# ---- design 1 ----
--- src/rtl/lc3_pkg.sv ---
// ============================================================================
// lc3_pkg : opcodes, ALU select/state enums and condition-code helpers
// Rev 1.0
// ============================================================================
`default_nettype none

package lc3_pkg;

    localparam logic [3:0] OP_ADD = 4'b0001;
    localparam logic [3:0] OP_AND = 4'b0101;
    localparam logic [3:0] OP_NOT = 4'b1001;

    localparam logic [2:0] CC_N = 3'b100;
    localparam logic [2:0] CC_Z = 3'b010;
    localparam logic [2:0] CC_P = 3'b001;

    typedef enum logic [1:0] {
        SEL_NOT = 2'b00,
        SEL_AND = 2'b01,
        SEL_ADD = 2'b10
    } alu_sel_t;

    typedef enum logic [1:0] {
        S_IDLE = 2'b00,
        S_READ = 2'b01,
        S_EXEC = 2'b10,
        S_WB   = 2'b11
    } seq_state_t;

    function automatic logic [15:0] sext5(input logic [4:0] imm);
        return {{11{imm[4]}}, imm};
    endfunction

    function automatic logic [2:0] cc_of(input logic [15:0] v);
        if (v[15])
            return CC_N;
        else if (v == 16'h0000)
            return CC_Z;
        else
            return CC_P;
    endfunction

endpackage

`default_nettype wire

--- src/rtl/alu.sv ---
// ============================================================================
// alu : shared LC-3 datapath ALU (00 NOT a, 01 a AND b, 10 a + b)
// Rev 1.0
// ============================================================================
`default_nettype none

module alu #(
    parameter int WIDTH = 16
) (
    input  logic [WIDTH-1:0] a,
    input  logic [WIDTH-1:0] b,
    input  logic [1:0]       sel,
    output logic [WIDTH-1:0] o
);

    always_comb begin
        o = a;
        case (sel)
            2'b00:   o = ~a;
            2'b01:   o = a & b;
            2'b10:   o = a + b;
            default: o = a;
        endcase
    end

endmodule

`default_nettype wire

--- src/rtl/lc3_regfile.sv ---
// ============================================================================
// lc3_regfile : 8x16 register file, two operand reads, debug read, one write
// Rev 1.0
// ============================================================================
`default_nettype none

module lc3_regfile #(
    parameter int WIDTH = 16,
    parameter int NREGS = 8,
    parameter int AW    = 3
) (
    input  logic             clk,
    input  logic             rst_n,
    input  logic [AW-1:0]    rd1_addr_i,
    output logic [WIDTH-1:0] rd1_data_o,
    input  logic [AW-1:0]    rd2_addr_i,
    output logic [WIDTH-1:0] rd2_data_o,
    input  logic [AW-1:0]    dbg_addr_i,
    output logic [WIDTH-1:0] dbg_data_o,
    input  logic             we_i,
    input  logic [AW-1:0]    waddr_i,
    input  logic [WIDTH-1:0] wdata_i
);

    logic [WIDTH-1:0] mem_q [NREGS];

    always_ff @(posedge clk or negedge rst_n) begin
        if (!rst_n) begin
            for (int i = 0; i < NREGS; i++)
                mem_q[i] <= '0;
        end else if (we_i) begin
            mem_q[waddr_i] <= wdata_i;
        end
    end

    assign rd1_data_o = mem_q[rd1_addr_i];
    assign rd2_data_o = mem_q[rd2_addr_i];
    assign dbg_data_o = mem_q[dbg_addr_i];

endmodule

`default_nettype wire

--- src/rtl/lc3_alu_sequencer.sv ---
// ============================================================================
// lc3_alu_sequencer : LC-3 ADD/AND/NOT execute controller (IDLE-READ-EXEC-WB)
// Rev 1.0
// ============================================================================
`default_nettype none

module lc3_alu_sequencer
    import lc3_pkg::*;
#(
    parameter int         WIDTH    = 16,
    parameter int         NREGS    = 8,
    parameter logic [2:0] CC_RESET = 3'b010
) (
    input  logic             clk,
    input  logic             rst_n,
    input  logic             instr_valid_i,
    output logic             instr_ready_o,
    input  logic [15:0]      instr_i,
    output logic             done_o,
    output logic             err_o,
    output logic [2:0]       cc_o,
    input  logic [2:0]       dbg_addr_i,
    output logic [WIDTH-1:0] dbg_data_o
);

    seq_state_t       state_q, state_d;
    alu_sel_t         sel_q, sel_d;
    logic [15:0]      ir_q, ir_d;
    logic [WIDTH-1:0] a_q, a_d, b_q, b_d, res_q, res_d;
    logic             err_q, err_d;
    logic [2:0]       cc_q, cc_d;

    logic [WIDTH-1:0] rd1_data, rd2_data, alu_o;
    logic [1:0]       alu_sel;
    logic             rf_we;

    lc3_regfile #(
        .WIDTH (WIDTH),
        .NREGS (NREGS),
        .AW    (3)
    ) u_regfile (
        .clk        (clk),
        .rst_n      (rst_n),
        .rd1_addr_i (ir_q[8:6]),
        .rd1_data_o (rd1_data),
        .rd2_addr_i (ir_q[2:0]),
        .rd2_data_o (rd2_data),
        .dbg_addr_i (dbg_addr_i),
        .dbg_data_o (dbg_data_o),
        .we_i       (rf_we),
        .waddr_i    (ir_q[11:9]),
        .wdata_i    (res_q)
    );

    alu #(.WIDTH(WIDTH)) u_alu (
        .a   (a_q),
        .b   (b_q),
        .sel (alu_sel),
        .o   (alu_o)
    );

    always_ff @(posedge clk or negedge rst_n) begin
        if (!rst_n) begin
            state_q <= S_IDLE;
            sel_q   <= SEL_NOT;
            ir_q    <= '0;
            a_q     <= '0;
            b_q     <= '0;
            res_q   <= '0;
            err_q   <= 1'b0;
            cc_q    <= CC_RESET;
        end else begin
            state_q <= state_d;
            sel_q   <= sel_d;
            ir_q    <= ir_d;
            a_q     <= a_d;
            b_q     <= b_d;
            res_q   <= res_d;
            err_q   <= err_d;
            cc_q    <= cc_d;
        end
    end

    always_comb begin
        state_d       = state_q;
        sel_d         = sel_q;
        ir_d          = ir_q;
        a_d           = a_q;
        b_d           = b_q;
        res_d         = res_q;
        err_d         = err_q;
        cc_d          = cc_q;
        alu_sel       = SEL_NOT;
        rf_we         = 1'b0;
        done_o        = 1'b0;
        instr_ready_o = 1'b0;

        case (state_q)
            S_IDLE: begin
                instr_ready_o = 1'b1;
                if (instr_valid_i) begin
                    ir_d    = instr_i;
                    err_d   = 1'b0;
                    state_d = S_READ;
                end
            end
            S_READ: begin
                a_d = rd1_data;
                b_d = ir_q[5] ? sext5(ir_q[4:0]) : rd2_data;
                case (ir_q[15:12])
                    OP_ADD:  sel_d = SEL_ADD;
                    OP_AND:  sel_d = SEL_AND;
                    OP_NOT:  sel_d = SEL_NOT;
                    default: begin
                        sel_d = SEL_NOT;
                        err_d = 1'b1;
                    end
                endcase
                state_d = S_EXEC;
            end
            S_EXEC: begin
                // Rejected opcodes still pass through EXEC so done timing is uniform.
                if (!err_q) begin
                    alu_sel = sel_q;
                    res_d   = alu_o;
                end
                state_d = S_WB;
            end
            S_WB: begin
                done_o = 1'b1;
                if (!err_q) begin
                    rf_we = 1'b1;
                    cc_d  = cc_of(res_q);
                end
                state_d = S_IDLE;
            end
            default: state_d = S_IDLE;
        endcase
    end

    assign err_o = err_q;
    assign cc_o  = cc_q;

endmodule

`default_nettype wire
--- config.mk ---
export PLATFORM = sky130hd
export DESIGN_NAME = lc3_alu_sequencer
export DESIGN_NICKNAME = d
export VERILOG_FILES = /design/src/rtl/lc3_pkg.sv /design/src/rtl/alu.sv /design/src/rtl/lc3_regfile.sv /design/src/rtl/lc3_alu_sequencer.sv
export SDC_FILE = /design/constraint.sdc
export NUM_CORES = 1
export LEC_CHECK = 0
export CAP_MARGIN = 25
export CORE_AREA = 2 2 157 159
export CTS_CLUSTER_DIAMETER = 60
export DETAILED_ROUTE_END_ITERATION = 16
export DIE_AREA = 0 0 159 161
export PLACE_DENSITY_LB_ADDON = 0.3
export SLEW_MARGIN = 40
export SYNTH_ARGS = -nofsm -noshare
export SYNTH_HDL_FRONTEND = slang
export SYNTH_SLANG_ARGS = --single-unit
--- constraint.sdc ---
create_clock -name clk -period 3.8 [get_ports clk]
set_clock_uncertainty 0.05 [all_clocks]
set_input_delay 1.14 -clock clk [delete_from_list [all_inputs] [get_ports clk]]
set_output_delay 1.14 -clock clk [all_outputs]
set_load 0.005 [all_outputs]
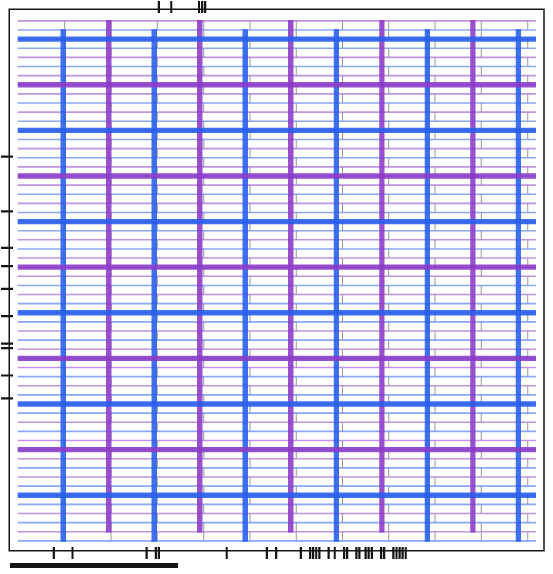
Figure 1: design 1, PDN straps and rails.
The bar under the picture is 50 um long. Pins as bars on the die edge. Tap cells in gray.
color	net
blue	VSS
purple	VDD
met5 straps	11
rows	57
tap cells	324
signal pins	44

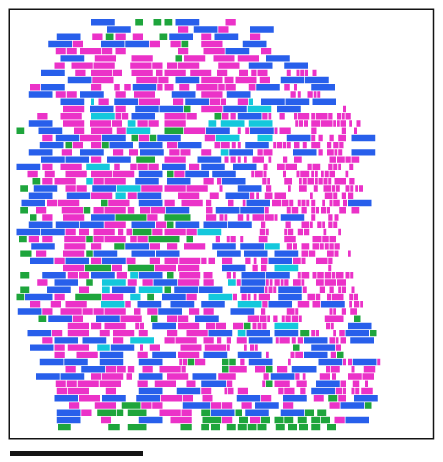
Figure 2: design 1, placed cells, one color a class.
The bar under the picture is 50 um long.
color	class	cells	share of their area
magenta	combinational and other logic	645	49%
green	remaining buffers and delay cells	91	7.8%
blue	sequential cells	200	39%
cyan	clock drivers and dummy loads	32	4.4%

==> impl_table.tex <==
% Auto-generated results table
\begin{tabular}{lr}
\hline
Metric & Value \\
\hline
\multicolumn{2}{l}{\textbf{Outcome}} \\
Outcome & finished, final reports clean \\
\multicolumn{2}{l}{\textbf{Routing}} \\
Post-DRT Antenna Nets & 0 \\
Detailed-route via count & 8190 \\
Met3 layer wire length in the routed design & 1710 um \\
Count of TritonRoute iterations in the first routing pass & 5 \\
Total DRC errors in the routed layout & 0 \\
\multicolumn{2}{l}{\textbf{Yosys}} \\
Synth Seq Share & 42.5\% \\
Area share of fa/ha/maj cells after synthesis & 2.30\% \\
Summed standard-cell area reported by yosys & 11800 um2 \\
Count of warnings emitted by yosys & 0 \\
Syn avg cell area & 12.7 um2 \\
\multicolumn{2}{l}{\textbf{STA}} \\
Worst hold margin & 439 ps \\
Ratio of final minimum period to clock period & 99.0\% \\
\multicolumn{2}{l}{\textbf{Min path}} \\
Class of the tightest hold or removal check & reg2reg \\
Cells on Worst Hold Path & 2 \\
\multicolumn{2}{l}{\textbf{Place}} \\
Post-place setup slack & -366 ps \\
\multicolumn{2}{l}{\textbf{Pwr}} \\
Power in sequential cells & 4.49 mW \\
Reg power frac & 38.4\% \\
Power of the clock network & 1.76 mW \\
Tot Pwr & 11.7 mW \\
Switching component of the power & 4.75 mW \\
\multicolumn{2}{l}{\textbf{Setup path}} \\
Reg-to-Reg End & res\_q[6] \\
Slowest cell on the critical path & sky130\_fd\_sc\_hd\_\_mux4\_2 \\
Crit Path Category & in2out \\
Crit path top cell by count & sky130\_fd\_sc\_hd\_\_buf\_12 \\
Critical path capture point type & output port \\
\multicolumn{2}{l}{\textbf{Finish}} \\
Register cell area after layout & 5010 um2 \\
Final-layout clock buffer total & 19 \\
Biggest cell category by area in the final layout & logic gates \\
Ant diodes & 0 \\
Non-clock buffer area fraction after layout & 7.56\% \\
\multicolumn{2}{l}{\textbf{Clock network}} \\
Clock tree from TritonCTS & yes \\
\multicolumn{2}{l}{\textbf{Floorplan}} \\
Starting density of the core & 49.1\% \\
\hline
\end{tabular}
[cell usage after synthesis, drive strengths merged (3+ instances only)]
| master | instances | area share, % |
|---|---|---|
| ha | 20 | 2.1 |
| nor2b | 15 | 0.80 |
| nand3b | 4 | 0.35 |
| a31oi | 3 | 0.16 |
| nor4 | 4 | 0.21 |
| o21ai | 38 | 1.6 |
| or3 | 5 | 0.27 |
| a31o | 4 | 0.30 |
| a21o | 3 | 0.19 |
| buf | 37 | 1.7 |
| o22ai | 22 | 1.2 |
| nand2 | 36 | 1.1 |
| nand4 | 3 | 0.16 |
| o221ai | 6 | 0.45 |
| nand2b | 6 | 0.32 |
| dfrtp | 199 | 42 |
| a211oi | 20 | 1.3 |
| o211ai | 3 | 0.19 |
| o21a | 3 | 0.19 |
| xor2 | 4 | 0.30 |
| nor2 | 49 | 1.6 |
| mux2 | 163 | 16 |
| mux2i | 23 | 2.0 |
| nor3b | 3 | 0.38 |
| a221oi | 3 | 0.22 |
| a21oi | 50 | 2.1 |
| clkbuf | 42 | 1.4 |
| nor3 | 9 | 0.52 |
| inv | 27 | 0.86 |
| nand3 | 6 | 0.26 |
| mux4 | 96 | 18 |

# ---- design 2 ----
==> src/rtl/fetch_sequencer.sv <==
// Program-fetch controller: owns the PC, the Start/Ack run handshake, program
// base selection, relative/absolute branching, stall, cycle count and watchdog.
module fetch_sequencer #(
  parameter int                       PC_W       = 10,
  parameter int                       PROG_CNT   = 4,
  parameter logic [PROG_CNT*PC_W-1:0] BASE_ADDRS = {10'd768, 10'd512, 10'd256, 10'd0},
  parameter int                       CYC_W      = 16,
  parameter int                       WDOG_LIMIT = 0
) (
  input  logic                        Clk,
  input  logic                        Reset,
  input  logic                        Start,
  input  logic [$clog2(PROG_CNT)-1:0] ProgSel,
  input  logic                        Halt,
  input  logic                        Stall,
  input  logic                        BranchEn,
  input  logic                        BranchAbs,
  input  logic [PC_W-1:0]             Target,
  output logic [PC_W-1:0]             ProgCtr,
  output logic                        Running,
  output logic                        Ack,
  output logic                        Timeout,
  output logic [CYC_W-1:0]            CycleCt
);

  localparam int SEL_W = $clog2(PROG_CNT);
  localparam logic [CYC_W-1:0] WDOG_LAST = CYC_W'(WDOG_LIMIT - 1);

  typedef enum logic [1:0] {
    IDLE = 2'd0,
    LOAD = 2'd1,
    RUN  = 2'd2,
    DONE = 2'd3
  } state_e;

  state_e            state_q, state_d;
  logic [PC_W-1:0]   prog_ctr_q, prog_ctr_d;
  logic [CYC_W-1:0]  cycle_ct_q, cycle_ct_d;
  logic              timeout_q, timeout_d;
  logic              running_q, running_d;
  logic              ack_q, ack_d;

  logic [PC_W-1:0]   base_addr;
  logic [CYC_W-1:0]  cycle_ct_inc;
  logic              wdog_hit;

  // Out-of-range selects fall back to program 0.
  function automatic logic [PC_W-1:0] base_of(input logic [SEL_W-1:0] sel);
    base_of = BASE_ADDRS[0 +: PC_W];
    for (int i = 1; i < PROG_CNT; i++) begin
      if (int'(sel) == i) base_of = BASE_ADDRS[i*PC_W +: PC_W];
    end
  endfunction

  assign base_addr    = base_of(ProgSel);
  assign cycle_ct_inc = (&cycle_ct_q) ? cycle_ct_q : cycle_ct_q + CYC_W'(1);
  assign wdog_hit     = (WDOG_LIMIT != 0) && (cycle_ct_q == WDOG_LAST);

  always_comb begin
    // NOTE: every signal gets a default here so no path through the case infers a latch.
    state_d    = state_q;
    prog_ctr_d = prog_ctr_q;
    cycle_ct_d = cycle_ct_q;
    timeout_d  = timeout_q;

    unique case (state_q)
      IDLE, LOAD: begin
        prog_ctr_d = base_addr;
        cycle_ct_d = '0;
        timeout_d  = 1'b0;
        if (state_q == IDLE && Start)      state_d = LOAD;
        else if (state_q == LOAD && !Start) state_d = RUN;
      end
      RUN: begin
        cycle_ct_d = cycle_ct_inc;
        if (Halt) begin
          state_d = DONE;
        end else if (wdog_hit) begin
          state_d   = DONE;
          timeout_d = 1'b1;
        end else if (Stall) begin
          prog_ctr_d = prog_ctr_q;
        end else if (BranchEn) begin
          // Relative offsets are already PC_W wide, so modular addition sign-extends for free.
          prog_ctr_d = BranchAbs ? Target : prog_ctr_q + Target;
        end else begin
          prog_ctr_d = prog_ctr_q + PC_W'(1);
        end
      end
      DONE: begin
        if (Start) begin
          state_d    = LOAD;
          prog_ctr_d = base_addr;
          cycle_ct_d = '0;
          timeout_d  = 1'b0;
        end
      end
      default: state_d = IDLE;
    endcase

    running_d = (state_d == RUN);
    ack_d     = (state_d == DONE);
  end

  always_ff @(posedge Clk) begin
    // NOTE: state registers use non-blocking assignments so all flops update together on the edge.
    if (Reset) begin
      state_q    <= IDLE;
      prog_ctr_q <= '0;
      cycle_ct_q <= '0;
      timeout_q  <= 1'b0;
      running_q  <= 1'b0;
      ack_q      <= 1'b0;
    end else begin
      state_q    <= state_d;
      prog_ctr_q <= prog_ctr_d;
      cycle_ct_q <= cycle_ct_d;
      timeout_q  <= timeout_d;
      running_q  <= running_d;
      ack_q      <= ack_d;
    end
  end

  assign ProgCtr = prog_ctr_q;
  assign Running = running_q;
  assign Ack     = ack_q;
  assign Timeout = timeout_q;
  assign CycleCt = cycle_ct_q;

endmodule

==> config.mk <==
export PLATFORM = sky130hd
export DESIGN_NAME = fetch_sequencer
export DESIGN_NICKNAME = d
export VERILOG_FILES = /design/src/rtl/fetch_sequencer.sv
export SDC_FILE = /design/constraint.sdc
export NUM_CORES = 1
export LEC_CHECK = 0
export CAP_MARGIN = 20
export CORE_MARGIN = 8
export CORE_UTILIZATION = 50
export CTS_CLUSTER_SIZE = 24
export DETAILED_ROUTE_END_ITERATION = 8
export PLACE_DENSITY = 0.77
export RECOVER_POWER = 25
export SETUP_SLACK_MARGIN = 0.2
export SLEW_MARGIN = 20
export SYNTH_ARGS = -nofsm -noshare
export SYNTH_HDL_FRONTEND = slang
export SYNTH_SLANG_ARGS = --single-unit
==> constraint.sdc <==
create_clock -name Clk -period 2.76 [get_ports Clk]
set_input_delay 0.828 -clock Clk [delete_from_list [all_inputs] [get_ports Clk]]
set_output_delay 0.828 -clock Clk [all_outputs]
set_load 0.02 [all_outputs]
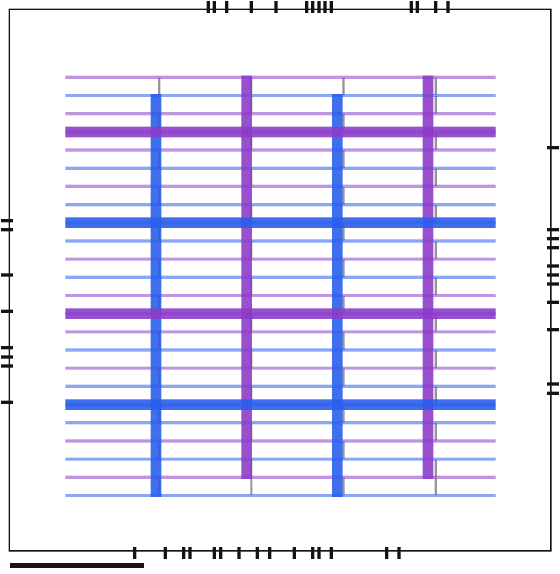
Figure 3: design 2, PDN straps and rails.
The bar under the picture is 20 um long. Pins as bars on the die edge. Tap cells in gray.
color	net
purple	VDD
blue	VSS
signal pins	48
met1 rails	24
tap cells	50
die outline width: 80.8 um
core area: 4030 um2
worst vdd rail ir drop: 0.291 mV

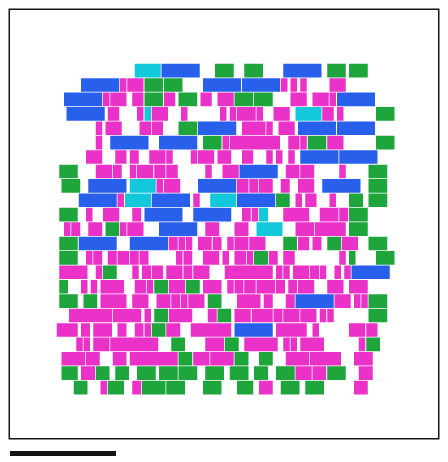
Figure 4: design 2, placed cells, one color a class.
The bar under the picture is 20 um long.
color	class	cells	share of their area
cyan	clock drivers and dummy loads	8	3.2%
magenta	combinational and other logic	212	53%
blue	sequential cells	30	21%
green	remaining buffers and delay cells	71	22%

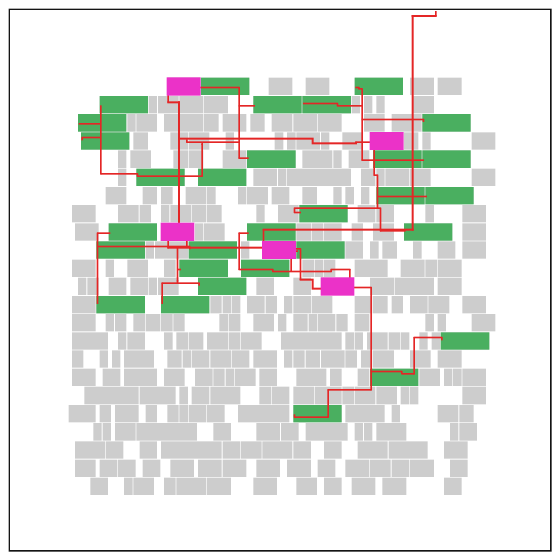
Figure 5: design 2, routed clock nets over the placement.
[magenta] clock drivers | count: 5
[green] flip-flops | count: 30
[red] clock wires | length: 426 um
routed clock nets	6

==> impl_table.tex <==
% Auto-generated results table
\begin{tabular}{lr}
\hline
Metric & Value \\
\hline
\multicolumn{2}{l}{\textbf{Finish}} \\
Final layout net count & 351 \\
Register cell area after layout & 601 um2 \\
Biggest cell category by area in the final layout & logic gates \\
Buffers, non-clock & 71 \\
Post-layout utilization of the core & 72.2\% \\
Ant diodes & 0 \\
Invs w/o clock & 5 \\
\multicolumn{2}{l}{\textbf{Setup path}} \\
Critical path capture point type & flip-flop \\
Top fanout value on the critical path & 3 \\
CP Data Arrival Time & 2800 ps \\
\multicolumn{2}{l}{\textbf{Routing}} \\
Met2 Wirelength & 2820 um \\
Detailed-route via count & 2142 \\
\multicolumn{2}{l}{\textbf{STA}} \\
Endpoints failing hold & 0 \\
Max-slew violation total from the final report & 0 \\
Peak clock frequency supported by timing & 380 MHz \\
\multicolumn{2}{l}{\textbf{Yosys}} \\
Count of warnings emitted by yosys & 0 \\
Synth Seq Share & 28.6\% \\
\#FFs+latches synth & 30 \\
Post-synthesis cell area & 2100 um2 \\
Mapped Cells & 254 \\
Syn avg cell area & 8.27 um2 \\
\multicolumn{2}{l}{\textbf{Global route}} \\
GR met3 Demand/Resource & 4.42\% \\
Total global-route track usage & 17.5\% \\
GR Layer Usage met2 & 29.8\% \\
\multicolumn{2}{l}{\textbf{Outcome}} \\
Outcome & finished, final reports clean \\
\multicolumn{2}{l}{\textbf{Clock network}} \\
Clk Tree Root Cell & sky130\_fd\_sc\_hd\_\_clkbuf\_8 \\
\hline
\end{tabular}
==> kinds of logic (layout without fill, tap and decap cells) <==
family | count (synthesis) | after routing
AND/OR/NAND/NOR | 110 | 110
AND-OR/OR-AND | 59 | 59
flip-flops | 30 | 30
XOR/XNOR | 21 | 21
buffers and inverters | 17 | 84
adder cells (fa/ha/maj) | 12 | 12
multiplexers | 4 | 4
other | 1 | 1
==> worst min-delay path, cell delays in order, from the launching register on <==
cell                      delay, ps
sky130_fd_sc_hd__dfxtp_1        370
sky130_fd_sc_hd__nand2_1         80
sky130_fd_sc_hd__a21oi_1         50
==> final timing paths <==
check / startpoint / to / depth (start not counted)
setup / recovery: Target[5] / ProgCtr[9] / 8
setup reg to reg: ProgCtr[0] / ProgCtr[6] / 9
hold / removal: ProgCtr[4] / ProgCtr[4] / 2
hold reg to reg: ProgCtr[4] / ProgCtr[4] / 2
==> sequential cells by signal, summed over array words and instances (netlist names) <==
name     count
Running      1
CycleCt     16
ProgCtr     10
state_q      2
Ack          1
==> report_power, final <==
part	internal, mW	switching, mW
Sequential	0.442	0.0160
Combinational	0.0888	0.0871
Clock	0.201	0.165
Total	0.732	0.268

# ---- design 3 ----
Figure 6. PDN straps and rails (design 3).
The bar under the picture is 50 um long. Pins as bars on the die edge. Tap cells in gray.
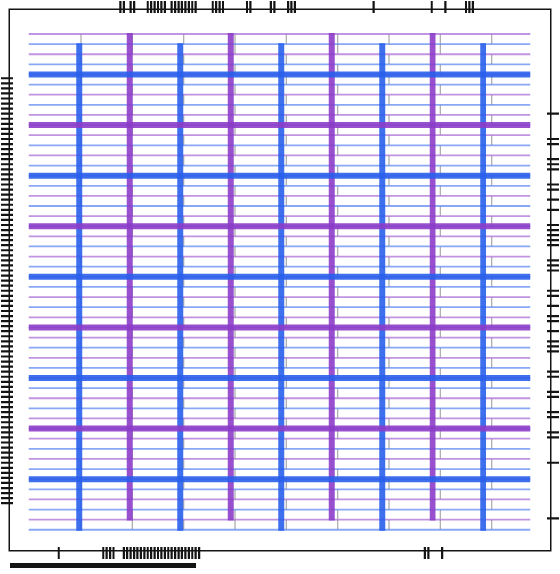
Figure 7. Placed cells, one color a class (design 3).
The bar under the picture is 50 um long.
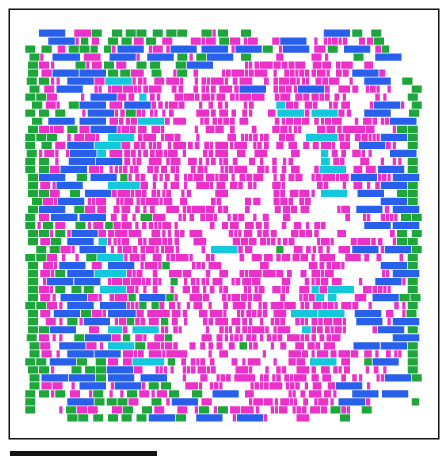
[config.mk]
export PLATFORM = sky130hd
export DESIGN_NAME = arm_alu_scheduler
export DESIGN_NICKNAME = d
export VERILOG_FILES = /design/src/rtl/arm_alu_scheduler.sv
export SDC_FILE = /design/constraint.sdc
export NUM_CORES = 1
export LEC_CHECK = 0
export CAP_MARGIN = 25
export CORE_MARGIN = 5
export CORE_UTILIZATION = 54
export CTS_CLUSTER_SIZE = 8
export DETAILED_ROUTE_END_ITERATION = 8
export HOLD_SLACK_MARGIN = 0.08
export PLACE_DENSITY = 0.84
export SYNTH_ARGS = -nofsm -noshare
export SYNTH_HDL_FRONTEND = slang
export SYNTH_SLANG_ARGS = --single-unit
[constraint.sdc]
create_clock -name clk -period 5.6 [get_ports clk]
set_input_delay 0.56 -clock clk [delete_from_list [all_inputs] [get_ports clk]]
set_output_delay 0.56 -clock clk [all_outputs]
set_load 0.01 [all_outputs]
[src/rtl/arm_alu_scheduler.sv]
// Round-robin scheduler sharing one ARM data-processing ALU between two requesters.
// Holds registered operands and results, and owns the architectural NZCV flag register.
module arm_alu (
   input  logic [31:0] regA,
   input  logic [31:0] regB,
   input  logic [3:0]  A,
   input  logic        C_in,
   output logic [31:0] Y,
   output logic        N,
   output logic        Z,
   output logic        C,
   output logic        V
);
   logic [31:0] add_x;
   logic [31:0] add_y;
   logic        add_ci;
   logic        arith;
   logic [32:0] sum;

   always_comb begin
      add_x  = regA;
      add_y  = regB;
      add_ci = 1'b0;
      arith  = 1'b1;
      // Subtractions are x + ~y + carry, so C comes out as ARM's "no borrow"
      case (A)
         4'b0010, 4'b1010: begin add_y = ~regB; add_ci = 1'b1; end
         4'b0011:          begin add_x = regB; add_y = ~regA; add_ci = 1'b1; end
         4'b0100, 4'b1011: begin add_ci = 1'b0; end
         4'b0101:          begin add_ci = C_in; end
         4'b0110:          begin add_y = ~regB; add_ci = C_in; end
         4'b0111:          begin add_x = regB; add_y = ~regA; add_ci = C_in; end
         default:          begin arith = 1'b0; end
      endcase
      sum = {1'b0, add_x} + {1'b0, add_y} + {32'b0, add_ci};
      case (A)
         4'b0000, 4'b1000: Y = regA & regB;
         4'b0001, 4'b1001: Y = regA ^ regB;
         4'b1100:          Y = regA | regB;
         4'b1101:          Y = regB;
         4'b1110:          Y = regA & ~regB;
         4'b1111:          Y = ~regB;
         default:          Y = sum[31:0];
      endcase
      N = Y[31];
      Z = (Y == 32'b0);
      // Logical ops pass the incoming carry through and clear V
      C = arith ? sum[32] : C_in;
      V = arith & (add_x[31] == add_y[31]) & (sum[31] != add_x[31]);
   end
endmodule

module arm_alu_scheduler #(
   parameter logic [3:0] FLAG_INIT = 4'b0000
) (
   input  logic        clk,
   input  logic        reset_n,
   input  logic [1:0]  req_valid,
   output logic [1:0]  req_ready,
   input  logic [31:0] req0_a,
   input  logic [31:0] req1_a,
   input  logic [31:0] req0_b,
   input  logic [31:0] req1_b,
   input  logic [3:0]  req0_op,
   input  logic [3:0]  req1_op,
   input  logic        req0_s,
   input  logic        req1_s,
   output logic        rsp_valid,
   input  logic        rsp_ready,
   output logic        rsp_id,
   output logic [31:0] rsp_y,
   output logic [3:0]  rsp_nzcv,
   output logic [3:0]  flags_nzcv,
   output logic        busy
);
   typedef enum logic [1:0] {IDLE, EXEC, DONE} state_t;

   state_t      state_q, state_d;
   logic        last_q, last_d;
   logic [31:0] op_a_q, op_a_d;
   logic [31:0] op_b_q, op_b_d;
   logic [3:0]  op_code_q, op_code_d;
   logic        op_s_q, op_s_d;
   logic        op_id_q, op_id_d;
   logic [31:0] rsp_y_q, rsp_y_d;
   logic [3:0]  rsp_nzcv_q, rsp_nzcv_d;
   logic        rsp_id_q, rsp_id_d;
   logic [3:0]  flags_q, flags_d;

   logic        any_req;
   logic        gnt_idx;
   logic        grant_en;
   logic [31:0] alu_y;
   logic [3:0]  alu_nzcv;

   assign any_req = |req_valid;
   assign gnt_idx = (req_valid == 2'b11) ? ~last_q : req_valid[1];

   arm_alu u_alu (
      .regA (op_a_q),
      .regB (op_b_q),
      .A    (op_code_q),
      .C_in (flags_q[1]),
      .Y    (alu_y),
      .N    (alu_nzcv[3]),
      .Z    (alu_nzcv[2]),
      .C    (alu_nzcv[1]),
      .V    (alu_nzcv[0])
   );

   always_comb begin
      state_d    = state_q;
      last_d     = last_q;
      op_a_d     = op_a_q;
      op_b_d     = op_b_q;
      op_code_d  = op_code_q;
      op_s_d     = op_s_q;
      op_id_d    = op_id_q;
      rsp_y_d    = rsp_y_q;
      rsp_nzcv_d = rsp_nzcv_q;
      rsp_id_d   = rsp_id_q;
      flags_d    = flags_q;
      grant_en   = 1'b0;
      req_ready  = 2'b00;
      case (state_q)
         IDLE: begin
            if (any_req) begin
               grant_en = 1'b1;
               state_d  = EXEC;
            end
         end
         EXEC: begin
            rsp_y_d    = alu_y;
            rsp_nzcv_d = alu_nzcv;
            rsp_id_d   = op_id_q;
            if (op_s_q) flags_d = alu_nzcv;
            state_d    = DONE;
         end
         DONE: begin
            // A new grant is only taken when the held result is consumed
            if (rsp_ready) begin
               if (any_req) begin
                  grant_en = 1'b1;
                  state_d  = EXEC;
               end else begin
                  state_d  = IDLE;
               end
            end
         end
         default: state_d = IDLE;
      endcase
      if (grant_en) begin
         req_ready = gnt_idx ? 2'b10 : 2'b01;
         last_d    = gnt_idx;
         op_a_d    = gnt_idx ? req1_a  : req0_a;
         op_b_d    = gnt_idx ? req1_b  : req0_b;
         op_code_d = gnt_idx ? req1_op : req0_op;
         op_s_d    = gnt_idx ? req1_s  : req0_s;
         op_id_d   = gnt_idx;
      end
   end

   always_ff @(posedge clk or negedge reset_n) begin
      if (!reset_n) begin
         state_q    <= IDLE;
         last_q     <= 1'b1;
         op_a_q     <= 32'b0;
         op_b_q     <= 32'b0;
         op_code_q  <= 4'b0;
         op_s_q     <= 1'b0;
         op_id_q    <= 1'b0;
         rsp_y_q    <= 32'b0;
         rsp_nzcv_q <= 4'b0;
         rsp_id_q   <= 1'b0;
         flags_q    <= FLAG_INIT;
      end else begin
         state_q    <= state_d;
         last_q     <= last_d;
         op_a_q     <= op_a_d;
         op_b_q     <= op_b_d;
         op_code_q  <= op_code_d;
         op_s_q     <= op_s_d;
         op_id_q    <= op_id_d;
         rsp_y_q    <= rsp_y_d;
         rsp_nzcv_q <= rsp_nzcv_d;
         rsp_id_q   <= rsp_id_d;
         flags_q    <= flags_d;
      end
   end

   assign rsp_valid  = (state_q == DONE);
   assign busy       = (state_q != IDLE);
   assign rsp_y      = rsp_y_q;
   assign rsp_nzcv   = rsp_nzcv_q;
   assign rsp_id     = rsp_id_q;
   assign flags_nzcv = flags_q;
endmodule

==> impl_table.tex <==
% Auto-generated results table
\begin{tabular}{lr}
\hline
Metric & Value \\
\hline
\multicolumn{2}{l}{\textbf{Clock network}} \\
Clock tree from TritonCTS & yes \\
Clk sink count & 113 \\
Buffer depth of the longest clock path & 2 \\
Post-cts resize count & 0 \\
Total clock buffers created by CTS & 17 \\
\multicolumn{2}{l}{\textbf{Yosys}} \\
Post-synth top area share & 28.4\% \\
Number of cell instances after yosys synthesis & 1292 \\
Number of nets produced by synthesis & 1500 \\
Area share of fa/ha/maj cells after synthesis & 8.39\% \\
\#FFs+latches synth & 113 \\
XOR/XNOR share of the synthesized area & 2.84\% \\
Count of warnings emitted by yosys & 0 \\
\multicolumn{2}{l}{\textbf{Finish}} \\
Buffers, non-clock & 208 \\
Ant diodes & 0 \\
\# fillers & 1541 \\
Multi-input gate area & 6100 um2 \\
Proportion of cell area occupied by multi-input gates & 49.0\% \\
\multicolumn{2}{l}{\textbf{Outcome}} \\
Violated checks & design-rule violations \\
Outcome & finished, violations left \\
\multicolumn{2}{l}{\textbf{Floorplan}} \\
Die extent in y & 145 um \\
\multicolumn{2}{l}{\textbf{STA}} \\
Actual slew at the worst max-slew pin & 936 ps \\
Minimum clock period & 4900 ps \\
Final TNS setup & 0 ps \\
Rel. slew slack & 37.6\% \\
Endpoints failing hold & 0 \\
\multicolumn{2}{l}{\textbf{Routing}} \\
Met3 layer wire length in the routed design & 4700 um \\
Top routing layer used & met4 \\
Post-DRT Antenna Nets & 0 \\
Iteration-0 DRC count of the detailed router & 1754 \\
Routed length per instance & 20.9 um \\
Total DRC errors in the routed layout & 6 \\
\multicolumn{2}{l}{\textbf{Setup path}} \\
Worst r2r src & op\_code\_q[0] \\
R2r worst-path depth & 17 \\
Critical path capture point type & flip-flop \\
Top fanout value on the critical path & 36 \\
Register-to-Register Setup Slack & 700 ps \\
CP Data Arrival Time & 5270 ps \\
Required time of the worst setup path & 5970 ps \\
\multicolumn{2}{l}{\textbf{Job}} \\
Max-capacitance violation count & 0 \\
Total number of warnings across the stage logs & 26 \\
\multicolumn{2}{l}{\textbf{Global route}} \\
Total global-route track usage & 31.5\% \\
Layer with the highest usage & met1 \\
\multicolumn{2}{l}{\textbf{Place}} \\
Final Wtd Congestion & 1.01 \\
\hline
\end{tabular}
Notes on Figure 6 above:
color	net
purple	VDD
blue	VSS
signal pins	188
met4 straps	9
rows	49
met5 straps	9
met1 rails	50

Notes on Figure 7 above:
color	class	cells	share of their area
green	remaining buffers and delay cells	208	17%
blue	sequential cells	113	23%
cyan	clock drivers and dummy loads	32	5.3%
magenta	combinational and other logic	1070	55%
floorplan row count: 49
sequential share of cell area: 22.7%
post-layout utilization of the core: 69.3%
core area: 18000 um2

-- critical path: stages (launching register included) --
cell and delay (ps):
sky130_fd_sc_hd__dfrtp_1 350, sky130_fd_sc_hd__buf_4 360, sky130_fd_sc_hd__buf_4 370, sky130_fd_sc_hd__nor3_2 90
sky130_fd_sc_hd__a211oi_1 290, sky130_fd_sc_hd__fa_1 280, sky130_fd_sc_hd__inv_1 80, sky130_fd_sc_hd__fa_1 480
sky130_fd_sc_hd__a21o_1 220, sky130_fd_sc_hd__a221o_2 420, sky130_fd_sc_hd__a21oi_2 200, sky130_fd_sc_hd__o2111ai_1 260
sky130_fd_sc_hd__xor2_1 260, sky130_fd_sc_hd__a2111oi_2 390, sky130_fd_sc_hd__nand4_1 150, sky130_fd_sc_hd__nor4_2 370
sky130_fd_sc_hd__o2111ai_1 170, sky130_fd_sc_hd__nand2_1 90

# ---- design 4 ----
`config.mk`:
```
export PLATFORM = sky130hd
export DESIGN_NAME = field_display_engine
export DESIGN_NICKNAME = d
export VERILOG_FILES = /design/src/rtl/field_display_engine.sv
export SDC_FILE = /design/constraint.sdc
export NUM_CORES = 1
export LEC_CHECK = 0
export CORE_MARGIN = 3
export CORE_UTILIZATION = 30
export DETAILED_ROUTE_END_ITERATION = 16
export GPL_ROUTABILITY_DRIVEN = 0
export SLEW_MARGIN = 40
export SYNTH_ARGS = -nofsm -noshare
export SYNTH_HDL_FRONTEND = slang
export SYNTH_SLANG_ARGS = --single-unit
```
`constraint.sdc`:
```
create_clock -name FITTYMEGA -period 9.6 [get_ports FITTYMEGA]
set_input_delay 2.88 -clock FITTYMEGA [delete_from_list [all_inputs] [get_ports FITTYMEGA]]
set_output_delay 2.88 -clock FITTYMEGA [all_outputs]
set_load 0.02 [all_outputs]
```
`src/rtl/field_display_engine.sv`:
```
// Byte-field extractor and 7-segment renderer for a wide captured word.
// Hex or decimal output; decimal uses a sequential double-dabble converter.
module field_display_engine #(
  parameter int WORD_BYTES      = 23,
  parameter int MAX_FIELD_BYTES = 4,
  parameter int NUM_DIGITS      = 8,
  parameter int SEL_W           = 5
) (
  input  logic                         FITTYMEGA,
  input  logic                         RESET,
  input  logic [0:8*WORD_BYTES-1]      whole_word,
  input  logic [SEL_W-1:0]             START_BYTE,
  input  logic [SEL_W-1:0]             END_BYTE,
  input  logic                         DEC_MODE,
  input  logic                         BLANK_ZEROS,
  input  logic                         GO,
  output logic                         BUSY,
  output logic                         DONE,
  output logic                         ERROR,
  output logic                         OVERFLOW,
  output logic [8*MAX_FIELD_BYTES-1:0] VALUE,
  output logic [7*NUM_DIGITS-1:0]      HexDisplay_output
);

  localparam int VW = 8 * MAX_FIELD_BYTES;
  localparam int BW = 4 * NUM_DIGITS;
  localparam int HW = (VW > BW) ? VW : BW;
  localparam int CW = (VW > 2) ? $clog2(VW) : 1;

  // states: IDLE wait GO | LOAD validate+extract | DABBLE binary->BCD | RENDER drive segments
  typedef enum logic [1:0] {S_IDLE, S_LOAD, S_DABBLE, S_RENDER} state_t;

  state_t                 state_q, state_d;
  logic [SEL_W-1:0]       start_q, start_d, end_q, end_d;
  logic                   dec_q, dec_d, blank_q, blank_d;
  logic                   busy_q, busy_d, done_q, done_d;
  logic                   error_q, error_d, ovf_q, ovf_d;
  logic [VW-1:0]          value_q, value_d, shift_q, shift_d;
  logic [BW-1:0]          bcd_q, bcd_d, bcd_adj;
  logic [CW-1:0]          cnt_q, cnt_d;
  logic [7*NUM_DIGITS-1:0] disp_q, disp_d, disp_render;
  logic [VW-1:0]          field;
  logic [HW-1:0]          hex_wide;
  logic [3:0]             nib;
  logic                   lead;
  logic                   sel_bad;

  function automatic logic [6:0] seg7(input logic [3:0] n);
    case (n)
      4'h0: seg7 = 7'b1000000;
      4'h1: seg7 = 7'b1111001;
      4'h2: seg7 = 7'b0100100;
      4'h3: seg7 = 7'b0110000;
      4'h4: seg7 = 7'b0011001;
      4'h5: seg7 = 7'b0010010;
      4'h6: seg7 = 7'b0000010;
      4'h7: seg7 = 7'b1111000;
      4'h8: seg7 = 7'b0000000;
      4'h9: seg7 = 7'b0011000;
      4'hA: seg7 = 7'b0001000;
      4'hB: seg7 = 7'b0000011;
      4'hC: seg7 = 7'b1000110;
      4'hD: seg7 = 7'b0100001;
      4'hE: seg7 = 7'b0000110;
      default: seg7 = 7'b0001110;
    endcase
  endfunction

  assign sel_bad = (end_q < start_q) ||
                   (int'(end_q) - int'(start_q) >= MAX_FIELD_BYTES) ||
                   (int'(end_q) >= WORD_BYTES);

  always_comb begin
    field = '0;
    for (int i = 0; i < MAX_FIELD_BYTES; i++) begin
      if ((int'(start_q) + i <= int'(end_q)) && (int'(start_q) + i < WORD_BYTES))
        field[8*i +: 8] = whole_word[8*(int'(start_q) + i) +: 8];
    end
  end

  always_comb begin
    bcd_adj = bcd_q;
    for (int d = 0; d < NUM_DIGITS; d++) begin
      if (bcd_q[4*d +: 4] >= 4'd5)
        bcd_adj[4*d +: 4] = bcd_q[4*d +: 4] + 4'd3;
    end
  end

  // Walk digits from the top; blanking stops at the first non-zero digit or digit 0.
  always_comb begin
    hex_wide    = HW'(value_q);
    lead        = 1'b1;
    nib         = 4'd0;
    disp_render = '1;
    for (int i = NUM_DIGITS - 1; i >= 0; i--) begin
      nib = dec_q ? bcd_q[4*i +: 4] : hex_wide[4*i +: 4];
      if (blank_q && lead && (nib == 4'd0) && (i != 0)) begin
        disp_render[7*i +: 7] = 7'h7F;
      end else begin
        disp_render[7*i +: 7] = seg7(nib);
        lead = 1'b0;
      end
    end
  end

  always_comb begin
    state_d = state_q;
    start_d = start_q;
    end_d   = end_q;
    dec_d   = dec_q;
    blank_d = blank_q;
    busy_d  = busy_q;
    done_d  = 1'b0;
    error_d = error_q;
    ovf_d   = ovf_q;
    value_d = value_q;
    shift_d = shift_q;
    bcd_d   = bcd_q;
    cnt_d   = cnt_q;
    disp_d  = disp_q;
    case (state_q)
      S_IDLE: begin
        if (GO) begin
          start_d = START_BYTE;
          end_d   = END_BYTE;
          dec_d   = DEC_MODE;
          blank_d = BLANK_ZEROS;
          error_d = 1'b0;
          ovf_d   = 1'b0;
          busy_d  = 1'b1;
          state_d = S_LOAD;
        end
      end
      S_LOAD: begin
        if (sel_bad) begin
          error_d = 1'b1;
          done_d  = 1'b1;
          busy_d  = 1'b0;
          state_d = S_IDLE;
        end else begin
          value_d = field;
          shift_d = field;
          bcd_d   = '0;
          cnt_d   = CW'(VW - 1);
          state_d = dec_q ? S_DABBLE : S_RENDER;
        end
      end
      S_DABBLE: begin
        bcd_d   = {bcd_adj[BW-2:0], shift_q[VW-1]};
        shift_d = {shift_q[VW-2:0], 1'b0};
        if (bcd_adj[BW-1])
          ovf_d = 1'b1;
        if (cnt_q == '0)
          state_d = S_RENDER;
        else
          cnt_d = cnt_q - 1'b1;
      end
      default: begin
        disp_d  = disp_render;
        done_d  = 1'b1;
        busy_d  = 1'b0;
        state_d = S_IDLE;
      end
    endcase
  end

  always_ff @(posedge FITTYMEGA or posedge RESET) begin
    if (RESET) begin
      state_q <= S_IDLE;
      start_q <= '0;
      end_q   <= '0;
      dec_q   <= 1'b0;
      blank_q <= 1'b0;
      busy_q  <= 1'b0;
      done_q  <= 1'b0;
      error_q <= 1'b0;
      ovf_q   <= 1'b0;
      value_q <= '0;
      shift_q <= '0;
      bcd_q   <= '0;
      cnt_q   <= '0;
      disp_q  <= '1;
    end else begin
      state_q <= state_d;
      start_q <= start_d;
      end_q   <= end_d;
      dec_q   <= dec_d;
      blank_q <= blank_d;
      busy_q  <= busy_d;
      done_q  <= done_d;
      error_q <= error_d;
      ovf_q   <= ovf_d;
      value_q <= value_d;
      shift_q <= shift_d;
      bcd_q   <= bcd_d;
      cnt_q   <= cnt_d;
      disp_q  <= disp_d;
    end
  end

  assign BUSY              = busy_q;
  assign DONE              = done_q;
  assign ERROR             = error_q;
  assign OVERFLOW          = ovf_q;
  assign VALUE             = value_q;
  assign HexDisplay_output = disp_q;

endmodule
```
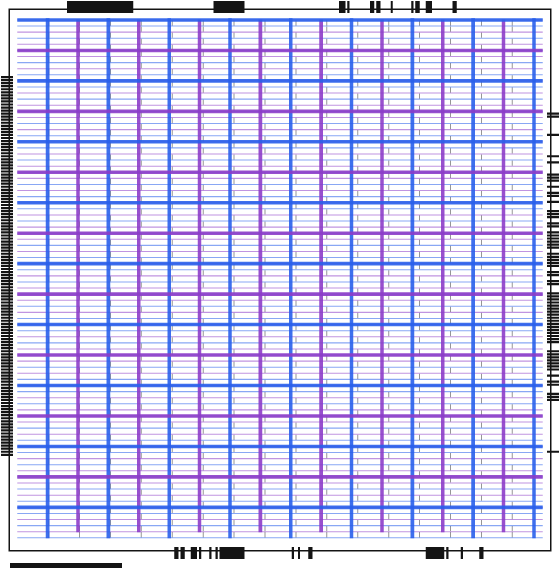
Figure 8: design 4, PDN straps and rails.
The bar under the picture is 50 um long. Pins as bars on the die edge. Tap cells in gray.
color	net
purple	VDD
blue	VSS
signal pins	291
met4 straps	17
rows	85
met1 rails	86

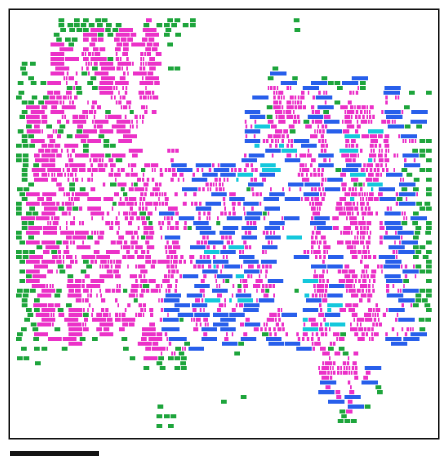
Figure 9: design 4, placed cells, one color a class.
The bar under the picture is 50 um long.
color	class	cells	share of their area
cyan	clock drivers and dummy loads	32	2.9%
magenta	combinational and other logic	1495	59%
blue	sequential cells	175	23%
green	remaining buffers and delay cells	317	16%
floorplan row count: 85
post-layout utilization of the core: 38.1%

==> impl_table.tex <==
% Auto-generated results table
\begin{tabular}{lr}
\hline
Metric & Value \\
\hline
\multicolumn{2}{l}{\textbf{Min path}} \\
Startpoint of the most critical hold path & HexDisplay\_output[44] \\
Cells on Worst Hold Path & 2 \\
\multicolumn{2}{l}{\textbf{Yosys}} \\
Number of cell instances after yosys synthesis & 1790 \\
Leading post-synthesis cells by cell area & sky130\_fd\_sc\_hd\_\_dfrtp\_1 18\%, sky130\_fd\_sc\_hd\_\_mux4\_2 17\%, sky130\_fd\_sc\_hd\_\_dfstp\_2 8.9\%, sky130\_fd\_sc\_hd\_\_mux2i\_1 7.8\%, sky130\_fd\_sc\_hd\_\_ha\_1 6.1\% \\
Area share of fa/ha/maj cells after synthesis & 6.23\% \\
Aoi/oai-family share of the synthesized area & 17.6\% \\
Post-synth top area share & 18.0\% \\
Leading area contributor after synthesis & sky130\_fd\_sc\_hd\_\_dfrtp\_1 \\
Number of flops mapped to enable cells by yosys & 0 \\
Area fraction in and, or, nand and nor cells after synthesis & 15.2\% \\
Multiplexer share & 27.9\% \\
Number of nets produced by synthesis & 2071 \\
Count of warnings emitted by yosys & 0 \\
Most frequent cells after synthesis & 252 x sky130\_fd\_sc\_hd\_\_nand2\_1, 131 x sky130\_fd\_sc\_hd\_\_nor2\_1, 130 x sky130\_fd\_sc\_hd\_\_mux2i\_1 \\
\#FFs+latches synth & 175 \\
Summed standard-cell area reported by yosys & 16600 um2 \\
Mapped Cells & 1790 \\
\multicolumn{2}{l}{\textbf{Pwr}} \\
Power share of the clock group & 9.0\% \\
Worst vdd rail ir drop & 0.182 mV \\
Power drawn by the combinational cells & 5.67 mW \\
Power in sequential cells & 1.48 mW \\
\multicolumn{2}{l}{\textbf{Routing}} \\
Top routing layer used & met5 \\
Post-DRT Antenna Nets & 0 \\
Length of routed wiring on met1 & 26300 um \\
Detailed-route via count & 15883 \\
Number of vias per cell after detailed routing & 5.84 \\
Iteration-0 DRC count of the detailed router & 1296 \\
Total DRC errors in the routed layout & 0 \\
Routed length per instance & 22.8 um \\
Met2 Wirelength & 28900 um \\
\multicolumn{2}{l}{\textbf{Setup path}} \\
Delay-heaviest family, CP & AND-OR/OR-AND gates \\
Reg-to-Reg End & shift\_q[6] \\
CP Data Arrival Time & 5130 ps \\
Worst r2r src & start\_q[0] \\
Critical Path Source Type & input port \\
Buffer-and-inverter tally for the worst setup path & 1 \\
Required time of the worst setup path & 9870 ps \\
Crit Path Category & in2reg \\
\multicolumn{2}{l}{\textbf{Clock network}} \\
Clock-pin slew on the worst setup and hold paths & 70 ps \\
Buffer depth of the longest clock path & 2 \\
Hold-fix buffers at CTS & 0 \\
Clk Tree Root Cell & sky130\_fd\_sc\_hd\_\_clkbuf\_16 \\
Total clock buffers created by CTS & 17 \\
Deepest level of the CTS H-tree & 4 \\
\multicolumn{2}{l}{\textbf{Finish}} \\
Register cell area after layout & 4460 um2 \\
Commonest cells after routing, fill and taps aside & 290 x sky130\_fd\_sc\_hd\_\_clkdlybuf4s50\_1, 250 x sky130\_fd\_sc\_hd\_\_nand2\_1, 129 x sky130\_fd\_sc\_hd\_\_mux2i\_1 \\
Multi-input gate area & 11400 um2 \\
Top cell excl fill/tap & sky130\_fd\_sc\_hd\_\_clkdlybuf4s50\_1 \\
Layout area overhead & 24.7\% \\
\multicolumn{2}{l}{\textbf{Floorplan}} \\
Die outline width & 241 um \\
Die outline area & 58100 um2 \\
I/O pin count & 291 \\
\multicolumn{2}{l}{\textbf{Global route}} \\
Largest net degree at the start of global routing & 103 \\
Initial antenna violation count & 7 \\
Total global-route track usage & 20.7\% \\
Via count of the first global-routing pass & 15375 \\
Layer with the highest usage & met2 \\
\multicolumn{2}{l}{\textbf{Outcome}} \\
Outcome & finished, final reports clean \\
\multicolumn{2}{l}{\textbf{STA}} \\
Peak clock frequency supported by timing & 206 MHz \\
Final setup fails & 0 \\
Max-slew violation total from the final report & 0 \\
\multicolumn{2}{l}{\textbf{Place}} \\
I/O Buffers & 290 \\
\hline
\end{tabular}
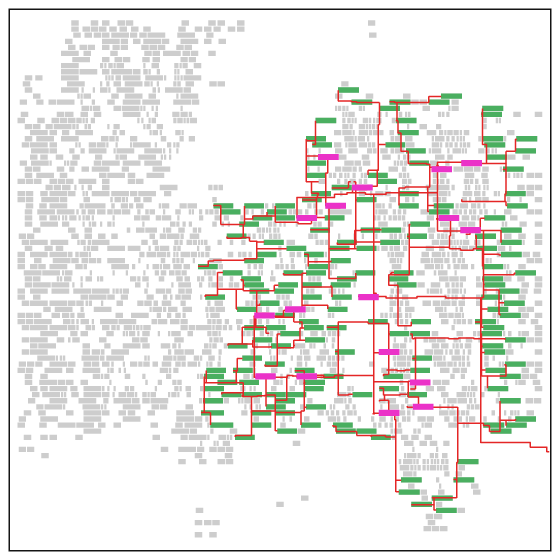
Figure 10: design 4, routed clock nets over the placement.
[red] clock wires | length: 2480 um
[green] flip-flops | count: 175
[magenta] clock drivers | count: 17
routed clock nets	18
insertion delay at the late pin of the worst-skew pair: 440 ps
power of the clock network: 0.703 mW
Fin Clk Skew: 11.6 ps

## per-stage QoR
stage	hold slack (ps)	total power, mW	cells	setup slack [ps]	instance area (um2)
floorplan	450	5.26	1790	2070	16600
global placement	450	6.96	2683	4380	20000
detailed placement	453	7.10	2683	4360	20100
CTS	464	7.82	2715	4630	20700
global route	492	8.35	2716	4600	20700
finish	462	7.85	2719	4740	20700
## sequential cells by signal (all words and copies together) (netlist names), 2 cells and up
| register | cells |
|---|---|
| HexDisplay_output | 56 |
| VALUE | 32 |
| bcd_q | 32 |
| shift_q | 32 |
| cnt_q | 5 |
| end_q | 5 |
| start_q | 5 |
| state_q | 2 |
## how the worst max path moves through the flow
| stage | cells past startpoint | endpoint | slack (ps) | from |
|---|---|---|---|---|
| after floorplan | 1 | BUSY | 2070 | RESET |
| after global placement | 6 | shift_q[25] | 4380 | whole_word[94] |
| after detailed placement | 6 | shift_q[25] | 4360 | whole_word[102] |
| after CTS | 10 | shift_q[6] | 4630 | start_q[0] |
| after global routing | 10 | shift_q[6] | 4600 | start_q[0] |
| final | 6 | shift_q[25] | 4740 | whole_word[102] |

# ---- design 5 ----
File: src/rtl/score_bcd_counter_pkg.sv
// Shared definitions for the BCD score counter: digit limits, FSM states and
// the all-nines score constant for the default four-digit configuration.
package score_bcd_counter_pkg;

    localparam int                 BCD_W       = 4;
    localparam logic [BCD_W-1:0]   BCD_MAX     = 4'd9;
    localparam int                 NDIGITS_DEF = 4;

    localparam logic [BCD_W*NDIGITS_DEF-1:0] SCORE_ALL_NINES = {NDIGITS_DEF{BCD_MAX}};

    typedef enum logic {
        ST_IDLE  = 1'b0,
        ST_COUNT = 1'b1
    } state_t;

endpackage

File: src/rtl/score_bcd_counter_bcd_digit_inc.sv
// One BCD digit incrementer: adds carry-in to a digit, wrapping 9 -> 0 with
// carry-out, so a chain of these forms a ripple-carry BCD +1.
module bcd_digit_inc
    import score_bcd_counter_pkg::*;
(
    input  logic [BCD_W-1:0] i_digit,
    input  logic             i_carry,
    output logic [BCD_W-1:0] o_digit,
    output logic             o_carry
);

    // Digit increment with decimal wrap.
    always_comb begin
        o_digit = i_digit;
        o_carry = 1'b0;
        if (i_carry) begin
            if (i_digit >= BCD_MAX) begin
                o_digit = 4'd0;
                o_carry = 1'b1;
            end else begin
                o_digit = i_digit + 4'd1;
            end
        end else begin
            o_digit = i_digit;
        end
    end

endmodule

File: src/rtl/score_bcd_counter.sv
// Pinball score held as packed BCD, incremented one unit per clock while
// awarding points, with a frame-latched copy for the digit renderers.
module score_bcd_counter
    import score_bcd_counter_pkg::*;
#(
    parameter int NDIGITS = 4,
    parameter int PTS_W   = 8
) (
    input  logic                     CLK,
    input  logic                     RST,
    input  logic                     clear,
    input  logic                     add_valid,
    input  logic [PTS_W-1:0]         add_points,
    output logic                     add_ready,
    input  logic                     frame_tick,
    output logic [BCD_W*NDIGITS-1:0] score_digits,
    output logic [BCD_W*NDIGITS-1:0] disp_digits,
    output logic                     busy,
    output logic                     sat
);

    localparam logic [BCD_W*NDIGITS-1:0] SCORE_ZERO = {(BCD_W*NDIGITS){1'b0}};
    localparam logic [PTS_W-1:0]         PTS_ZERO   = {PTS_W{1'b0}};
    localparam logic [PTS_W-1:0]         PTS_ONE    = {{(PTS_W-1){1'b0}}, 1'b1};

    state_t                     r_state;
    logic [BCD_W*NDIGITS-1:0]   r_score;
    logic [BCD_W*NDIGITS-1:0]   r_disp;
    logic [PTS_W-1:0]           r_pending;
    logic                       r_sat;

    state_t                     w_state_nxt;
    logic [BCD_W*NDIGITS-1:0]   w_score_nxt;
    logic [PTS_W-1:0]           w_pending_nxt;
    logic                       w_sat_nxt;
    logic                       w_ready;
    logic [BCD_W*NDIGITS-1:0]   w_score_inc;
    logic [NDIGITS:0]           w_carry;

    // A carry out of the top digit means the score is already all nines.
    assign w_carry[0] = (r_state == ST_COUNT);

    for (genvar g = 0; g < NDIGITS; g++) begin : g_digit
        bcd_digit_inc u_inc (
            .i_digit (r_score[g*BCD_W +: BCD_W]),
            .i_carry (w_carry[g]),
            .o_digit (w_score_inc[g*BCD_W +: BCD_W]),
            .o_carry (w_carry[g+1])
        );
    end

    // Next-state, score, pending and handshake logic; clear overrides all.
    always_comb begin
        w_state_nxt   = r_state;
        w_score_nxt   = r_score;
        w_pending_nxt = r_pending;
        w_sat_nxt     = r_sat;
        w_ready       = 1'b0;
        if (clear) begin
            w_state_nxt   = ST_IDLE;
            w_score_nxt   = SCORE_ZERO;
            w_pending_nxt = PTS_ZERO;
            w_sat_nxt     = 1'b0;
        end else begin
            case (r_state)
                ST_IDLE: begin
                    w_ready = 1'b1;
                    if (add_valid && (add_points != PTS_ZERO)) begin
                        w_pending_nxt = add_points;
                        w_state_nxt   = ST_COUNT;
                    end else begin
                        w_state_nxt   = ST_IDLE;
                    end
                end
                ST_COUNT: begin
                    if (w_carry[NDIGITS]) begin
                        w_pending_nxt = PTS_ZERO;
                        w_sat_nxt     = 1'b1;
                        w_state_nxt   = ST_IDLE;
                    end else begin
                        w_score_nxt   = w_score_inc;
                        w_pending_nxt = r_pending - PTS_ONE;
                        if (r_pending <= PTS_ONE) begin
                            w_state_nxt = ST_IDLE;
                        end else begin
                            w_state_nxt = ST_COUNT;
                        end
                    end
                end
                default: begin
                    w_state_nxt   = ST_IDLE;
                    w_pending_nxt = PTS_ZERO;
                end
            endcase
        end
    end

    // State registers; the display copy samples the pre-edge score on frame_tick.
    always_ff @(posedge CLK) begin
        if (RST) begin
            r_state   <= ST_IDLE;
            r_score   <= SCORE_ZERO;
            r_disp    <= SCORE_ZERO;
            r_pending <= PTS_ZERO;
            r_sat     <= 1'b0;
        end else begin
            r_state   <= w_state_nxt;
            r_score   <= w_score_nxt;
            r_pending <= w_pending_nxt;
            r_sat     <= w_sat_nxt;
            if (frame_tick) begin
                r_disp <= r_score;
            end else begin
                r_disp <= r_disp;
            end
        end
    end

    assign add_ready    = w_ready;
    assign busy         = (r_state == ST_COUNT);
    assign sat          = r_sat;
    assign score_digits = r_score;
    assign disp_digits  = r_disp;

endmodule
File: config.mk
export PLATFORM = sky130hd
export DESIGN_NAME = score_bcd_counter
export DESIGN_NICKNAME = d
export VERILOG_FILES = /design/src/rtl/score_bcd_counter_pkg.sv /design/src/rtl/score_bcd_counter_bcd_digit_inc.sv /design/src/rtl/score_bcd_counter.sv
export SDC_FILE = /design/constraint.sdc
export NUM_CORES = 1
export LEC_CHECK = 0
export ABC_AREA = 1
export CAP_MARGIN = 25
export CORE_ASPECT_RATIO = 0.6
export CORE_MARGIN = 10
export CORE_UTILIZATION = 45
export CTS_CLUSTER_DIAMETER = 100
export CTS_CLUSTER_SIZE = 30
export DETAILED_ROUTE_END_ITERATION = 6
export PLACE_DENSITY = 0.76
export SKIP_LAST_GASP = 1
export SLEW_MARGIN = 10
export SYNTH_ARGS = -nofsm -noshare
export SYNTH_HDL_FRONTEND = slang
export SYNTH_SLANG_ARGS = --single-unit
File: constraint.sdc
create_clock -name CLK -period 1.45 [get_ports CLK]
set_input_delay 0.145 -clock CLK [delete_from_list [all_inputs] [get_ports CLK]]
set_output_delay 0.145 -clock CLK [all_outputs]
set_load 0.01 [all_outputs]
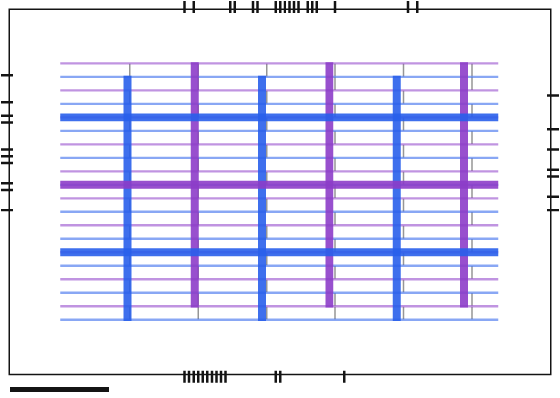
Figure 11: design 5, PDN straps and rails.
The bar under the picture is 20 um long. Pins as bars on the die edge. Tap cells in gray.
color	net
blue	VSS
purple	VDD
signal pins	48
met5 straps	3
met4 straps	6
die outline width: 109 um
core area: 4560 um2
die extent in y: 73.3 um

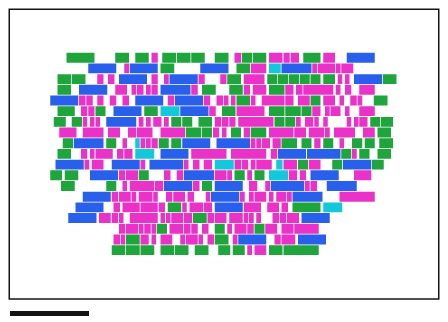
Figure 12: design 5, placed cells, one color a class.
The bar under the picture is 20 um long.
color	class	cells	share of their area
cyan	clock drivers and dummy loads	8	2.6%
magenta	combinational and other logic	216	45%
green	remaining buffers and delay cells	93	27%
blue	sequential cells	42	26%
sequential share of cell area: 25.6%
post-layout utilization of the core: 74.0%
floorplan row count: 19
final non-filler cell area: 3380 um2

==> impl_table.tex <==
% Auto-generated results table
\begin{tabular}{lr}
\hline
Metric & Value \\
\hline
\multicolumn{2}{l}{\textbf{Outcome}} \\
Outcome & finished, violations left \\
Violated checks & negative setup slack \\
\multicolumn{2}{l}{\textbf{Routing}} \\
Post-DRT Antenna Nets & 0 \\
Routed length per instance & 17.2 um \\
\multicolumn{2}{l}{\textbf{Yosys}} \\
Number of nets produced by synthesis & 293 \\
Syn avg cell area & 8.02 um2 \\
Async set-reset flop share out of synthesis & 0\% \\
Summed standard-cell area reported by yosys & 2130 um2 \\
Synth Seq Share & 39.4\% \\
Area fraction in and, or, nand and nor cells after synthesis & 21.8\% \\
Dominant register cell in the synthesized netlist & sky130\_fd\_sc\_hd\_\_dfxtp\_1 \\
Area share of fa/ha/maj cells after synthesis & 8.21\% \\
Leading post-synthesis cells by cell area & sky130\_fd\_sc\_hd\_\_dfxtp\_1 39\%, sky130\_fd\_sc\_hd\_\_ha\_1 8.2\%, sky130\_fd\_sc\_hd\_\_o21ai\_0 7.7\%, sky130\_fd\_sc\_hd\_\_a21oi\_1 7.5\%, sky130\_fd\_sc\_hd\_\_nand2\_1 5.1\% \\
Leading area contributor after synthesis & sky130\_fd\_sc\_hd\_\_dfxtp\_1 \\
Number of cell instances after yosys synthesis & 266 \\
Mapped Cells & 266 \\
Main logic family after synthesis & simple AND/OR/NAND/NOR gates \\
\multicolumn{2}{l}{\textbf{STA}} \\
Final setup fails & 12 \\
Worst hold margin & 494 ps \\
Endpoints failing hold & 0 \\
Max-slew violation total from the final report & 0 \\
Final TNS setup & -216 ps \\
Post-route setup slack & -39.9 ps \\
\multicolumn{2}{l}{\textbf{Job}} \\
Max-capacitance violation count & 0 \\
Total number of warnings across the stage logs & 37 \\
\multicolumn{2}{l}{\textbf{Clock network}} \\
Clk Tree Root Cell & sky130\_fd\_sc\_hd\_\_clkbuf\_8 \\
Clock tree from TritonCTS & yes \\
Deepest level of the CTS H-tree & 2 \\
\multicolumn{2}{l}{\textbf{Setup path}} \\
Buffer-and-inverter tally for the worst setup path & 3 \\
Crit path top cell by count & sky130\_fd\_sc\_hd\_\_inv\_4 \\
Required time of the worst setup path & 1670 ps \\
Largest incremental delay on the critical path & 370 ps \\
Delay-heaviest family, CP & simple AND/OR/NAND/NOR gates \\
CP Data Arrival Time & 1710 ps \\
Crit Path Category & reg2reg \\
\multicolumn{2}{l}{\textbf{Floorplan}} \\
Well tap count & 63 \\
Starting density of the core & 46.7\% \\
\multicolumn{2}{l}{\textbf{Finish}} \\
Commonest cells after routing, fill and taps aside & 38 x sky130\_fd\_sc\_hd\_\_clkdlybuf4s50\_1, 37 x sky130\_fd\_sc\_hd\_\_buf\_4, 33 x sky130\_fd\_sc\_hd\_\_o21ai\_0 \\
Number of multi-input combinational cells & 189 \\
Ant diodes & 0 \\
Biggest cell category by area in the final layout & logic gates \\
Layout area overhead & 58.4\% \\
\multicolumn{2}{l}{\textbf{Min path}} \\
Class of the tightest hold or removal check & reg2reg \\
\multicolumn{2}{l}{\textbf{Global route}} \\
Total global-route track usage & 15.4\% \\
\multicolumn{2}{l}{\textbf{Place}} \\
I/O Buffers & 47 \\
Cell area after placement & 2970 um2 \\
\hline
\end{tabular}
[path summary, 6_finish.rpt]
| check | startpoint | to | depth (start not counted) |
|---|---|---|---|
| max reg2reg | score_digits[1] | score_digits[8] | 10 |
| min reg2reg | sat | sat | 2 |
| max | score_digits[1] | score_digits[8] | 10 |
| min | sat | sat | 2 |
[report_power, final]
group          internal, mW  switching (mW)
Combinational         0.169           0.199
Sequential             1.18          0.0295
Clock                 0.341           0.436
Total                  1.69           0.665
[metal layers]
layer / vias to the layer above / global-route usage, % / wire length (um)
met4: 0 / 3.49 / 72
met2: 98 / 20.6 / 3430
li1: 1080 / - / -
met3: 6 / 4.89 / 641
met5: - / 0 / 0
met1: 1090 / 22.8 / 3120
[flip-flops by register name, indices dropped and copies added (netlist names)]
register / flops
disp_digits: 16
score_digits: 16
r_pending: 8
busy: 1
sat: 1
[what timing repair did]
action,in CTS,in global routing
cloned,0,1
pin swaps,1,21
setup endpoints to repair,18,31
gates resized,11,65
buffers inserted,1,5
[kinds of logic after synthesis]
logic type / count (synthesis)
DFF: 42
AOI/OAI and AO/OA: 77
buffers and inverters: 35
xor gates and xnor gates: 10
and+or+nand+nor: 88
adders and majority gates: 14

# ---- design 6 ----
<file path="src/rtl/log_op_sequencer_pkg.sv">
// Shared opcodes and FSM encoding for the int_log command sequencer.
package log_pkg;

    localparam logic [2:0] OP_AND  = 3'd0;
    localparam logic [2:0] OP_NAND = 3'd1;
    localparam logic [2:0] OP_OR   = 3'd2;
    localparam logic [2:0] OP_NOR  = 3'd3;
    localparam logic [2:0] OP_XOR  = 3'd4;
    localparam logic [2:0] OP_XNOR = 3'd5;
    localparam logic [2:0] OP_NOT  = 3'd6;
    localparam logic [2:0] OP_RSVD = 3'b111;

    typedef enum logic [1:0] {
        ST_IDLE = 2'd0,
        ST_WAIT = 2'd1,
        ST_RESP = 2'd2
    } state_t;

    function automatic logic is_rsvd(input logic [2:0] op);
        return op == OP_RSVD;
    endfunction

endpackage

</file>
<file path="src/rtl/log_op_sequencer_if.sv">
// Command and response channels of the sequencer.
// Both channels: a transfer happens on a rising edge where valid && ready; the
// sender holds its payload stable while valid is high and ready is low.
interface log_op_sequencer_if #(
    parameter int WIDTH = 16
);
    logic             cmd_valid;
    logic             cmd_ready;
    logic [2:0]       cmd_op;
    logic [WIDTH-1:0] cmd_a;
    logic [WIDTH-1:0] cmd_b;
    logic             rsp_valid;
    logic             rsp_ready;
    logic [WIDTH-1:0] rsp_data;
    logic             rsp_err;

    modport master (
        output cmd_valid, cmd_op, cmd_a, cmd_b, rsp_ready,
        input  cmd_ready, rsp_valid, rsp_data, rsp_err
    );

    modport slave (
        input  cmd_valid, cmd_op, cmd_a, cmd_b, rsp_ready,
        output cmd_ready, rsp_valid, rsp_data, rsp_err
    );
endinterface

</file>
<file path="src/rtl/log_op_sequencer_cmd_fifo.sv">
// Synchronous command FIFO; caller guarantees no push when full, no pop when empty.
module log_cmd_fifo #(
    parameter  int DW    = 35,
    parameter  int DEPTH = 4,
    localparam int CW    = $clog2(DEPTH + 1),
    localparam int PW    = $clog2(DEPTH)
) (
    input  logic          clk,
    input  logic          rst,
    input  logic          push,
    input  logic [DW-1:0] push_data,
    input  logic          pop,
    output logic [DW-1:0] pop_data,
    output logic          full,
    output logic          empty,
    output logic [CW-1:0] count
);
    logic [DW-1:0] mem [DEPTH];
    logic [PW-1:0] wr_ptr;
    logic [PW-1:0] rd_ptr;

    assign full     = (count == CW'(DEPTH));
    assign empty    = (count == '0);
    assign pop_data = mem[rd_ptr];

    always_ff @(posedge clk) begin
        if (push) begin
            mem[wr_ptr] <= push_data;
        end
    end

    // DEPTH is a power of two, so pointers wrap by plain overflow.
    always_ff @(posedge clk or posedge rst) begin
        if (rst) begin
            wr_ptr <= '0;
            rd_ptr <= '0;
            count  <= '0;
        end else begin
            if (push) wr_ptr <= wr_ptr + PW'(1);
            if (pop)  rd_ptr <= rd_ptr + PW'(1);
            case ({push, pop})
                2'b10:   count <= count + CW'(1);
                2'b01:   count <= count - CW'(1);
                default: count <= count;
            endcase
        end
    end
endmodule

</file>
<file path="src/rtl/log_op_sequencer.sv">
// Buffers logic-op commands, issues them one at a time to int_log, returns results.
module log_op_sequencer
    import log_pkg::*;
#(
    parameter  int WIDTH      = 16,
    parameter  int FIFO_DEPTH = 4,
    parameter  int LOG_LAT    = 1,
    localparam int CW         = $clog2(FIFO_DEPTH + 1),
    localparam int WCW        = $clog2(LOG_LAT + 1)
) (
    input  logic                 clk,
    input  logic                 rst,
    log_op_sequencer_if.slave    bus,
    output logic [2:0]           operation,
    output logic [WIDTH-1:0]     opa_log,
    output logic [WIDTH-1:0]     opb_log,
    input  logic [WIDTH-1:0]     out_log,
    output logic                 busy,
    output logic [CW-1:0]        fifo_count,
    output state_t               state
);
    localparam int EW = 3 + 2 * WIDTH;

    logic             ready_q;
    logic             fifo_full;
    logic             fifo_empty;
    logic             push;
    logic             pop;
    logic [EW-1:0]    pop_data;
    logic [2:0]       pop_op;
    logic [WIDTH-1:0] pop_a;
    logic [WIDTH-1:0] pop_b;
    logic [WCW-1:0]   wait_cnt;
    logic             rsp_valid_q;
    logic [WIDTH-1:0] rsp_data_q;
    logic             rsp_err_q;

    // ready_q holds cmd_ready low through reset and rises on the first edge after.
    assign bus.cmd_ready = ready_q && !fifo_full;
    assign bus.rsp_valid = rsp_valid_q;
    assign bus.rsp_data  = rsp_data_q;
    assign bus.rsp_err   = rsp_err_q;

    assign push = bus.cmd_valid && bus.cmd_ready;
    assign pop  = (state == ST_IDLE) && !fifo_empty;
    assign busy = (state != ST_IDLE) || !fifo_empty;

    assign {pop_op, pop_a, pop_b} = pop_data;

    log_cmd_fifo #(
        .DW    (EW),
        .DEPTH (FIFO_DEPTH)
    ) u_fifo (
        .clk       (clk),
        .rst       (rst),
        .push      (push),
        .push_data ({bus.cmd_op, bus.cmd_a, bus.cmd_b}),
        .pop       (pop),
        .pop_data  (pop_data),
        .full      (fifo_full),
        .empty     (fifo_empty),
        .count     (fifo_count)
    );

    always_ff @(posedge clk or posedge rst) begin
        if (rst) begin
            state       <= ST_IDLE;
            ready_q     <= 1'b0;
            operation   <= '0;
            opa_log     <= '0;
            opb_log     <= '0;
            wait_cnt    <= '0;
            rsp_valid_q <= 1'b0;
            rsp_data_q  <= '0;
            rsp_err_q   <= 1'b0;
        end else begin
            ready_q <= 1'b1;
            case (state)
                ST_IDLE: begin
                    if (!fifo_empty) begin
                        // Reserved opcodes never reach the logic unit; its inputs stay put.
                        if (is_rsvd(pop_op)) begin
                            rsp_data_q  <= '0;
                            rsp_err_q   <= 1'b1;
                            rsp_valid_q <= 1'b1;
                            state       <= ST_RESP;
                        end else begin
                            operation <= pop_op;
                            opa_log   <= pop_a;
                            opb_log   <= pop_b;
                            wait_cnt  <= WCW'(LOG_LAT);
                            state     <= ST_WAIT;
                        end
                    end
                end
                ST_WAIT: begin
                    wait_cnt <= wait_cnt - WCW'(1);
                    if (wait_cnt == WCW'(1)) begin
                        rsp_data_q  <= out_log;
                        rsp_err_q   <= 1'b0;
                        rsp_valid_q <= 1'b1;
                        state       <= ST_RESP;
                    end
                end
                ST_RESP: begin
                    if (bus.rsp_ready) begin
                        rsp_valid_q <= 1'b0;
                        state       <= ST_IDLE;
                    end
                end
                default: state <= ST_IDLE;
            endcase
        end
    end
endmodule

</file>
<file path="src/flat_wrapper.sv">
// flat-port wrapper written by rule: the top's interface ports become plain ports
module log_op_sequencer_flat import log_pkg::*;
#(
    parameter  int WIDTH      = 16,
    parameter  int FIFO_DEPTH = 4,
    parameter  int LOG_LAT    = 1,
    localparam int CW         = $clog2(FIFO_DEPTH + 1),
    localparam int WCW        = $clog2(LOG_LAT + 1)
)
  (clk, rst, operation, opa_log, opb_log, out_log, busy, fifo_count, state, bus_cmd_valid, bus_cmd_op, bus_cmd_a, bus_cmd_b, bus_rsp_ready, bus_cmd_ready, bus_rsp_valid, bus_rsp_data, bus_rsp_err);
  log_op_sequencer_if #(.WIDTH(WIDTH)) bus_i ();
  input  logic clk;
  input  logic rst;
  output logic [2:0] operation;
  output logic [WIDTH-1:0] opa_log;
  output logic [WIDTH-1:0] opb_log;
  input  logic [WIDTH-1:0] out_log;
  output logic busy;
  output logic [CW-1:0] fifo_count;
  output state_t state;
  input wire logic [$bits(bus_i.cmd_valid)-1:0] bus_cmd_valid;
  input wire logic [$bits(bus_i.cmd_op)-1:0] bus_cmd_op;
  input wire logic [$bits(bus_i.cmd_a)-1:0] bus_cmd_a;
  input wire logic [$bits(bus_i.cmd_b)-1:0] bus_cmd_b;
  input wire logic [$bits(bus_i.rsp_ready)-1:0] bus_rsp_ready;
  output wire logic [$bits(bus_i.cmd_ready)-1:0] bus_cmd_ready;
  output wire logic [$bits(bus_i.rsp_valid)-1:0] bus_rsp_valid;
  output wire logic [$bits(bus_i.rsp_data)-1:0] bus_rsp_data;
  output wire logic [$bits(bus_i.rsp_err)-1:0] bus_rsp_err;
  assign bus_i.cmd_valid = bus_cmd_valid;
  assign bus_i.cmd_op = bus_cmd_op;
  assign bus_i.cmd_a = bus_cmd_a;
  assign bus_i.cmd_b = bus_cmd_b;
  assign bus_i.rsp_ready = bus_rsp_ready;
  assign bus_cmd_ready = bus_i.cmd_ready;
  assign bus_rsp_valid = bus_i.rsp_valid;
  assign bus_rsp_data = bus_i.rsp_data;
  assign bus_rsp_err = bus_i.rsp_err;
  log_op_sequencer #(.WIDTH(WIDTH), .FIFO_DEPTH(FIFO_DEPTH), .LOG_LAT(LOG_LAT)) u_core (.clk(clk), .rst(rst), .bus(bus_i), .operation(operation), .opa_log(opa_log), .opb_log(opb_log), .out_log(out_log), .busy(busy), .fifo_count(fifo_count), .state(state));
endmodule
</file>
<file path="config.mk">
export PLATFORM = sky130hd
export DESIGN_NAME = log_op_sequencer_flat
export DESIGN_NICKNAME = d
export VERILOG_FILES = /design/src/rtl/log_op_sequencer_pkg.sv /design/src/rtl/log_op_sequencer_if.sv /design/src/rtl/log_op_sequencer_cmd_fifo.sv /design/src/rtl/log_op_sequencer.sv /design/src/flat_wrapper.sv
export SDC_FILE = /design/constraint.sdc
export NUM_CORES = 1
export LEC_CHECK = 0
export CELL_PAD_IN_SITES_DETAIL_PLACEMENT = 2
export CELL_PAD_IN_SITES_GLOBAL_PLACEMENT = 2
export CORE_MARGIN = 10
export CORE_UTILIZATION = 41
export CTS_CLUSTER_SIZE = 30
export DETAILED_ROUTE_END_ITERATION = 10
export PLACE_DENSITY_LB_ADDON = 0.1
export SYNTH_ARGS = -nofsm -noshare
export SYNTH_HDL_FRONTEND = slang
export SYNTH_HIERARCHICAL = 1
export SYNTH_SLANG_ARGS = --single-unit
</file>
<file path="constraint.sdc">
create_clock -name clk -period 2.9 [get_ports clk]
set_clock_uncertainty 0.15 [all_clocks]
set_input_delay 0.58 -clock clk [delete_from_list [all_inputs] [get_ports clk]]
set_output_delay 0.58 -clock clk [all_outputs]
set_load 0.01 [all_outputs]
</file>
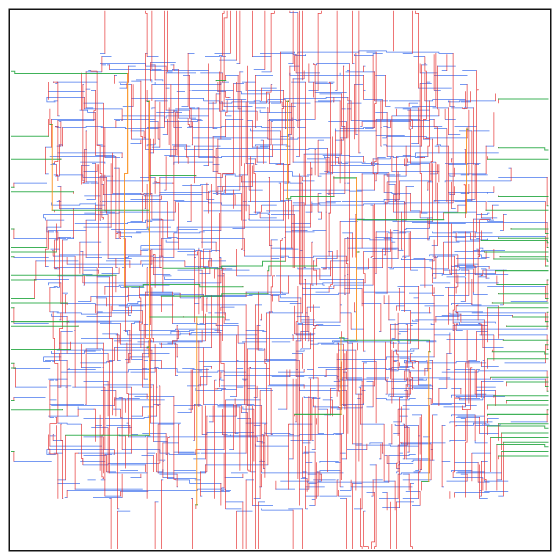
Figure 13: design 6, signal wires by layer.
color	layer	wire length
green	metal 3	1090 um
red	metal 2	9020 um
blue	metal 1	7360 um
orange	metal 4	403 um

==> impl_table.tex <==
% Auto-generated results table
\begin{tabular}{lr}
\hline
Metric & Value \\
\hline
\multicolumn{2}{l}{\textbf{Yosys}} \\
Async set-reset flop share out of synthesis & 31.4\% \\
Number of flops mapped to enable cells by yosys & 140 \\
Area fraction in and, or, nand and nor cells after synthesis & 1.72\% \\
XOR/XNOR share of the synthesized area & 0.669\% \\
Synth Seq Share & 73.9\% \\
Number of nets produced by synthesis & 428 \\
Most frequent cells after synthesis & 140 x sky130\_fd\_sc\_hd\_\_edfxtp\_1, 64 x sky130\_fd\_sc\_hd\_\_dfrtp\_1, 28 x sky130\_fd\_sc\_hd\_\_mux4\_2 \\
\#FFs+latches synth & 204 \\
Cell with the most instances after synthesis & sky130\_fd\_sc\_hd\_\_edfxtp\_1 \\
Count of warnings emitted by yosys & 6 \\
Leading post-synthesis cells by cell area & sky130\_fd\_sc\_hd\_\_edfxtp\_1 54\%, sky130\_fd\_sc\_hd\_\_dfrtp\_1 20\%, sky130\_fd\_sc\_hd\_\_mux4\_2 8.0\%, sky130\_fd\_sc\_hd\_\_mux2\_4 5.0\%, sky130\_fd\_sc\_hd\_\_mux4\_1 2.3\% \\
Number of cell instances after yosys synthesis & 367 \\
Leading area contributor after synthesis & sky130\_fd\_sc\_hd\_\_edfxtp\_1 \\
Unique cell types & 39 \\
Multiplexer share & 16.3\% \\
Mapped Cells & 367 \\
Main logic family after synthesis & multiplexers \\
Post-synth top area share & 53.5\% \\
\multicolumn{2}{l}{\textbf{Pwr}} \\
Leakage power summed over all cells & 3.67 nW \\
Worst vdd rail ir drop & 0.565 mV \\
\multicolumn{2}{l}{\textbf{Routing}} \\
Routed length per instance & 23.8 um \\
Number of vias per cell after detailed routing & 5.21 \\
Met2 Wirelength & 9020 um \\
Count of TritonRoute iterations in the first routing pass & 4 \\
Detailed-route via count & 3906 \\
Wire length reported by the detailed router & 17900 um \\
Iteration-0 DRC count of the detailed router & 235 \\
Length of routed wiring on met1 & 7360 um \\
\multicolumn{2}{l}{\textbf{STA}} \\
Minimum clock period & 2750 ps \\
Final TNS setup & 0 ps \\
Final setup fails & 0 \\
Ratio of final minimum period to clock period & 95.0\% \\
Actual slew at the worst max-slew pin & 633 ps \\
Worst hold margin & 251 ps \\
Max-slew violation total from the final report & 0 \\
Peak clock frequency supported by timing & 363 MHz \\
Rel. slew slack & 57.8\% \\
\multicolumn{2}{l}{\textbf{Finish}} \\
Register cell area after layout & 5810 um2 \\
Buffers, non-clock & 127 \\
Final layout net count & 561 \\
Ant diodes & 0 \\
Proportion of cell area occupied by multi-input gates & 18.0\% \\
Top cell excl fill/tap & sky130\_fd\_sc\_hd\_\_edfxtp\_1 \\
Non-clock buffer area fraction after layout & 13.2\% \\
Post-route non-filler standard cell count & 750 \\
\multicolumn{2}{l}{\textbf{Setup path}} \\
Chain of cells forming the critical path & nor3\_1 -> nand2\_1 -> clkdlybuf4s50\_1 \\
CP Data Arrival Time & 2020 ps \\
Slowest cell on the critical path & sky130\_fd\_sc\_hd\_\_clkdlybuf4s50\_1 \\
Critical path capture point type & output port \\
\multicolumn{2}{l}{\textbf{Floorplan}} \\
Floorplan row count & 50 \\
Die outline area & 25100 um2 \\
Die extent in y & 158 um \\
Die outline width & 158 um \\
Core area & 18800 um2 \\
Well tap count & 234 \\
\multicolumn{2}{l}{\textbf{Global route}} \\
Met1 Usage GRT & 17.9\% \\
Layer with the highest usage & met2 \\
GR met3 Demand/Resource & 3.48\% \\
\multicolumn{2}{l}{\textbf{Outcome}} \\
Outcome & finished, final reports clean \\
\multicolumn{2}{l}{\textbf{Place}} \\
Post-place setup slack & 336 ps \\
Total placed cells including tap cells & 710 \\
Detailed placement HPWL & 11600 um \\
Final Wtd Congestion & 0.694 \\
\multicolumn{2}{l}{\textbf{Clock network}} \\
Clock-pin slew on the worst setup and hold paths & 60 ps \\
Deepest level of the CTS H-tree & 1 \\
Insertion delay at the late pin of the worst-skew pair & 500 ps \\
\multicolumn{2}{l}{\textbf{Job}} \\
Max-capacitance violation count & 0 \\
\hline
\end{tabular}
## flip-flops by register name (all words and copies together) (netlist names)
name	count
u_core/operation	3
u_core/bus.rsp_err	1
u_core/u_fifo/wr_ptr	2
u_core/u_fifo/count	3
u_core/ready_q	1
u_core/opa_log	16
u_core/state	2
u_core/bus.rsp_data	16
u_core/bus.rsp_valid	1
u_core/wait_cnt	1
u_core/u_fifo/rd_ptr	2
u_core/u_fifo/mem	140
u_core/opb_log	16
## report_power, final
part | total [mW] | switching, mW | internal [mW]
Sequential | 4.20 | 0.400 | 3.80
Clock | 2.69 | 1.11 | 1.59
Combinational | 3.88 | 1.65 | 2.23
Total | 10.8 | 3.15 | 7.62
## path summary, 6_finish.rpt
kind | end | start | slack (ps) | depth (start not counted)
min reg2reg | u_core/bus.rsp_data[4] | u_core/bus.rsp_data[4] | 350 | 1
max | busy | u_core/u_fifo/count[0] | 150 | 3
max reg2reg | u_core/opa_log[9] | u_core/u_fifo/rd_ptr[0] | 470 | 5
min | u_core/u_fifo/count[1] | rst | 250 | 2
max in group asynchronous | u_core/opb_log[14] | rst | 1820 | 3
min in group clk | u_core/bus.rsp_data[4] | u_core/bus.rsp_data[4] | 350 | 1

# ---- design 7 ----
Figure 14. PDN straps and rails (design 7).
The bar under the picture is 20 um long. Pins as bars on the die edge. Tap cells in gray.
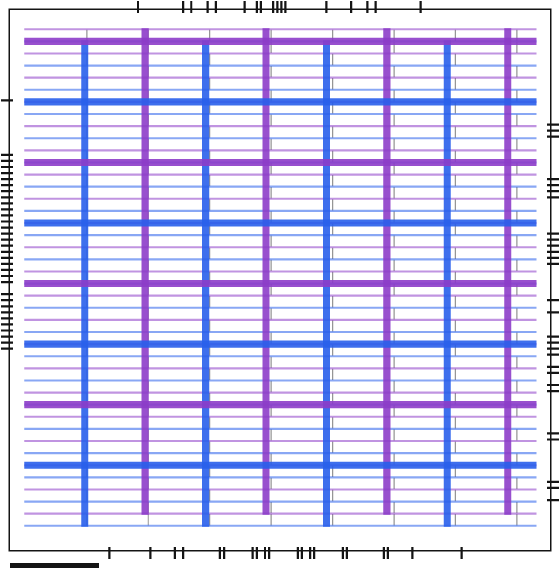
Figure 15. Placed cells, one color a class (design 7).
The bar under the picture is 20 um long.
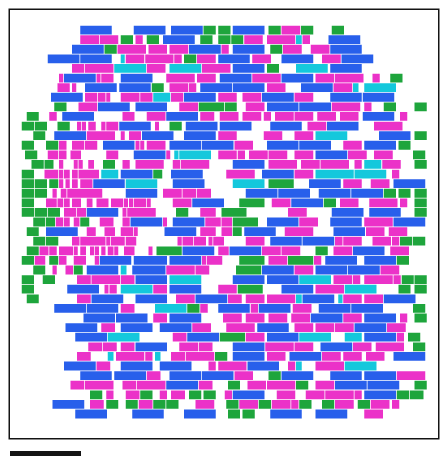
==> config.mk <==
export PLATFORM = sky130hd
export DESIGN_NAME = reg_dst_wb_queue_flat
export DESIGN_NICKNAME = d
export VERILOG_FILES = /design/src/rtl/mips_pkg.sv /design/src/rtl/reg_dst_wb_queue_if.sv /design/src/rtl/reg_dst_decode.sv /design/src/rtl/reg_dst_wb_queue.sv /design/src/flat_wrapper.sv
export SDC_FILE = /design/constraint.sdc
export NUM_CORES = 1
export LEC_CHECK = 0
export CORE_MARGIN = 3
export CORE_UTILIZATION = 60
export DETAILED_ROUTE_END_ITERATION = 16
export PLACE_DENSITY = 0.83
export SLEW_MARGIN = 30
export SYNTH_ARGS = -nofsm -noshare
export SYNTH_HDL_FRONTEND = slang
export SYNTH_SLANG_ARGS = --single-unit
==> constraint.sdc <==
create_clock -name clk -period 3.79 [get_ports clk]
set_clock_uncertainty 0.05 [all_clocks]
set_input_delay 0.758 -clock clk [delete_from_list [all_inputs] [get_ports clk]]
set_output_delay 0.758 -clock clk [all_outputs]
set_load 0.01 [all_outputs]
==> src/rtl/mips_pkg.sv <==
// Shared MIPS datapath constants: RegDst select codes
// and fixed register indices.
package mips_pkg;

  localparam int RD_RT = 0;
  localparam int RD_RA = 1;
  localparam int RD_SP = 2;
  localparam int RD_RD = 3;
  localparam int RD_RS = 4;

  localparam int REG_RA   = 31;
  localparam int REG_SP   = 29;
  localparam int REG_ZERO = 0;

endpackage

==> src/rtl/reg_dst_wb_queue_if.sv <==
// Write-back queue bus: request side (in_*, ir_*, reg_dst)
// and register-file drain side (wb_*), plus status.
interface reg_dst_wb_queue_if #(
  parameter int ADDR_W = 5,
  parameter int DATA_W = 32,
  parameter int SEL_W  = 3,
  parameter int DEPTH  = 4
);
  localparam int CNT_W = $clog2(DEPTH + 1);

  logic              in_valid;
  logic              in_ready;
  logic [SEL_W-1:0]  reg_dst;
  logic [ADDR_W-1:0] ir_rt;
  logic [ADDR_W-1:0] ir_rd;
  logic [ADDR_W-1:0] ir_rs;
  logic [DATA_W-1:0] in_data;
  logic              wb_valid;
  logic              wb_ready;
  logic [ADDR_W-1:0] wb_addr;
  logic [DATA_W-1:0] wb_data;
  logic [CNT_W-1:0]  count;
  logic              illegal_sel;

  modport master (
    output in_valid, reg_dst, ir_rt, ir_rd,
    output ir_rs, in_data, wb_ready,
    input  in_ready, wb_valid, wb_addr,
    input  wb_data, count, illegal_sel
  );

  modport slave (
    input  in_valid, reg_dst, ir_rt, ir_rd,
    input  ir_rs, in_data, wb_ready,
    output in_ready, wb_valid, wb_addr,
    output wb_data, count, illegal_sel
  );

endinterface

==> src/rtl/reg_dst_decode.sv <==
// Combinational RegDst decoder.
// Ports: i_sel/i_rt/i_rd/i_rs in; o_idx, o_illegal out.
module reg_dst_decode
  import mips_pkg::*;
#(
  parameter int ADDR_W = 5,
  parameter int SEL_W  = 3,
  parameter int RA_IDX = REG_RA,
  parameter int SP_IDX = REG_SP
) (
  input  logic [SEL_W-1:0]  i_sel,
  input  logic [ADDR_W-1:0] i_rt,
  input  logic [ADDR_W-1:0] i_rd,
  input  logic [ADDR_W-1:0] i_rs,
  output logic [ADDR_W-1:0] o_idx,
  output logic              o_illegal
);

  always_comb begin
    o_idx     = '0;
    o_illegal = 1'b0;
    unique case (1'b1)
      (i_sel == SEL_W'(RD_RT)): o_idx = i_rt;
      (i_sel == SEL_W'(RD_RA)): o_idx = ADDR_W'(RA_IDX);
      (i_sel == SEL_W'(RD_SP)): o_idx = ADDR_W'(SP_IDX);
      (i_sel == SEL_W'(RD_RD)): o_idx = i_rd;
      (i_sel == SEL_W'(RD_RS)): o_idx = i_rs;
      default:                  o_illegal = 1'b1;
    endcase
  end

endmodule

==> src/rtl/reg_dst_wb_queue.sv <==
// Decoded register write-back FIFO feeding the register file.
// Ports: clk, rst_n, flush, bus (slave: request + drain side).
module reg_dst_wb_queue
  import mips_pkg::*;
#(
  parameter int ADDR_W = 5,
  parameter int DATA_W = 32,
  parameter int SEL_W  = 3,
  parameter int DEPTH  = 4,
  parameter int RA_IDX = REG_RA,
  parameter int SP_IDX = REG_SP
) (
  input logic clk,
  input logic rst_n,
  input logic flush,
  reg_dst_wb_queue_if.slave bus
);

  localparam int PTR_W = $clog2(DEPTH);
  localparam int CNT_W = $clog2(DEPTH + 1);

  logic [ADDR_W-1:0] r_addr [DEPTH];
  logic [DATA_W-1:0] r_data [DEPTH];
  logic [PTR_W-1:0]  r_wptr;
  logic [PTR_W-1:0]  r_rptr;
  logic [CNT_W-1:0]  r_count;
  logic              r_ill;

  logic [ADDR_W-1:0] w_idx;
  logic              w_ill;
  logic              w_full;
  logic              w_empty;
  logic              w_acc;
  logic              w_push;
  logic              w_pop;

  reg_dst_decode #(
    .ADDR_W (ADDR_W),
    .SEL_W  (SEL_W),
    .RA_IDX (RA_IDX),
    .SP_IDX (SP_IDX)
  ) u_dec (
    .i_sel     (bus.reg_dst),
    .i_rt      (bus.ir_rt),
    .i_rd      (bus.ir_rd),
    .i_rs      (bus.ir_rs),
    .o_idx     (w_idx),
    .o_illegal (w_ill)
  );

  assign w_full  = (r_count == CNT_W'(DEPTH));
  assign w_empty = (r_count == '0);

  // $zero and illegal requests handshake but never store
  assign w_acc  = bus.in_valid && !w_full && !flush;
  assign w_push = w_acc && !w_ill && (w_idx != '0);
  assign w_pop  = !w_empty && bus.wb_ready && !flush;

  assign bus.in_ready    = !w_full;
  assign bus.wb_valid    = !w_empty;
  assign bus.wb_addr     = w_empty ? '0 : r_addr[r_rptr];
  assign bus.wb_data     = w_empty ? '0 : r_data[r_rptr];
  assign bus.count       = r_count;
  assign bus.illegal_sel = r_ill;

  always_ff @(posedge clk or negedge rst_n) begin
    if (!rst_n) begin
      for (int i = 0; i < DEPTH; i++) begin
        r_addr[i] <= '0;
        r_data[i] <= '0;
      end
      r_wptr  <= '0;
      r_rptr  <= '0;
      r_count <= '0;
      r_ill   <= 1'b0;
    end else if (flush) begin
      r_wptr  <= '0;
      r_rptr  <= '0;
      r_count <= '0;
      r_ill   <= 1'b0;
    end else begin
      if (w_push) begin
        r_addr[r_wptr] <= w_idx;
        r_data[r_wptr] <= bus.in_data;
        r_wptr         <= r_wptr + PTR_W'(1);
      end
      if (w_pop)
        r_rptr <= r_rptr + PTR_W'(1);
      if (w_push && !w_pop)
        r_count <= r_count + CNT_W'(1);
      else if (w_pop && !w_push)
        r_count <= r_count - CNT_W'(1);
      if (w_acc && w_ill)
        r_ill <= 1'b1;
    end
  end

endmodule

==> src/flat_wrapper.sv <==
// flat-port wrapper written by rule: the top's interface ports become plain ports
module reg_dst_wb_queue_flat import mips_pkg::*;
#(
  parameter int ADDR_W = 5,
  parameter int DATA_W = 32,
  parameter int SEL_W  = 3,
  parameter int DEPTH  = 4,
  parameter int RA_IDX = REG_RA,
  parameter int SP_IDX = REG_SP
)
  (clk, rst_n, flush, bus_in_valid, bus_reg_dst, bus_ir_rt, bus_ir_rd, bus_ir_rs, bus_in_data, bus_wb_ready, bus_in_ready, bus_wb_valid, bus_wb_addr, bus_wb_data, bus_count, bus_illegal_sel);
  reg_dst_wb_queue_if #(.ADDR_W(ADDR_W), .DATA_W(DATA_W), .SEL_W(SEL_W), .DEPTH(DEPTH)) bus_i ();
  input logic clk;
  input logic rst_n;
  input logic flush;
  input wire logic [$bits(bus_i.in_valid)-1:0] bus_in_valid;
  input wire logic [$bits(bus_i.reg_dst)-1:0] bus_reg_dst;
  input wire logic [$bits(bus_i.ir_rt)-1:0] bus_ir_rt;
  input wire logic [$bits(bus_i.ir_rd)-1:0] bus_ir_rd;
  input wire logic [$bits(bus_i.ir_rs)-1:0] bus_ir_rs;
  input wire logic [$bits(bus_i.in_data)-1:0] bus_in_data;
  input wire logic [$bits(bus_i.wb_ready)-1:0] bus_wb_ready;
  output wire logic [$bits(bus_i.in_ready)-1:0] bus_in_ready;
  output wire logic [$bits(bus_i.wb_valid)-1:0] bus_wb_valid;
  output wire logic [$bits(bus_i.wb_addr)-1:0] bus_wb_addr;
  output wire logic [$bits(bus_i.wb_data)-1:0] bus_wb_data;
  output wire logic [$bits(bus_i.count)-1:0] bus_count;
  output wire logic [$bits(bus_i.illegal_sel)-1:0] bus_illegal_sel;
  assign bus_i.in_valid = bus_in_valid;
  assign bus_i.reg_dst = bus_reg_dst;
  assign bus_i.ir_rt = bus_ir_rt;
  assign bus_i.ir_rd = bus_ir_rd;
  assign bus_i.ir_rs = bus_ir_rs;
  assign bus_i.in_data = bus_in_data;
  assign bus_i.wb_ready = bus_wb_ready;
  assign bus_in_ready = bus_i.in_ready;
  assign bus_wb_valid = bus_i.wb_valid;
  assign bus_wb_addr = bus_i.wb_addr;
  assign bus_wb_data = bus_i.wb_data;
  assign bus_count = bus_i.count;
  assign bus_illegal_sel = bus_i.illegal_sel;
  reg_dst_wb_queue #(.ADDR_W(ADDR_W), .DATA_W(DATA_W), .SEL_W(SEL_W), .DEPTH(DEPTH), .RA_IDX(RA_IDX), .SP_IDX(SP_IDX)) u_core (.clk(clk), .rst_n(rst_n), .flush(flush), .bus(bus_i));
endmodule
==> impl_table.tex <==
% Auto-generated results table
\begin{tabular}{lr}
\hline
Metric & Value \\
\hline
\multicolumn{2}{l}{\textbf{Yosys}} \\
Summed standard-cell area reported by yosys & 7970 um2 \\
Unique cell types & 39 \\
Post-synthesis cell area & 7970 um2 \\
Count of warnings emitted by yosys & 0 \\
Cell with the most instances after synthesis & sky130\_fd\_sc\_hd\_\_dfrtp\_1 \\
Synth Seq Share & 49.0\% \\
Number of nets produced by synthesis & 557 \\
Most frequent cells after synthesis & 156 x sky130\_fd\_sc\_hd\_\_dfrtp\_1, 104 x sky130\_fd\_sc\_hd\_\_mux2\_4, 37 x sky130\_fd\_sc\_hd\_\_and2\_1, 37 x sky130\_fd\_sc\_hd\_\_mux4\_2, 31 x sky130\_fd\_sc\_hd\_\_mux2\_2 \\
Syn avg cell area & 16.0 um2 \\
Leading post-synthesis cells by cell area & sky130\_fd\_sc\_hd\_\_dfrtp\_1 49\%, sky130\_fd\_sc\_hd\_\_mux2\_4 20\%, sky130\_fd\_sc\_hd\_\_mux4\_2 10\%, sky130\_fd\_sc\_hd\_\_mux2\_2 4.4\%, sky130\_fd\_sc\_hd\_\_buf\_12 4.0\% \\
\multicolumn{2}{l}{\textbf{STA}} \\
Unrepaired setup endpoints after global routing & false \\
Post-route setup slack & 414 ps \\
Endpoints failing hold & 0 \\
Final setup fails & 0 \\
Peak clock frequency supported by timing & 296 MHz \\
Max-slew violation total from the final report & 0 \\
Minimum clock period & 3380 ps \\
\multicolumn{2}{l}{\textbf{Pwr}} \\
Logic gate share of total power & 39.1\% \\
Power of the clock network & 1.61 mW \\
Tot Pwr & 6.59 mW \\
Reg power frac & 36.5\% \\
Leakage power summed over all cells & 4.26 nW \\
Power in sequential cells & 2.41 mW \\
\multicolumn{2}{l}{\textbf{Clock network}} \\
Deepest level of the CTS H-tree & 4 \\
Total clock buffers created by CTS & 17 \\
Buffer depth of the longest clock path & 2 \\
Post-cts resize count & 0 \\
Hold-fix buffers at CTS & 0 \\
\multicolumn{2}{l}{\textbf{Setup path}} \\
Critical Path Source Type & flip-flop \\
Slowest cell on the critical path & sky130\_fd\_sc\_hd\_\_dfrtp\_2 \\
Largest incremental delay on the critical path & 610 ps \\
Buffer-and-inverter tally for the worst setup path & 2 \\
Top fanout value on the critical path & 12 \\
CP Data Arrival Time & 2570 ps \\
\multicolumn{2}{l}{\textbf{Job}} \\
Total number of warnings across the stage logs & 29 \\
\multicolumn{2}{l}{\textbf{Floorplan}} \\
Starting density of the core & 62.2\% \\
Die outline area & 14700 um2 \\
\multicolumn{2}{l}{\textbf{Finish}} \\
\# fillers & 769 \\
Register cell area after layout & 3910 um2 \\
Ant diodes & 0 \\
Invs w/o clock & 23 \\
Final-layout clock buffer total & 24 \\
Register with the most flip-flops & u\_core.r\_data \\
Number of multi-input combinational cells & 288 \\
\multicolumn{2}{l}{\textbf{Global route}} \\
Grt total ovfl & 0 \\
Largest net degree at the start of global routing & 94 \\
Initial antenna violation count & 0 \\
\multicolumn{2}{l}{\textbf{Min path}} \\
Class of the tightest hold or removal check & in2async \\
\multicolumn{2}{l}{\textbf{Outcome}} \\
Outcome & finished, final reports clean \\
\multicolumn{2}{l}{\textbf{Place}} \\
I/O Buffers & 97 \\
\hline
\end{tabular}
## Picture notes: Figure 14
color	net
purple	VDD
blue	VSS
met4 straps	8
tap cells	172
met5 straps	8
met1 rails	42
core area: 12800 um2
die extent in y: 121 um
worst vdd rail ir drop: 0.671 mV
die outline width: 121 um

## Picture notes: Figure 15
color	class	cells	share of their area
magenta	combinational and other logic	311	39%
blue	sequential cells	156	42%
cyan	clock drivers and dummy loads	32	5.9%
green	remaining buffers and delay cells	116	13%

## worst paths after layout
| check | cells after the start | end | slack (ps) | startpoint |
|---|---|---|---|---|
| worst min-delay path | 1 | u_core.r_data[74] | 370 | rst_n |
| worst max-delay path | 4 | bus_wb_addr[1] | 410 | u_core.r_rptr[0] |
| worst min register to register | 1 | u_core.r_data[33] | 450 | u_core.r_data[33] |
| max in group asynchronous | 2 | u_core.r_data[122] | 2470 | rst_n |
| worst max register to register | 9 | u_core.bus.count[2] | 1170 | u_core.bus.count[0] |
| min in group clk | 1 | u_core.r_data[33] | 450 | u_core.r_data[33] |
## stage by stage
stage	cell area, um2	std cells
2_1_floorplan	7970	497
3_3_place_gp	9060	755
3_5_place_dp	9060	755
4_1_cts	9620	787
5_1_grt	9620	787
6_report	9620	787
## cell families after synthesis
kind of cell | Yosys count | synth area share, %
compound gates | 19 | 1.91
xor+xnor | 4 | 0.439
fa+ha+maj | 5 | 0.879
buf+inv | 53 | 5.87
flops | 156 | 49.0
mux | 190 | 36.7
simple gates | 70 | 5.27
## layer usage
layer  track usage [%]  share of wire [%]  wire (um)
met1              34.1                 46       7250
met2              35.8                 48       7600
met5                 0                  0          0
met4              6.79                1.4        216
met3              5.64                4.6        726

# ---- design 8 ----
Figure 16. PDN straps and rails (design 8).
The bar under the picture is 20 um long. Pins as bars on the die edge. Tap cells in gray.
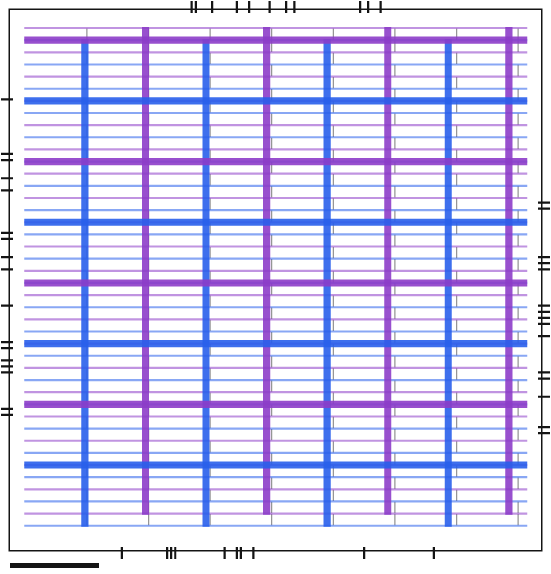
**config.mk**
```make
export PLATFORM = sky130hd
export DESIGN_NAME = result_display
export DESIGN_NICKNAME = d
export VERILOG_FILES = /design/src/rtl/result_display.sv
export SDC_FILE = /design/constraint.sdc
export NUM_CORES = 1
export LEC_CHECK = 0
export CAP_MARGIN = 30
export CORE_AREA = 3 3 116 118
export CTS_CLUSTER_DIAMETER = 80
export DETAILED_ROUTE_END_ITERATION = 12
export DIE_AREA = 0 0 119 121
export HOLD_SLACK_MARGIN = 0.1
export SLEW_MARGIN = 20
export SYNTH_ARGS = -nofsm -noshare
export SYNTH_HDL_FRONTEND = slang
export SYNTH_SLANG_ARGS = --single-unit
```
**constraint.sdc**
```tcl
create_clock -name clk -period 6.5 [get_ports clk]
set_input_delay 1.625 -clock clk [delete_from_list [all_inputs] [get_ports clk]]
set_output_delay 1.625 -clock clk [all_outputs]
set_load 0.01 [all_outputs]
```
**src/rtl/result_display.sv**
```systemverilog
// rtl/result_display.sv - settle-detect latch and multiplexed active-low hex display of a 32-bit result word
//
// Watches out_word, declares it settled after STABLE_CYCLES unchanged clocks,
// latches it (unless frozen) and scans it as hex over DIGITS 7-segment digits.
//
// Ports:
//   clk          in   1       rising-edge clock
//   rst          in   1       synchronous reset, active-low
//   out_word     in   32      processor result word
//   freeze       in   1       1: hold displayed word
//   seg          out  7       {g,f,e,d,c,b,a}, active-low, registered
//   an           out  DIGITS  digit enables, active-low one-hot, registered
//   dp           out  1       decimal point, active-low, lit on digit 0 while unsettled
//   result_valid out  1       out_word has held for STABLE_CYCLES clocks
//   changed      out  1       pulse the cycle after out_word differed from its previous sample
module result_display #(
   parameter int DIGITS        = 8,
   parameter int REFRESH_DIV   = 1000,
   parameter int STABLE_CYCLES = 16,
   parameter bit BLANK_LZ      = 1'b1
) (
   input  logic              clk,
   input  logic              rst,
   input  logic [31:0]       out_word,
   input  logic              freeze,
   output logic [6:0]        seg,
   output logic [DIGITS-1:0] an,
   output logic              dp,
   output logic              result_valid,
   output logic              changed
);

   localparam int SW = $clog2(STABLE_CYCLES + 1);
   localparam int DW = $clog2(REFRESH_DIV);
   localparam int IW = (DIGITS > 1) ? $clog2(DIGITS) : 1;

   localparam logic [SW-1:0]     SAT      = SW'(STABLE_CYCLES);
   localparam logic [DW-1:0]     DIV_LAST = DW'(REFRESH_DIV - 1);
   localparam logic [IW-1:0]     IDX_LAST = IW'(DIGITS - 1);
   localparam logic [DIGITS-1:0] AN_ONE   = DIGITS'(1);
   // Only nibbles that have a digit take part in leading-zero blanking.
   localparam logic [31:0]       NIB_MASK = (DIGITS >= 8) ? 32'hFFFF_FFFF
                                          : ((32'h1 << (4 * DIGITS)) - 32'h1);

   logic [31:0]   prev;
   logic [SW-1:0] stab_cnt;
   logic [31:0]   disp_word;
   logic [DW-1:0] div;
   logic [IW-1:0] idx;

   logic [31:0]   shifted;
   logic [3:0]    nib;
   logic          blank;

   assign result_valid = (stab_cnt == SAT);

   function automatic logic [6:0] hex7(input logic [3:0] v);
      case (v)
         4'h0: hex7 = 7'b1000000;
         4'h1: hex7 = 7'b1111001;
         4'h2: hex7 = 7'b0100100;
         4'h3: hex7 = 7'b0110000;
         4'h4: hex7 = 7'b0011001;
         4'h5: hex7 = 7'b0010010;
         4'h6: hex7 = 7'b0000010;
         4'h7: hex7 = 7'b1111000;
         4'h8: hex7 = 7'b0000000;
         4'h9: hex7 = 7'b0010000;
         4'hA: hex7 = 7'b0001000;
         4'hB: hex7 = 7'b0000011;
         4'hC: hex7 = 7'b1000110;
         4'hD: hex7 = 7'b0100001;
         4'hE: hex7 = 7'b0000110;
         default: hex7 = 7'b0001110;
      endcase
   endfunction

   // Stability tracker and display latch.
   always_ff @(posedge clk) begin
      if (!rst) begin
         prev      <= '0;
         stab_cnt  <= '0;
         changed   <= 1'b0;
         disp_word <= '0;
      end else begin
         prev <= out_word;
         if (out_word != prev) begin
            stab_cnt <= '0;
            changed  <= 1'b1;
         end else begin
            changed <= 1'b0;
            if (stab_cnt != SAT)
               stab_cnt <= stab_cnt + 1'b1;
            // Load only on the settle edge itself; a later freeze drop does not reload.
            if (stab_cnt == SAT - 1'b1 && !freeze)
               disp_word <= out_word;
         end
      end
   end

   // Scan counter.
   always_ff @(posedge clk) begin
      if (!rst) begin
         div <= '0;
         idx <= '0;
      end else if (div == DIV_LAST) begin
         div <= '0;
         idx <= (idx == IDX_LAST) ? '0 : idx + 1'b1;
      end else begin
         div <= div + 1'b1;
      end
   end

   always_comb begin
      shifted = (disp_word & NIB_MASK) >> {idx, 2'b00};
      nib     = shifted[3:0];
      blank   = BLANK_LZ && (idx != '0) && (shifted == 32'h0);
   end

   // Output stage: reflects idx/disp_word/result_valid of the previous clock.
   always_ff @(posedge clk) begin
      if (!rst) begin
         seg <= 7'h7F;
         an  <= '1;
         dp  <= 1'b1;
      end else begin
         seg <= hex7(nib);
         an  <= blank ? '1 : ~(AN_ONE << idx);
         dp  <= !((idx == '0) && !result_valid);
      end
   end

endmodule

```
==> impl_table.tex <==
% Auto-generated results table
\begin{tabular}{lr}
\hline
Metric & Value \\
\hline
\multicolumn{2}{l}{\textbf{Setup path}} \\
Top fanout value on the critical path & 24 \\
Register-to-Register Setup Slack & 3240 ps \\
Largest incremental delay on the critical path & 590 ps \\
Count of cell instances traversed by the critical path & 7 \\
Crit Path Category & in2reg \\
\multicolumn{2}{l}{\textbf{Finish}} \\
Multi-input gate area & 2130 um2 \\
Final layout net count & 559 \\
Final-layout clock buffer total & 11 \\
Proportion of cell area occupied by multi-input gates & 39.9\% \\
Clock-cell share of area & 5.99\% \\
\multicolumn{2}{l}{\textbf{Global route}} \\
Initial antenna violation count & 0 \\
GR met3 Demand/Resource & 4.57\% \\
Largest net degree at the start of global routing & 77 \\
Global-route wire length before repair & 15500 um \\
Layer with the highest usage & met2 \\
\multicolumn{2}{l}{\textbf{Routing}} \\
Post-DRT Antenna Nets & 0 \\
Routed length per instance & 13.4 um \\
Length of routed wiring on met1 & 4370 um \\
Total DRC errors in the routed layout & 0 \\
Met2 Wirelength & 4280 um \\
Top routing layer used & met4 \\
Detailed-route via count & 3194 \\
\multicolumn{2}{l}{\textbf{STA}} \\
Rel. slew slack & 40.9\% \\
Fin Clk Skew & 8.51 ps \\
\multicolumn{2}{l}{\textbf{Clock network}} \\
Post-cts resize count & 0 \\
Clock tree from TritonCTS & yes \\
Total clock buffers created by CTS & 9 \\
Clock-pin slew on the worst setup and hold paths & 70 ps \\
Deepest level of the CTS H-tree & 3 \\
Insertion delay at the late pin of the worst-skew pair & 350 ps \\
Post-CTS setup buffers & 0 \\
\multicolumn{2}{l}{\textbf{Min path}} \\
Hold worst-path end & div[0] \\
\multicolumn{2}{l}{\textbf{Yosys}} \\
Async set-reset flop share out of synthesis & 0\% \\
Summed standard-cell area reported by yosys & 4380 um2 \\
Number of cell instances after yosys synthesis & 462 \\
Cell with the most instances after synthesis & sky130\_fd\_sc\_hd\_\_dfxtp\_1 \\
\multicolumn{2}{l}{\textbf{Floorplan}} \\
I/O pin count & 53 \\
Die outline area & 14400 um2 \\
Die outline width & 119 um \\
\multicolumn{2}{l}{\textbf{Place}} \\
Final Wtd Congestion & 0.816 \\
Detailed placement HPWL & 6910 um \\
\multicolumn{2}{l}{\textbf{Pwr}} \\
Power share of the clock group & 44.4\% \\
Cell Pwr Density & 237 nW/um2 \\
\multicolumn{2}{l}{\textbf{Outcome}} \\
Outcome & finished, final reports clean \\
\hline
\end{tabular}
Notes on Figure 16 above:
color	net
blue	VSS
purple	VDD
met5 straps	8
tap cells	172
met4 straps	8

==> logic make-up (layout without fill, tap and decap cells) <==
| group | after synthesis | in the layout | share of synthesized area [%] |
|---|---|---|---|
| flip-flops | 99 | 99 | 45.3 |
| multiplexers | 50 | 50 | 14.3 |
| adder cells (fa/ha/maj) | 15 | 15 | 4.29 |
| AND/OR/NAND/NOR | 160 | 160 | 17.0 |
| AND-OR/OR-AND | 34 | 34 | 5.06 |
| buffers and inverters | 63 | 115 | 5.92 |
| XOR/XNOR | 41 | 41 | 8.21 |
==> stage by stage <==
stage	utilization (%)	instances	total power [mW]	worst slack, ps
final	42.6	686	1.27	2510
after global routing	42.6	686	1.32	2320
after CTS	42.6	686	1.29	2490
after detailed placement	40.0	670	0.722	2110
after global placement	40.0	670	0.721	2210
after floorplan	-	462	0.681	3480
==> registers in the layout, indices dropped and copies added (netlist names) <==
| signal | cells |
|---|---|
| seg | 7 |
| dp | 1 |
| stab_cnt | 5 |
| an | 8 |
| disp_word | 32 |
| changed | 1 |
| idx | 3 |
| div | 10 |
| prev | 32 |

# ---- design 9 ----
Figure 17. Signal wires by layer (design 9).
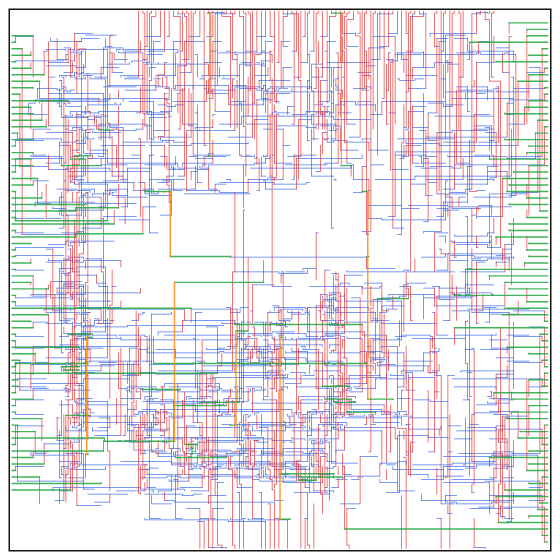
Figure 18. Placed cells, one color a class (design 9).
The bar under the picture is 20 um long.
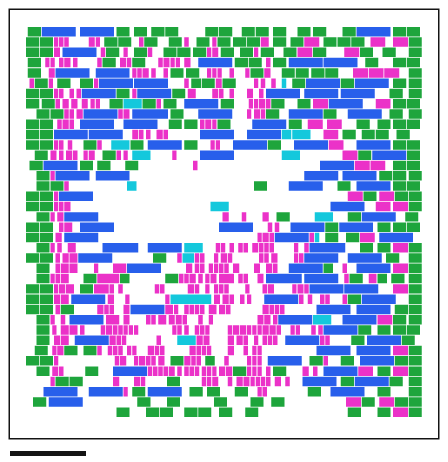
$ cat src/rtl/sram_arbiter.sv
// Two-requester arbiter for a dual-port SRAM: reads use port A, writes use port B.
// Each port has its own round-robin pointer, and a write takes priority over a read to the same address.
module sram_arbiter #(
  parameter int ADDR_WD = 9,
  parameter int DATA_WD = 32
) (
  input  logic                 wb_clk_i,
  input  logic                 wb_rst_i,

  input  logic                 r0_req,
  input  logic                 r0_we,
  input  logic [ADDR_WD-1:0]   r0_addr,
  input  logic [DATA_WD-1:0]   r0_wdata,
  input  logic [DATA_WD/8-1:0] r0_mask,
  output logic                 r0_gnt,
  output logic                 r0_rvalid,
  output logic [DATA_WD-1:0]   r0_rdata,

  input  logic                 r1_req,
  input  logic                 r1_we,
  input  logic [ADDR_WD-1:0]   r1_addr,
  input  logic [DATA_WD-1:0]   r1_wdata,
  input  logic [DATA_WD/8-1:0] r1_mask,
  output logic                 r1_gnt,
  output logic                 r1_rvalid,
  output logic [DATA_WD-1:0]   r1_rdata,

  output logic                 sram_csb_a,
  output logic [ADDR_WD-1:0]   sram_addr_a,
  input  logic [DATA_WD-1:0]   sram_dout_a,

  output logic                 sram_csb_b,
  output logic                 sram_web_b,
  output logic [DATA_WD/8-1:0] sram_mask_b,
  output logic [ADDR_WD-1:0]   sram_addr_b,
  output logic [DATA_WD-1:0]   sram_din_b
);

  logic               armed;
  logic               rd_last;
  logic               wr_last;
  logic               rd_tag;
  logic [DATA_WD-1:0] rdata_q;

  logic               rd_el0, rd_el1, wr_el0, wr_el1;
  logic               rd_any, wr_any, rd_win, wr_win;
  logic               hazard, rd_go;
  logic [ADDR_WD-1:0] rd_win_addr, wr_win_addr;
  logic               ret;

  always_comb begin
    rd_el0 = armed & r0_req & ~r0_we & ~r0_gnt;
    rd_el1 = armed & r1_req & ~r1_we & ~r1_gnt;
    wr_el0 = armed & r0_req &  r0_we & ~r0_gnt;
    wr_el1 = armed & r1_req &  r1_we & ~r1_gnt;

    rd_any = rd_el0 | rd_el1;
    wr_any = wr_el0 | wr_el1;
    // When both are eligible, the pointer records the last winner, so the other requester wins.
    rd_win = (rd_el0 & rd_el1) ? ~rd_last : rd_el1;
    wr_win = (wr_el0 & wr_el1) ? ~wr_last : wr_el1;

    rd_win_addr = rd_win ? r1_addr : r0_addr;
    wr_win_addr = wr_win ? r1_addr : r0_addr;

    hazard = rd_any & wr_any & (rd_win_addr == wr_win_addr);
    rd_go  = rd_any & ~hazard;
  end

  always_ff @(posedge wb_clk_i or posedge wb_rst_i) begin
    if (wb_rst_i) begin
      armed       <= 1'b0;
      rd_last     <= 1'b1;
      wr_last     <= 1'b1;
      rd_tag      <= 1'b0;
      r0_gnt      <= 1'b0;
      r1_gnt      <= 1'b0;
      r0_rvalid   <= 1'b0;
      r1_rvalid   <= 1'b0;
      rdata_q     <= '0;
      sram_csb_a  <= 1'b1;
      sram_addr_a <= '0;
      sram_csb_b  <= 1'b1;
      sram_web_b  <= 1'b1;
      sram_mask_b <= '0;
      sram_addr_b <= '0;
      sram_din_b  <= '0;
    end else begin
      armed  <= 1'b1;
      r0_gnt <= (rd_go & ~rd_win) | (wr_any & ~wr_win);
      r1_gnt <= (rd_go &  rd_win) | (wr_any &  wr_win);

      sram_csb_a <= ~rd_go;
      if (rd_go) begin
        sram_addr_a <= rd_win_addr;
        rd_last     <= rd_win;
        rd_tag      <= rd_win;
      end

      sram_csb_b <= ~wr_any;
      sram_web_b <= ~wr_any;
      if (wr_any) begin
        sram_addr_b <= wr_win_addr;
        sram_mask_b <= wr_win ? r1_mask  : r0_mask;
        sram_din_b  <= wr_win ? r1_wdata : r0_wdata;
        wr_last     <= wr_win;
      end

      // A read issued this cycle has its data on sram_dout_a next cycle.
      r0_rvalid <= ~sram_csb_a & ~rd_tag;
      r1_rvalid <= ~sram_csb_a &  rd_tag;

      if (ret) rdata_q <= sram_dout_a;
    end
  end

  // The SRAM output arrives in the return cycle itself, so it is passed through while rvalid is high.
  // The shared register holds the last returned word at all other times.
  assign ret      = r0_rvalid | r1_rvalid;
  assign r0_rdata = ret ? sram_dout_a : rdata_q;
  assign r1_rdata = ret ? sram_dout_a : rdata_q;

endmodule
$ cat config.mk
export PLATFORM = sky130hd
export DESIGN_NAME = sram_arbiter
export DESIGN_NICKNAME = d
export VERILOG_FILES = /design/src/rtl/sram_arbiter.sv
export SDC_FILE = /design/constraint.sdc
export NUM_CORES = 1
export LEC_CHECK = 0
export ABC_AREA = 1
export CAP_MARGIN = 20
export CORE_MARGIN = 4
export CORE_UTILIZATION = 43
export CTS_CLUSTER_DIAMETER = 120
export CTS_CLUSTER_SIZE = 10
export DETAILED_ROUTE_END_ITERATION = 8
export PLACE_DENSITY = 0.9
export SYNTH_ARGS = -nofsm -noshare
export SYNTH_HDL_FRONTEND = slang
export SYNTH_SLANG_ARGS = --single-unit
$ cat constraint.sdc
create_clock -name wb_clk_i -period 5.3 [get_ports wb_clk_i]
set_input_delay 1.59 -clock wb_clk_i [delete_from_list [all_inputs] [get_ports wb_clk_i]]
set_output_delay 1.59 -clock wb_clk_i [all_outputs]
set_load 0.005 [all_outputs]
==> impl_table.tex <==
% Auto-generated results table
\begin{tabular}{lr}
\hline
Metric & Value \\
\hline
\multicolumn{2}{l}{\textbf{STA}} \\
Endpoints failing hold & 0 \\
\multicolumn{2}{l}{\textbf{Setup path}} \\
Worst r2r src & r0\_gnt \\
Required time of the worst setup path & 3710 ps \\
Critical path capture point type & output port \\
\multicolumn{2}{l}{\textbf{Clock network}} \\
Post-CTS setup buffers & 0 \\
Hold-fix buffers at CTS & 0 \\
Total clock buffers created by CTS & 9 \\
\multicolumn{2}{l}{\textbf{Pwr}} \\
Power share of the clock group & 20.0\% \\
\multicolumn{2}{l}{\textbf{Floorplan}} \\
Die extent in y & 113 um \\
\multicolumn{2}{l}{\textbf{Finish}} \\
Invs w/o clock & 34 \\
Final-layout clock buffer total & 12 \\
Post-layout utilization of the core & 67.5\% \\
\multicolumn{2}{l}{\textbf{Outcome}} \\
Outcome & finished, final reports clean \\
\multicolumn{2}{l}{\textbf{Yosys}} \\
Post-synthesis cell area & 4760 um2 \\
Number of nets produced by synthesis & 695 \\
Number of flops mapped to enable cells by yosys & 0 \\
Synth Seq Share & 50.6\% \\
Dominant register cell in the synthesized netlist & sky130\_fd\_sc\_hd\_\_dfrtp\_1 \\
\multicolumn{2}{l}{\textbf{Global route}} \\
Largest net degree at the start of global routing & 64 \\
GR met3 Demand/Resource & 5.88\% \\
\multicolumn{2}{l}{\textbf{Routing}} \\
Top routing layer used & met4 \\
\hline
\end{tabular}
## Picture notes: Figure 17
color	layer	wire length
red	metal 2	7480 um
blue	metal 1	5800 um
green	metal 3	1260 um
orange	metal 4	235 um
detailed-route via count: 4559
wire length reported by the detailed router: 14800 um

## Picture notes: Figure 18
color	class	cells	share of their area
magenta	combinational and other logic	411	28%
cyan	clock drivers and dummy loads	16	2.8%
green	remaining buffers and delay cells	257	36%
blue	sequential cells	96	34%

==> power by group through the flow <==
stage	Sequential, mW	Combinational, mW	Clock [mW]
2_1_floorplan	0.991	0.407	0
3_3_place_gp	0.990	0.960	0
3_5_place_dp	0.999	0.985	0
4_1_cts	0.988	0.987	0.503
5_1_grt	1.01	1.05	0.533
6_report	0.988	0.974	0.491
==> per-stage QoR <==
stage,area [um2],std cells,setup slack [ps]
final,7320,920,916
after detailed placement,7120,904,692
after global placement,7120,904,869
after floorplan,4760,567,1210
after global routing,7320,920,599
after CTS,7320,920,917
==> cells by family (layout without fill, tap and decap cells) <==
group,Yosys count,count (layout)
DFF,96,96
other,1,1
AOI/OAI and AO/OA,16,16
muxes,32,32
and+or+nand+nor,328,328
buffers and inverters,94,307
==> state kept, by name (all words and copies together) (netlist names) <==
signal,count
armed,1
r0_gnt,1
r0_rvalid,1
r1_gnt,1
r1_rvalid,1
rd_last,1
rd_tag,1
rdata_q,32
sram_addr_a,9
sram_addr_b,9
sram_csb_a,1
sram_din_b,32
sram_mask_b,4
sram_web_b,1
wr_last,1
==> worst max-delay path: cells and delay by family <==
family,cells,cell delay (ps)
buf+inv,2,890
mux,1,310


==> screenshots <==
Congestion heat map.
picture 1
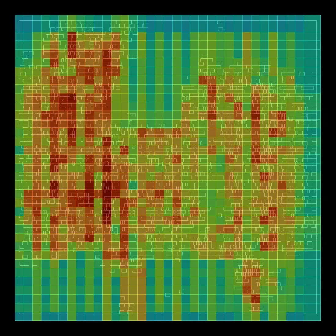
picture 2
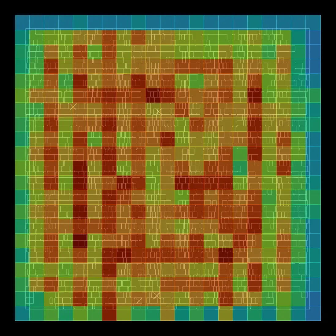
picture 3
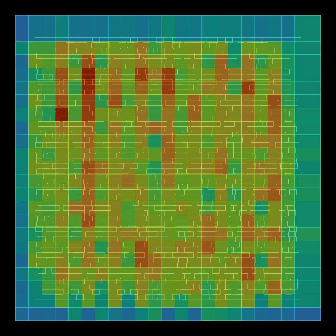
picture 4
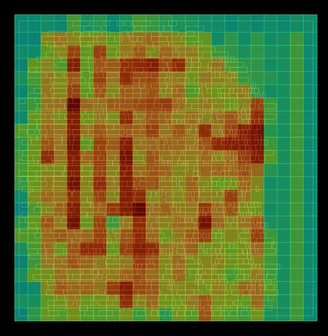
picture 5
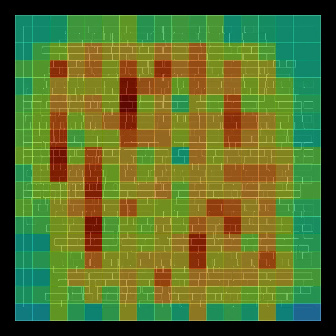
picture 6
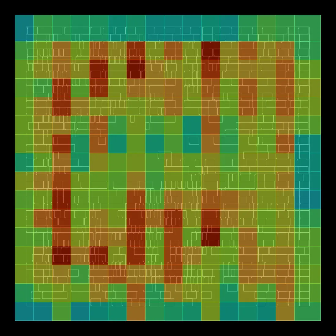
| from | picture |
|---|---|
| design 3 | picture 2 |
| design 6 | picture 3 |
| design 4 | picture 1 |
| design 9 | picture 6 |
| design 7 | picture 5 |
| design 1 | picture 4 |


==> notes/layouts.md <==
Pictures saved along the way, in no particular order.

Signal wires by layer.
Plate I
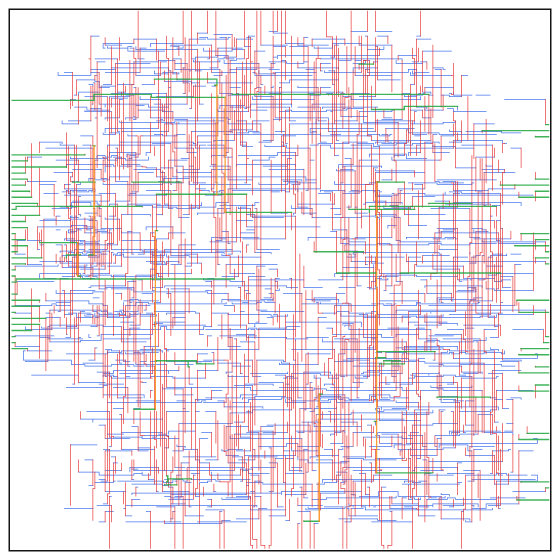
Plate II
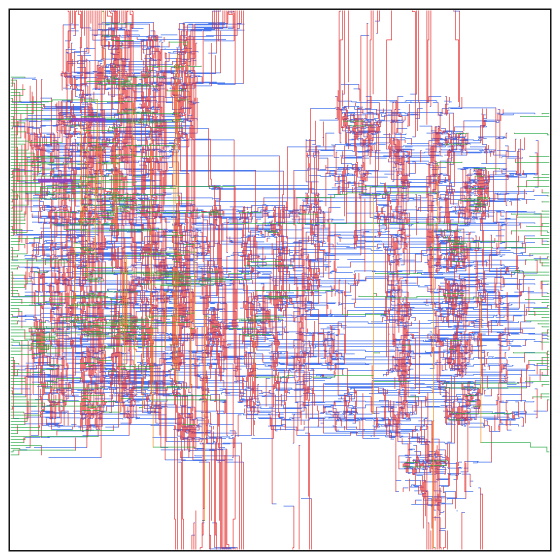
Plate III
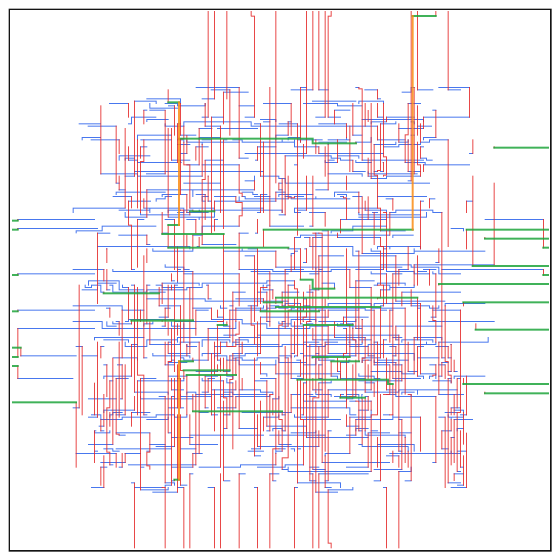
Plate IV
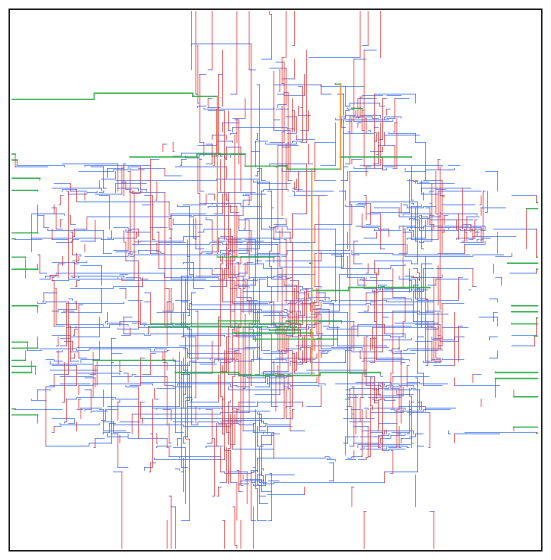
Plate V
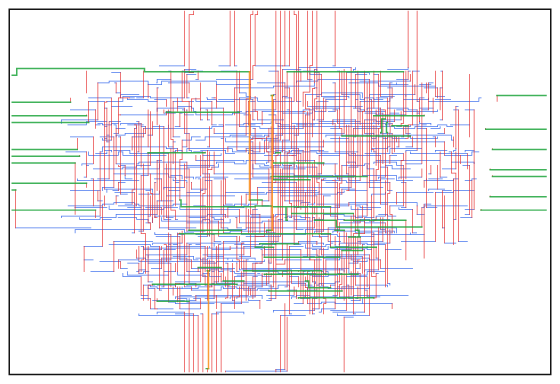
Plate VI
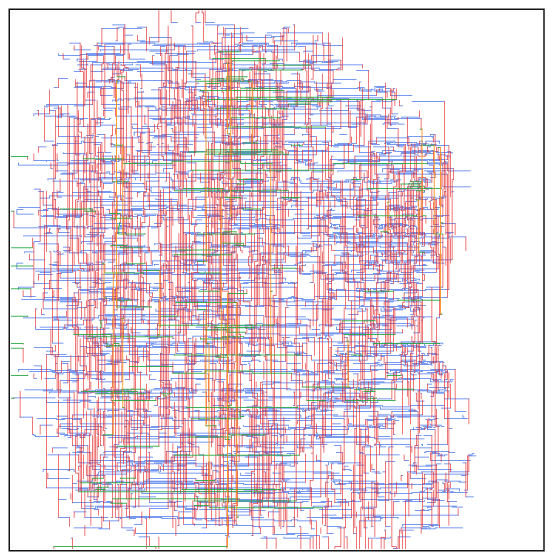
Of these, most wire: Plate II
Of these, least wire: Plate III
- design 4 = Plate II
- design 7 = Plate I
- design 8 = Plate IV
- design 2 = Plate III
- design 1 = Plate VI
- design 5 = Plate V

Key to Plate III:
color	layer	wire length
blue	metal 1	2430 um
green	metal 3	345 um
red	metal 2	2820 um
orange	metal 4	68.0 um

Power and IR drop assume default switching activity.
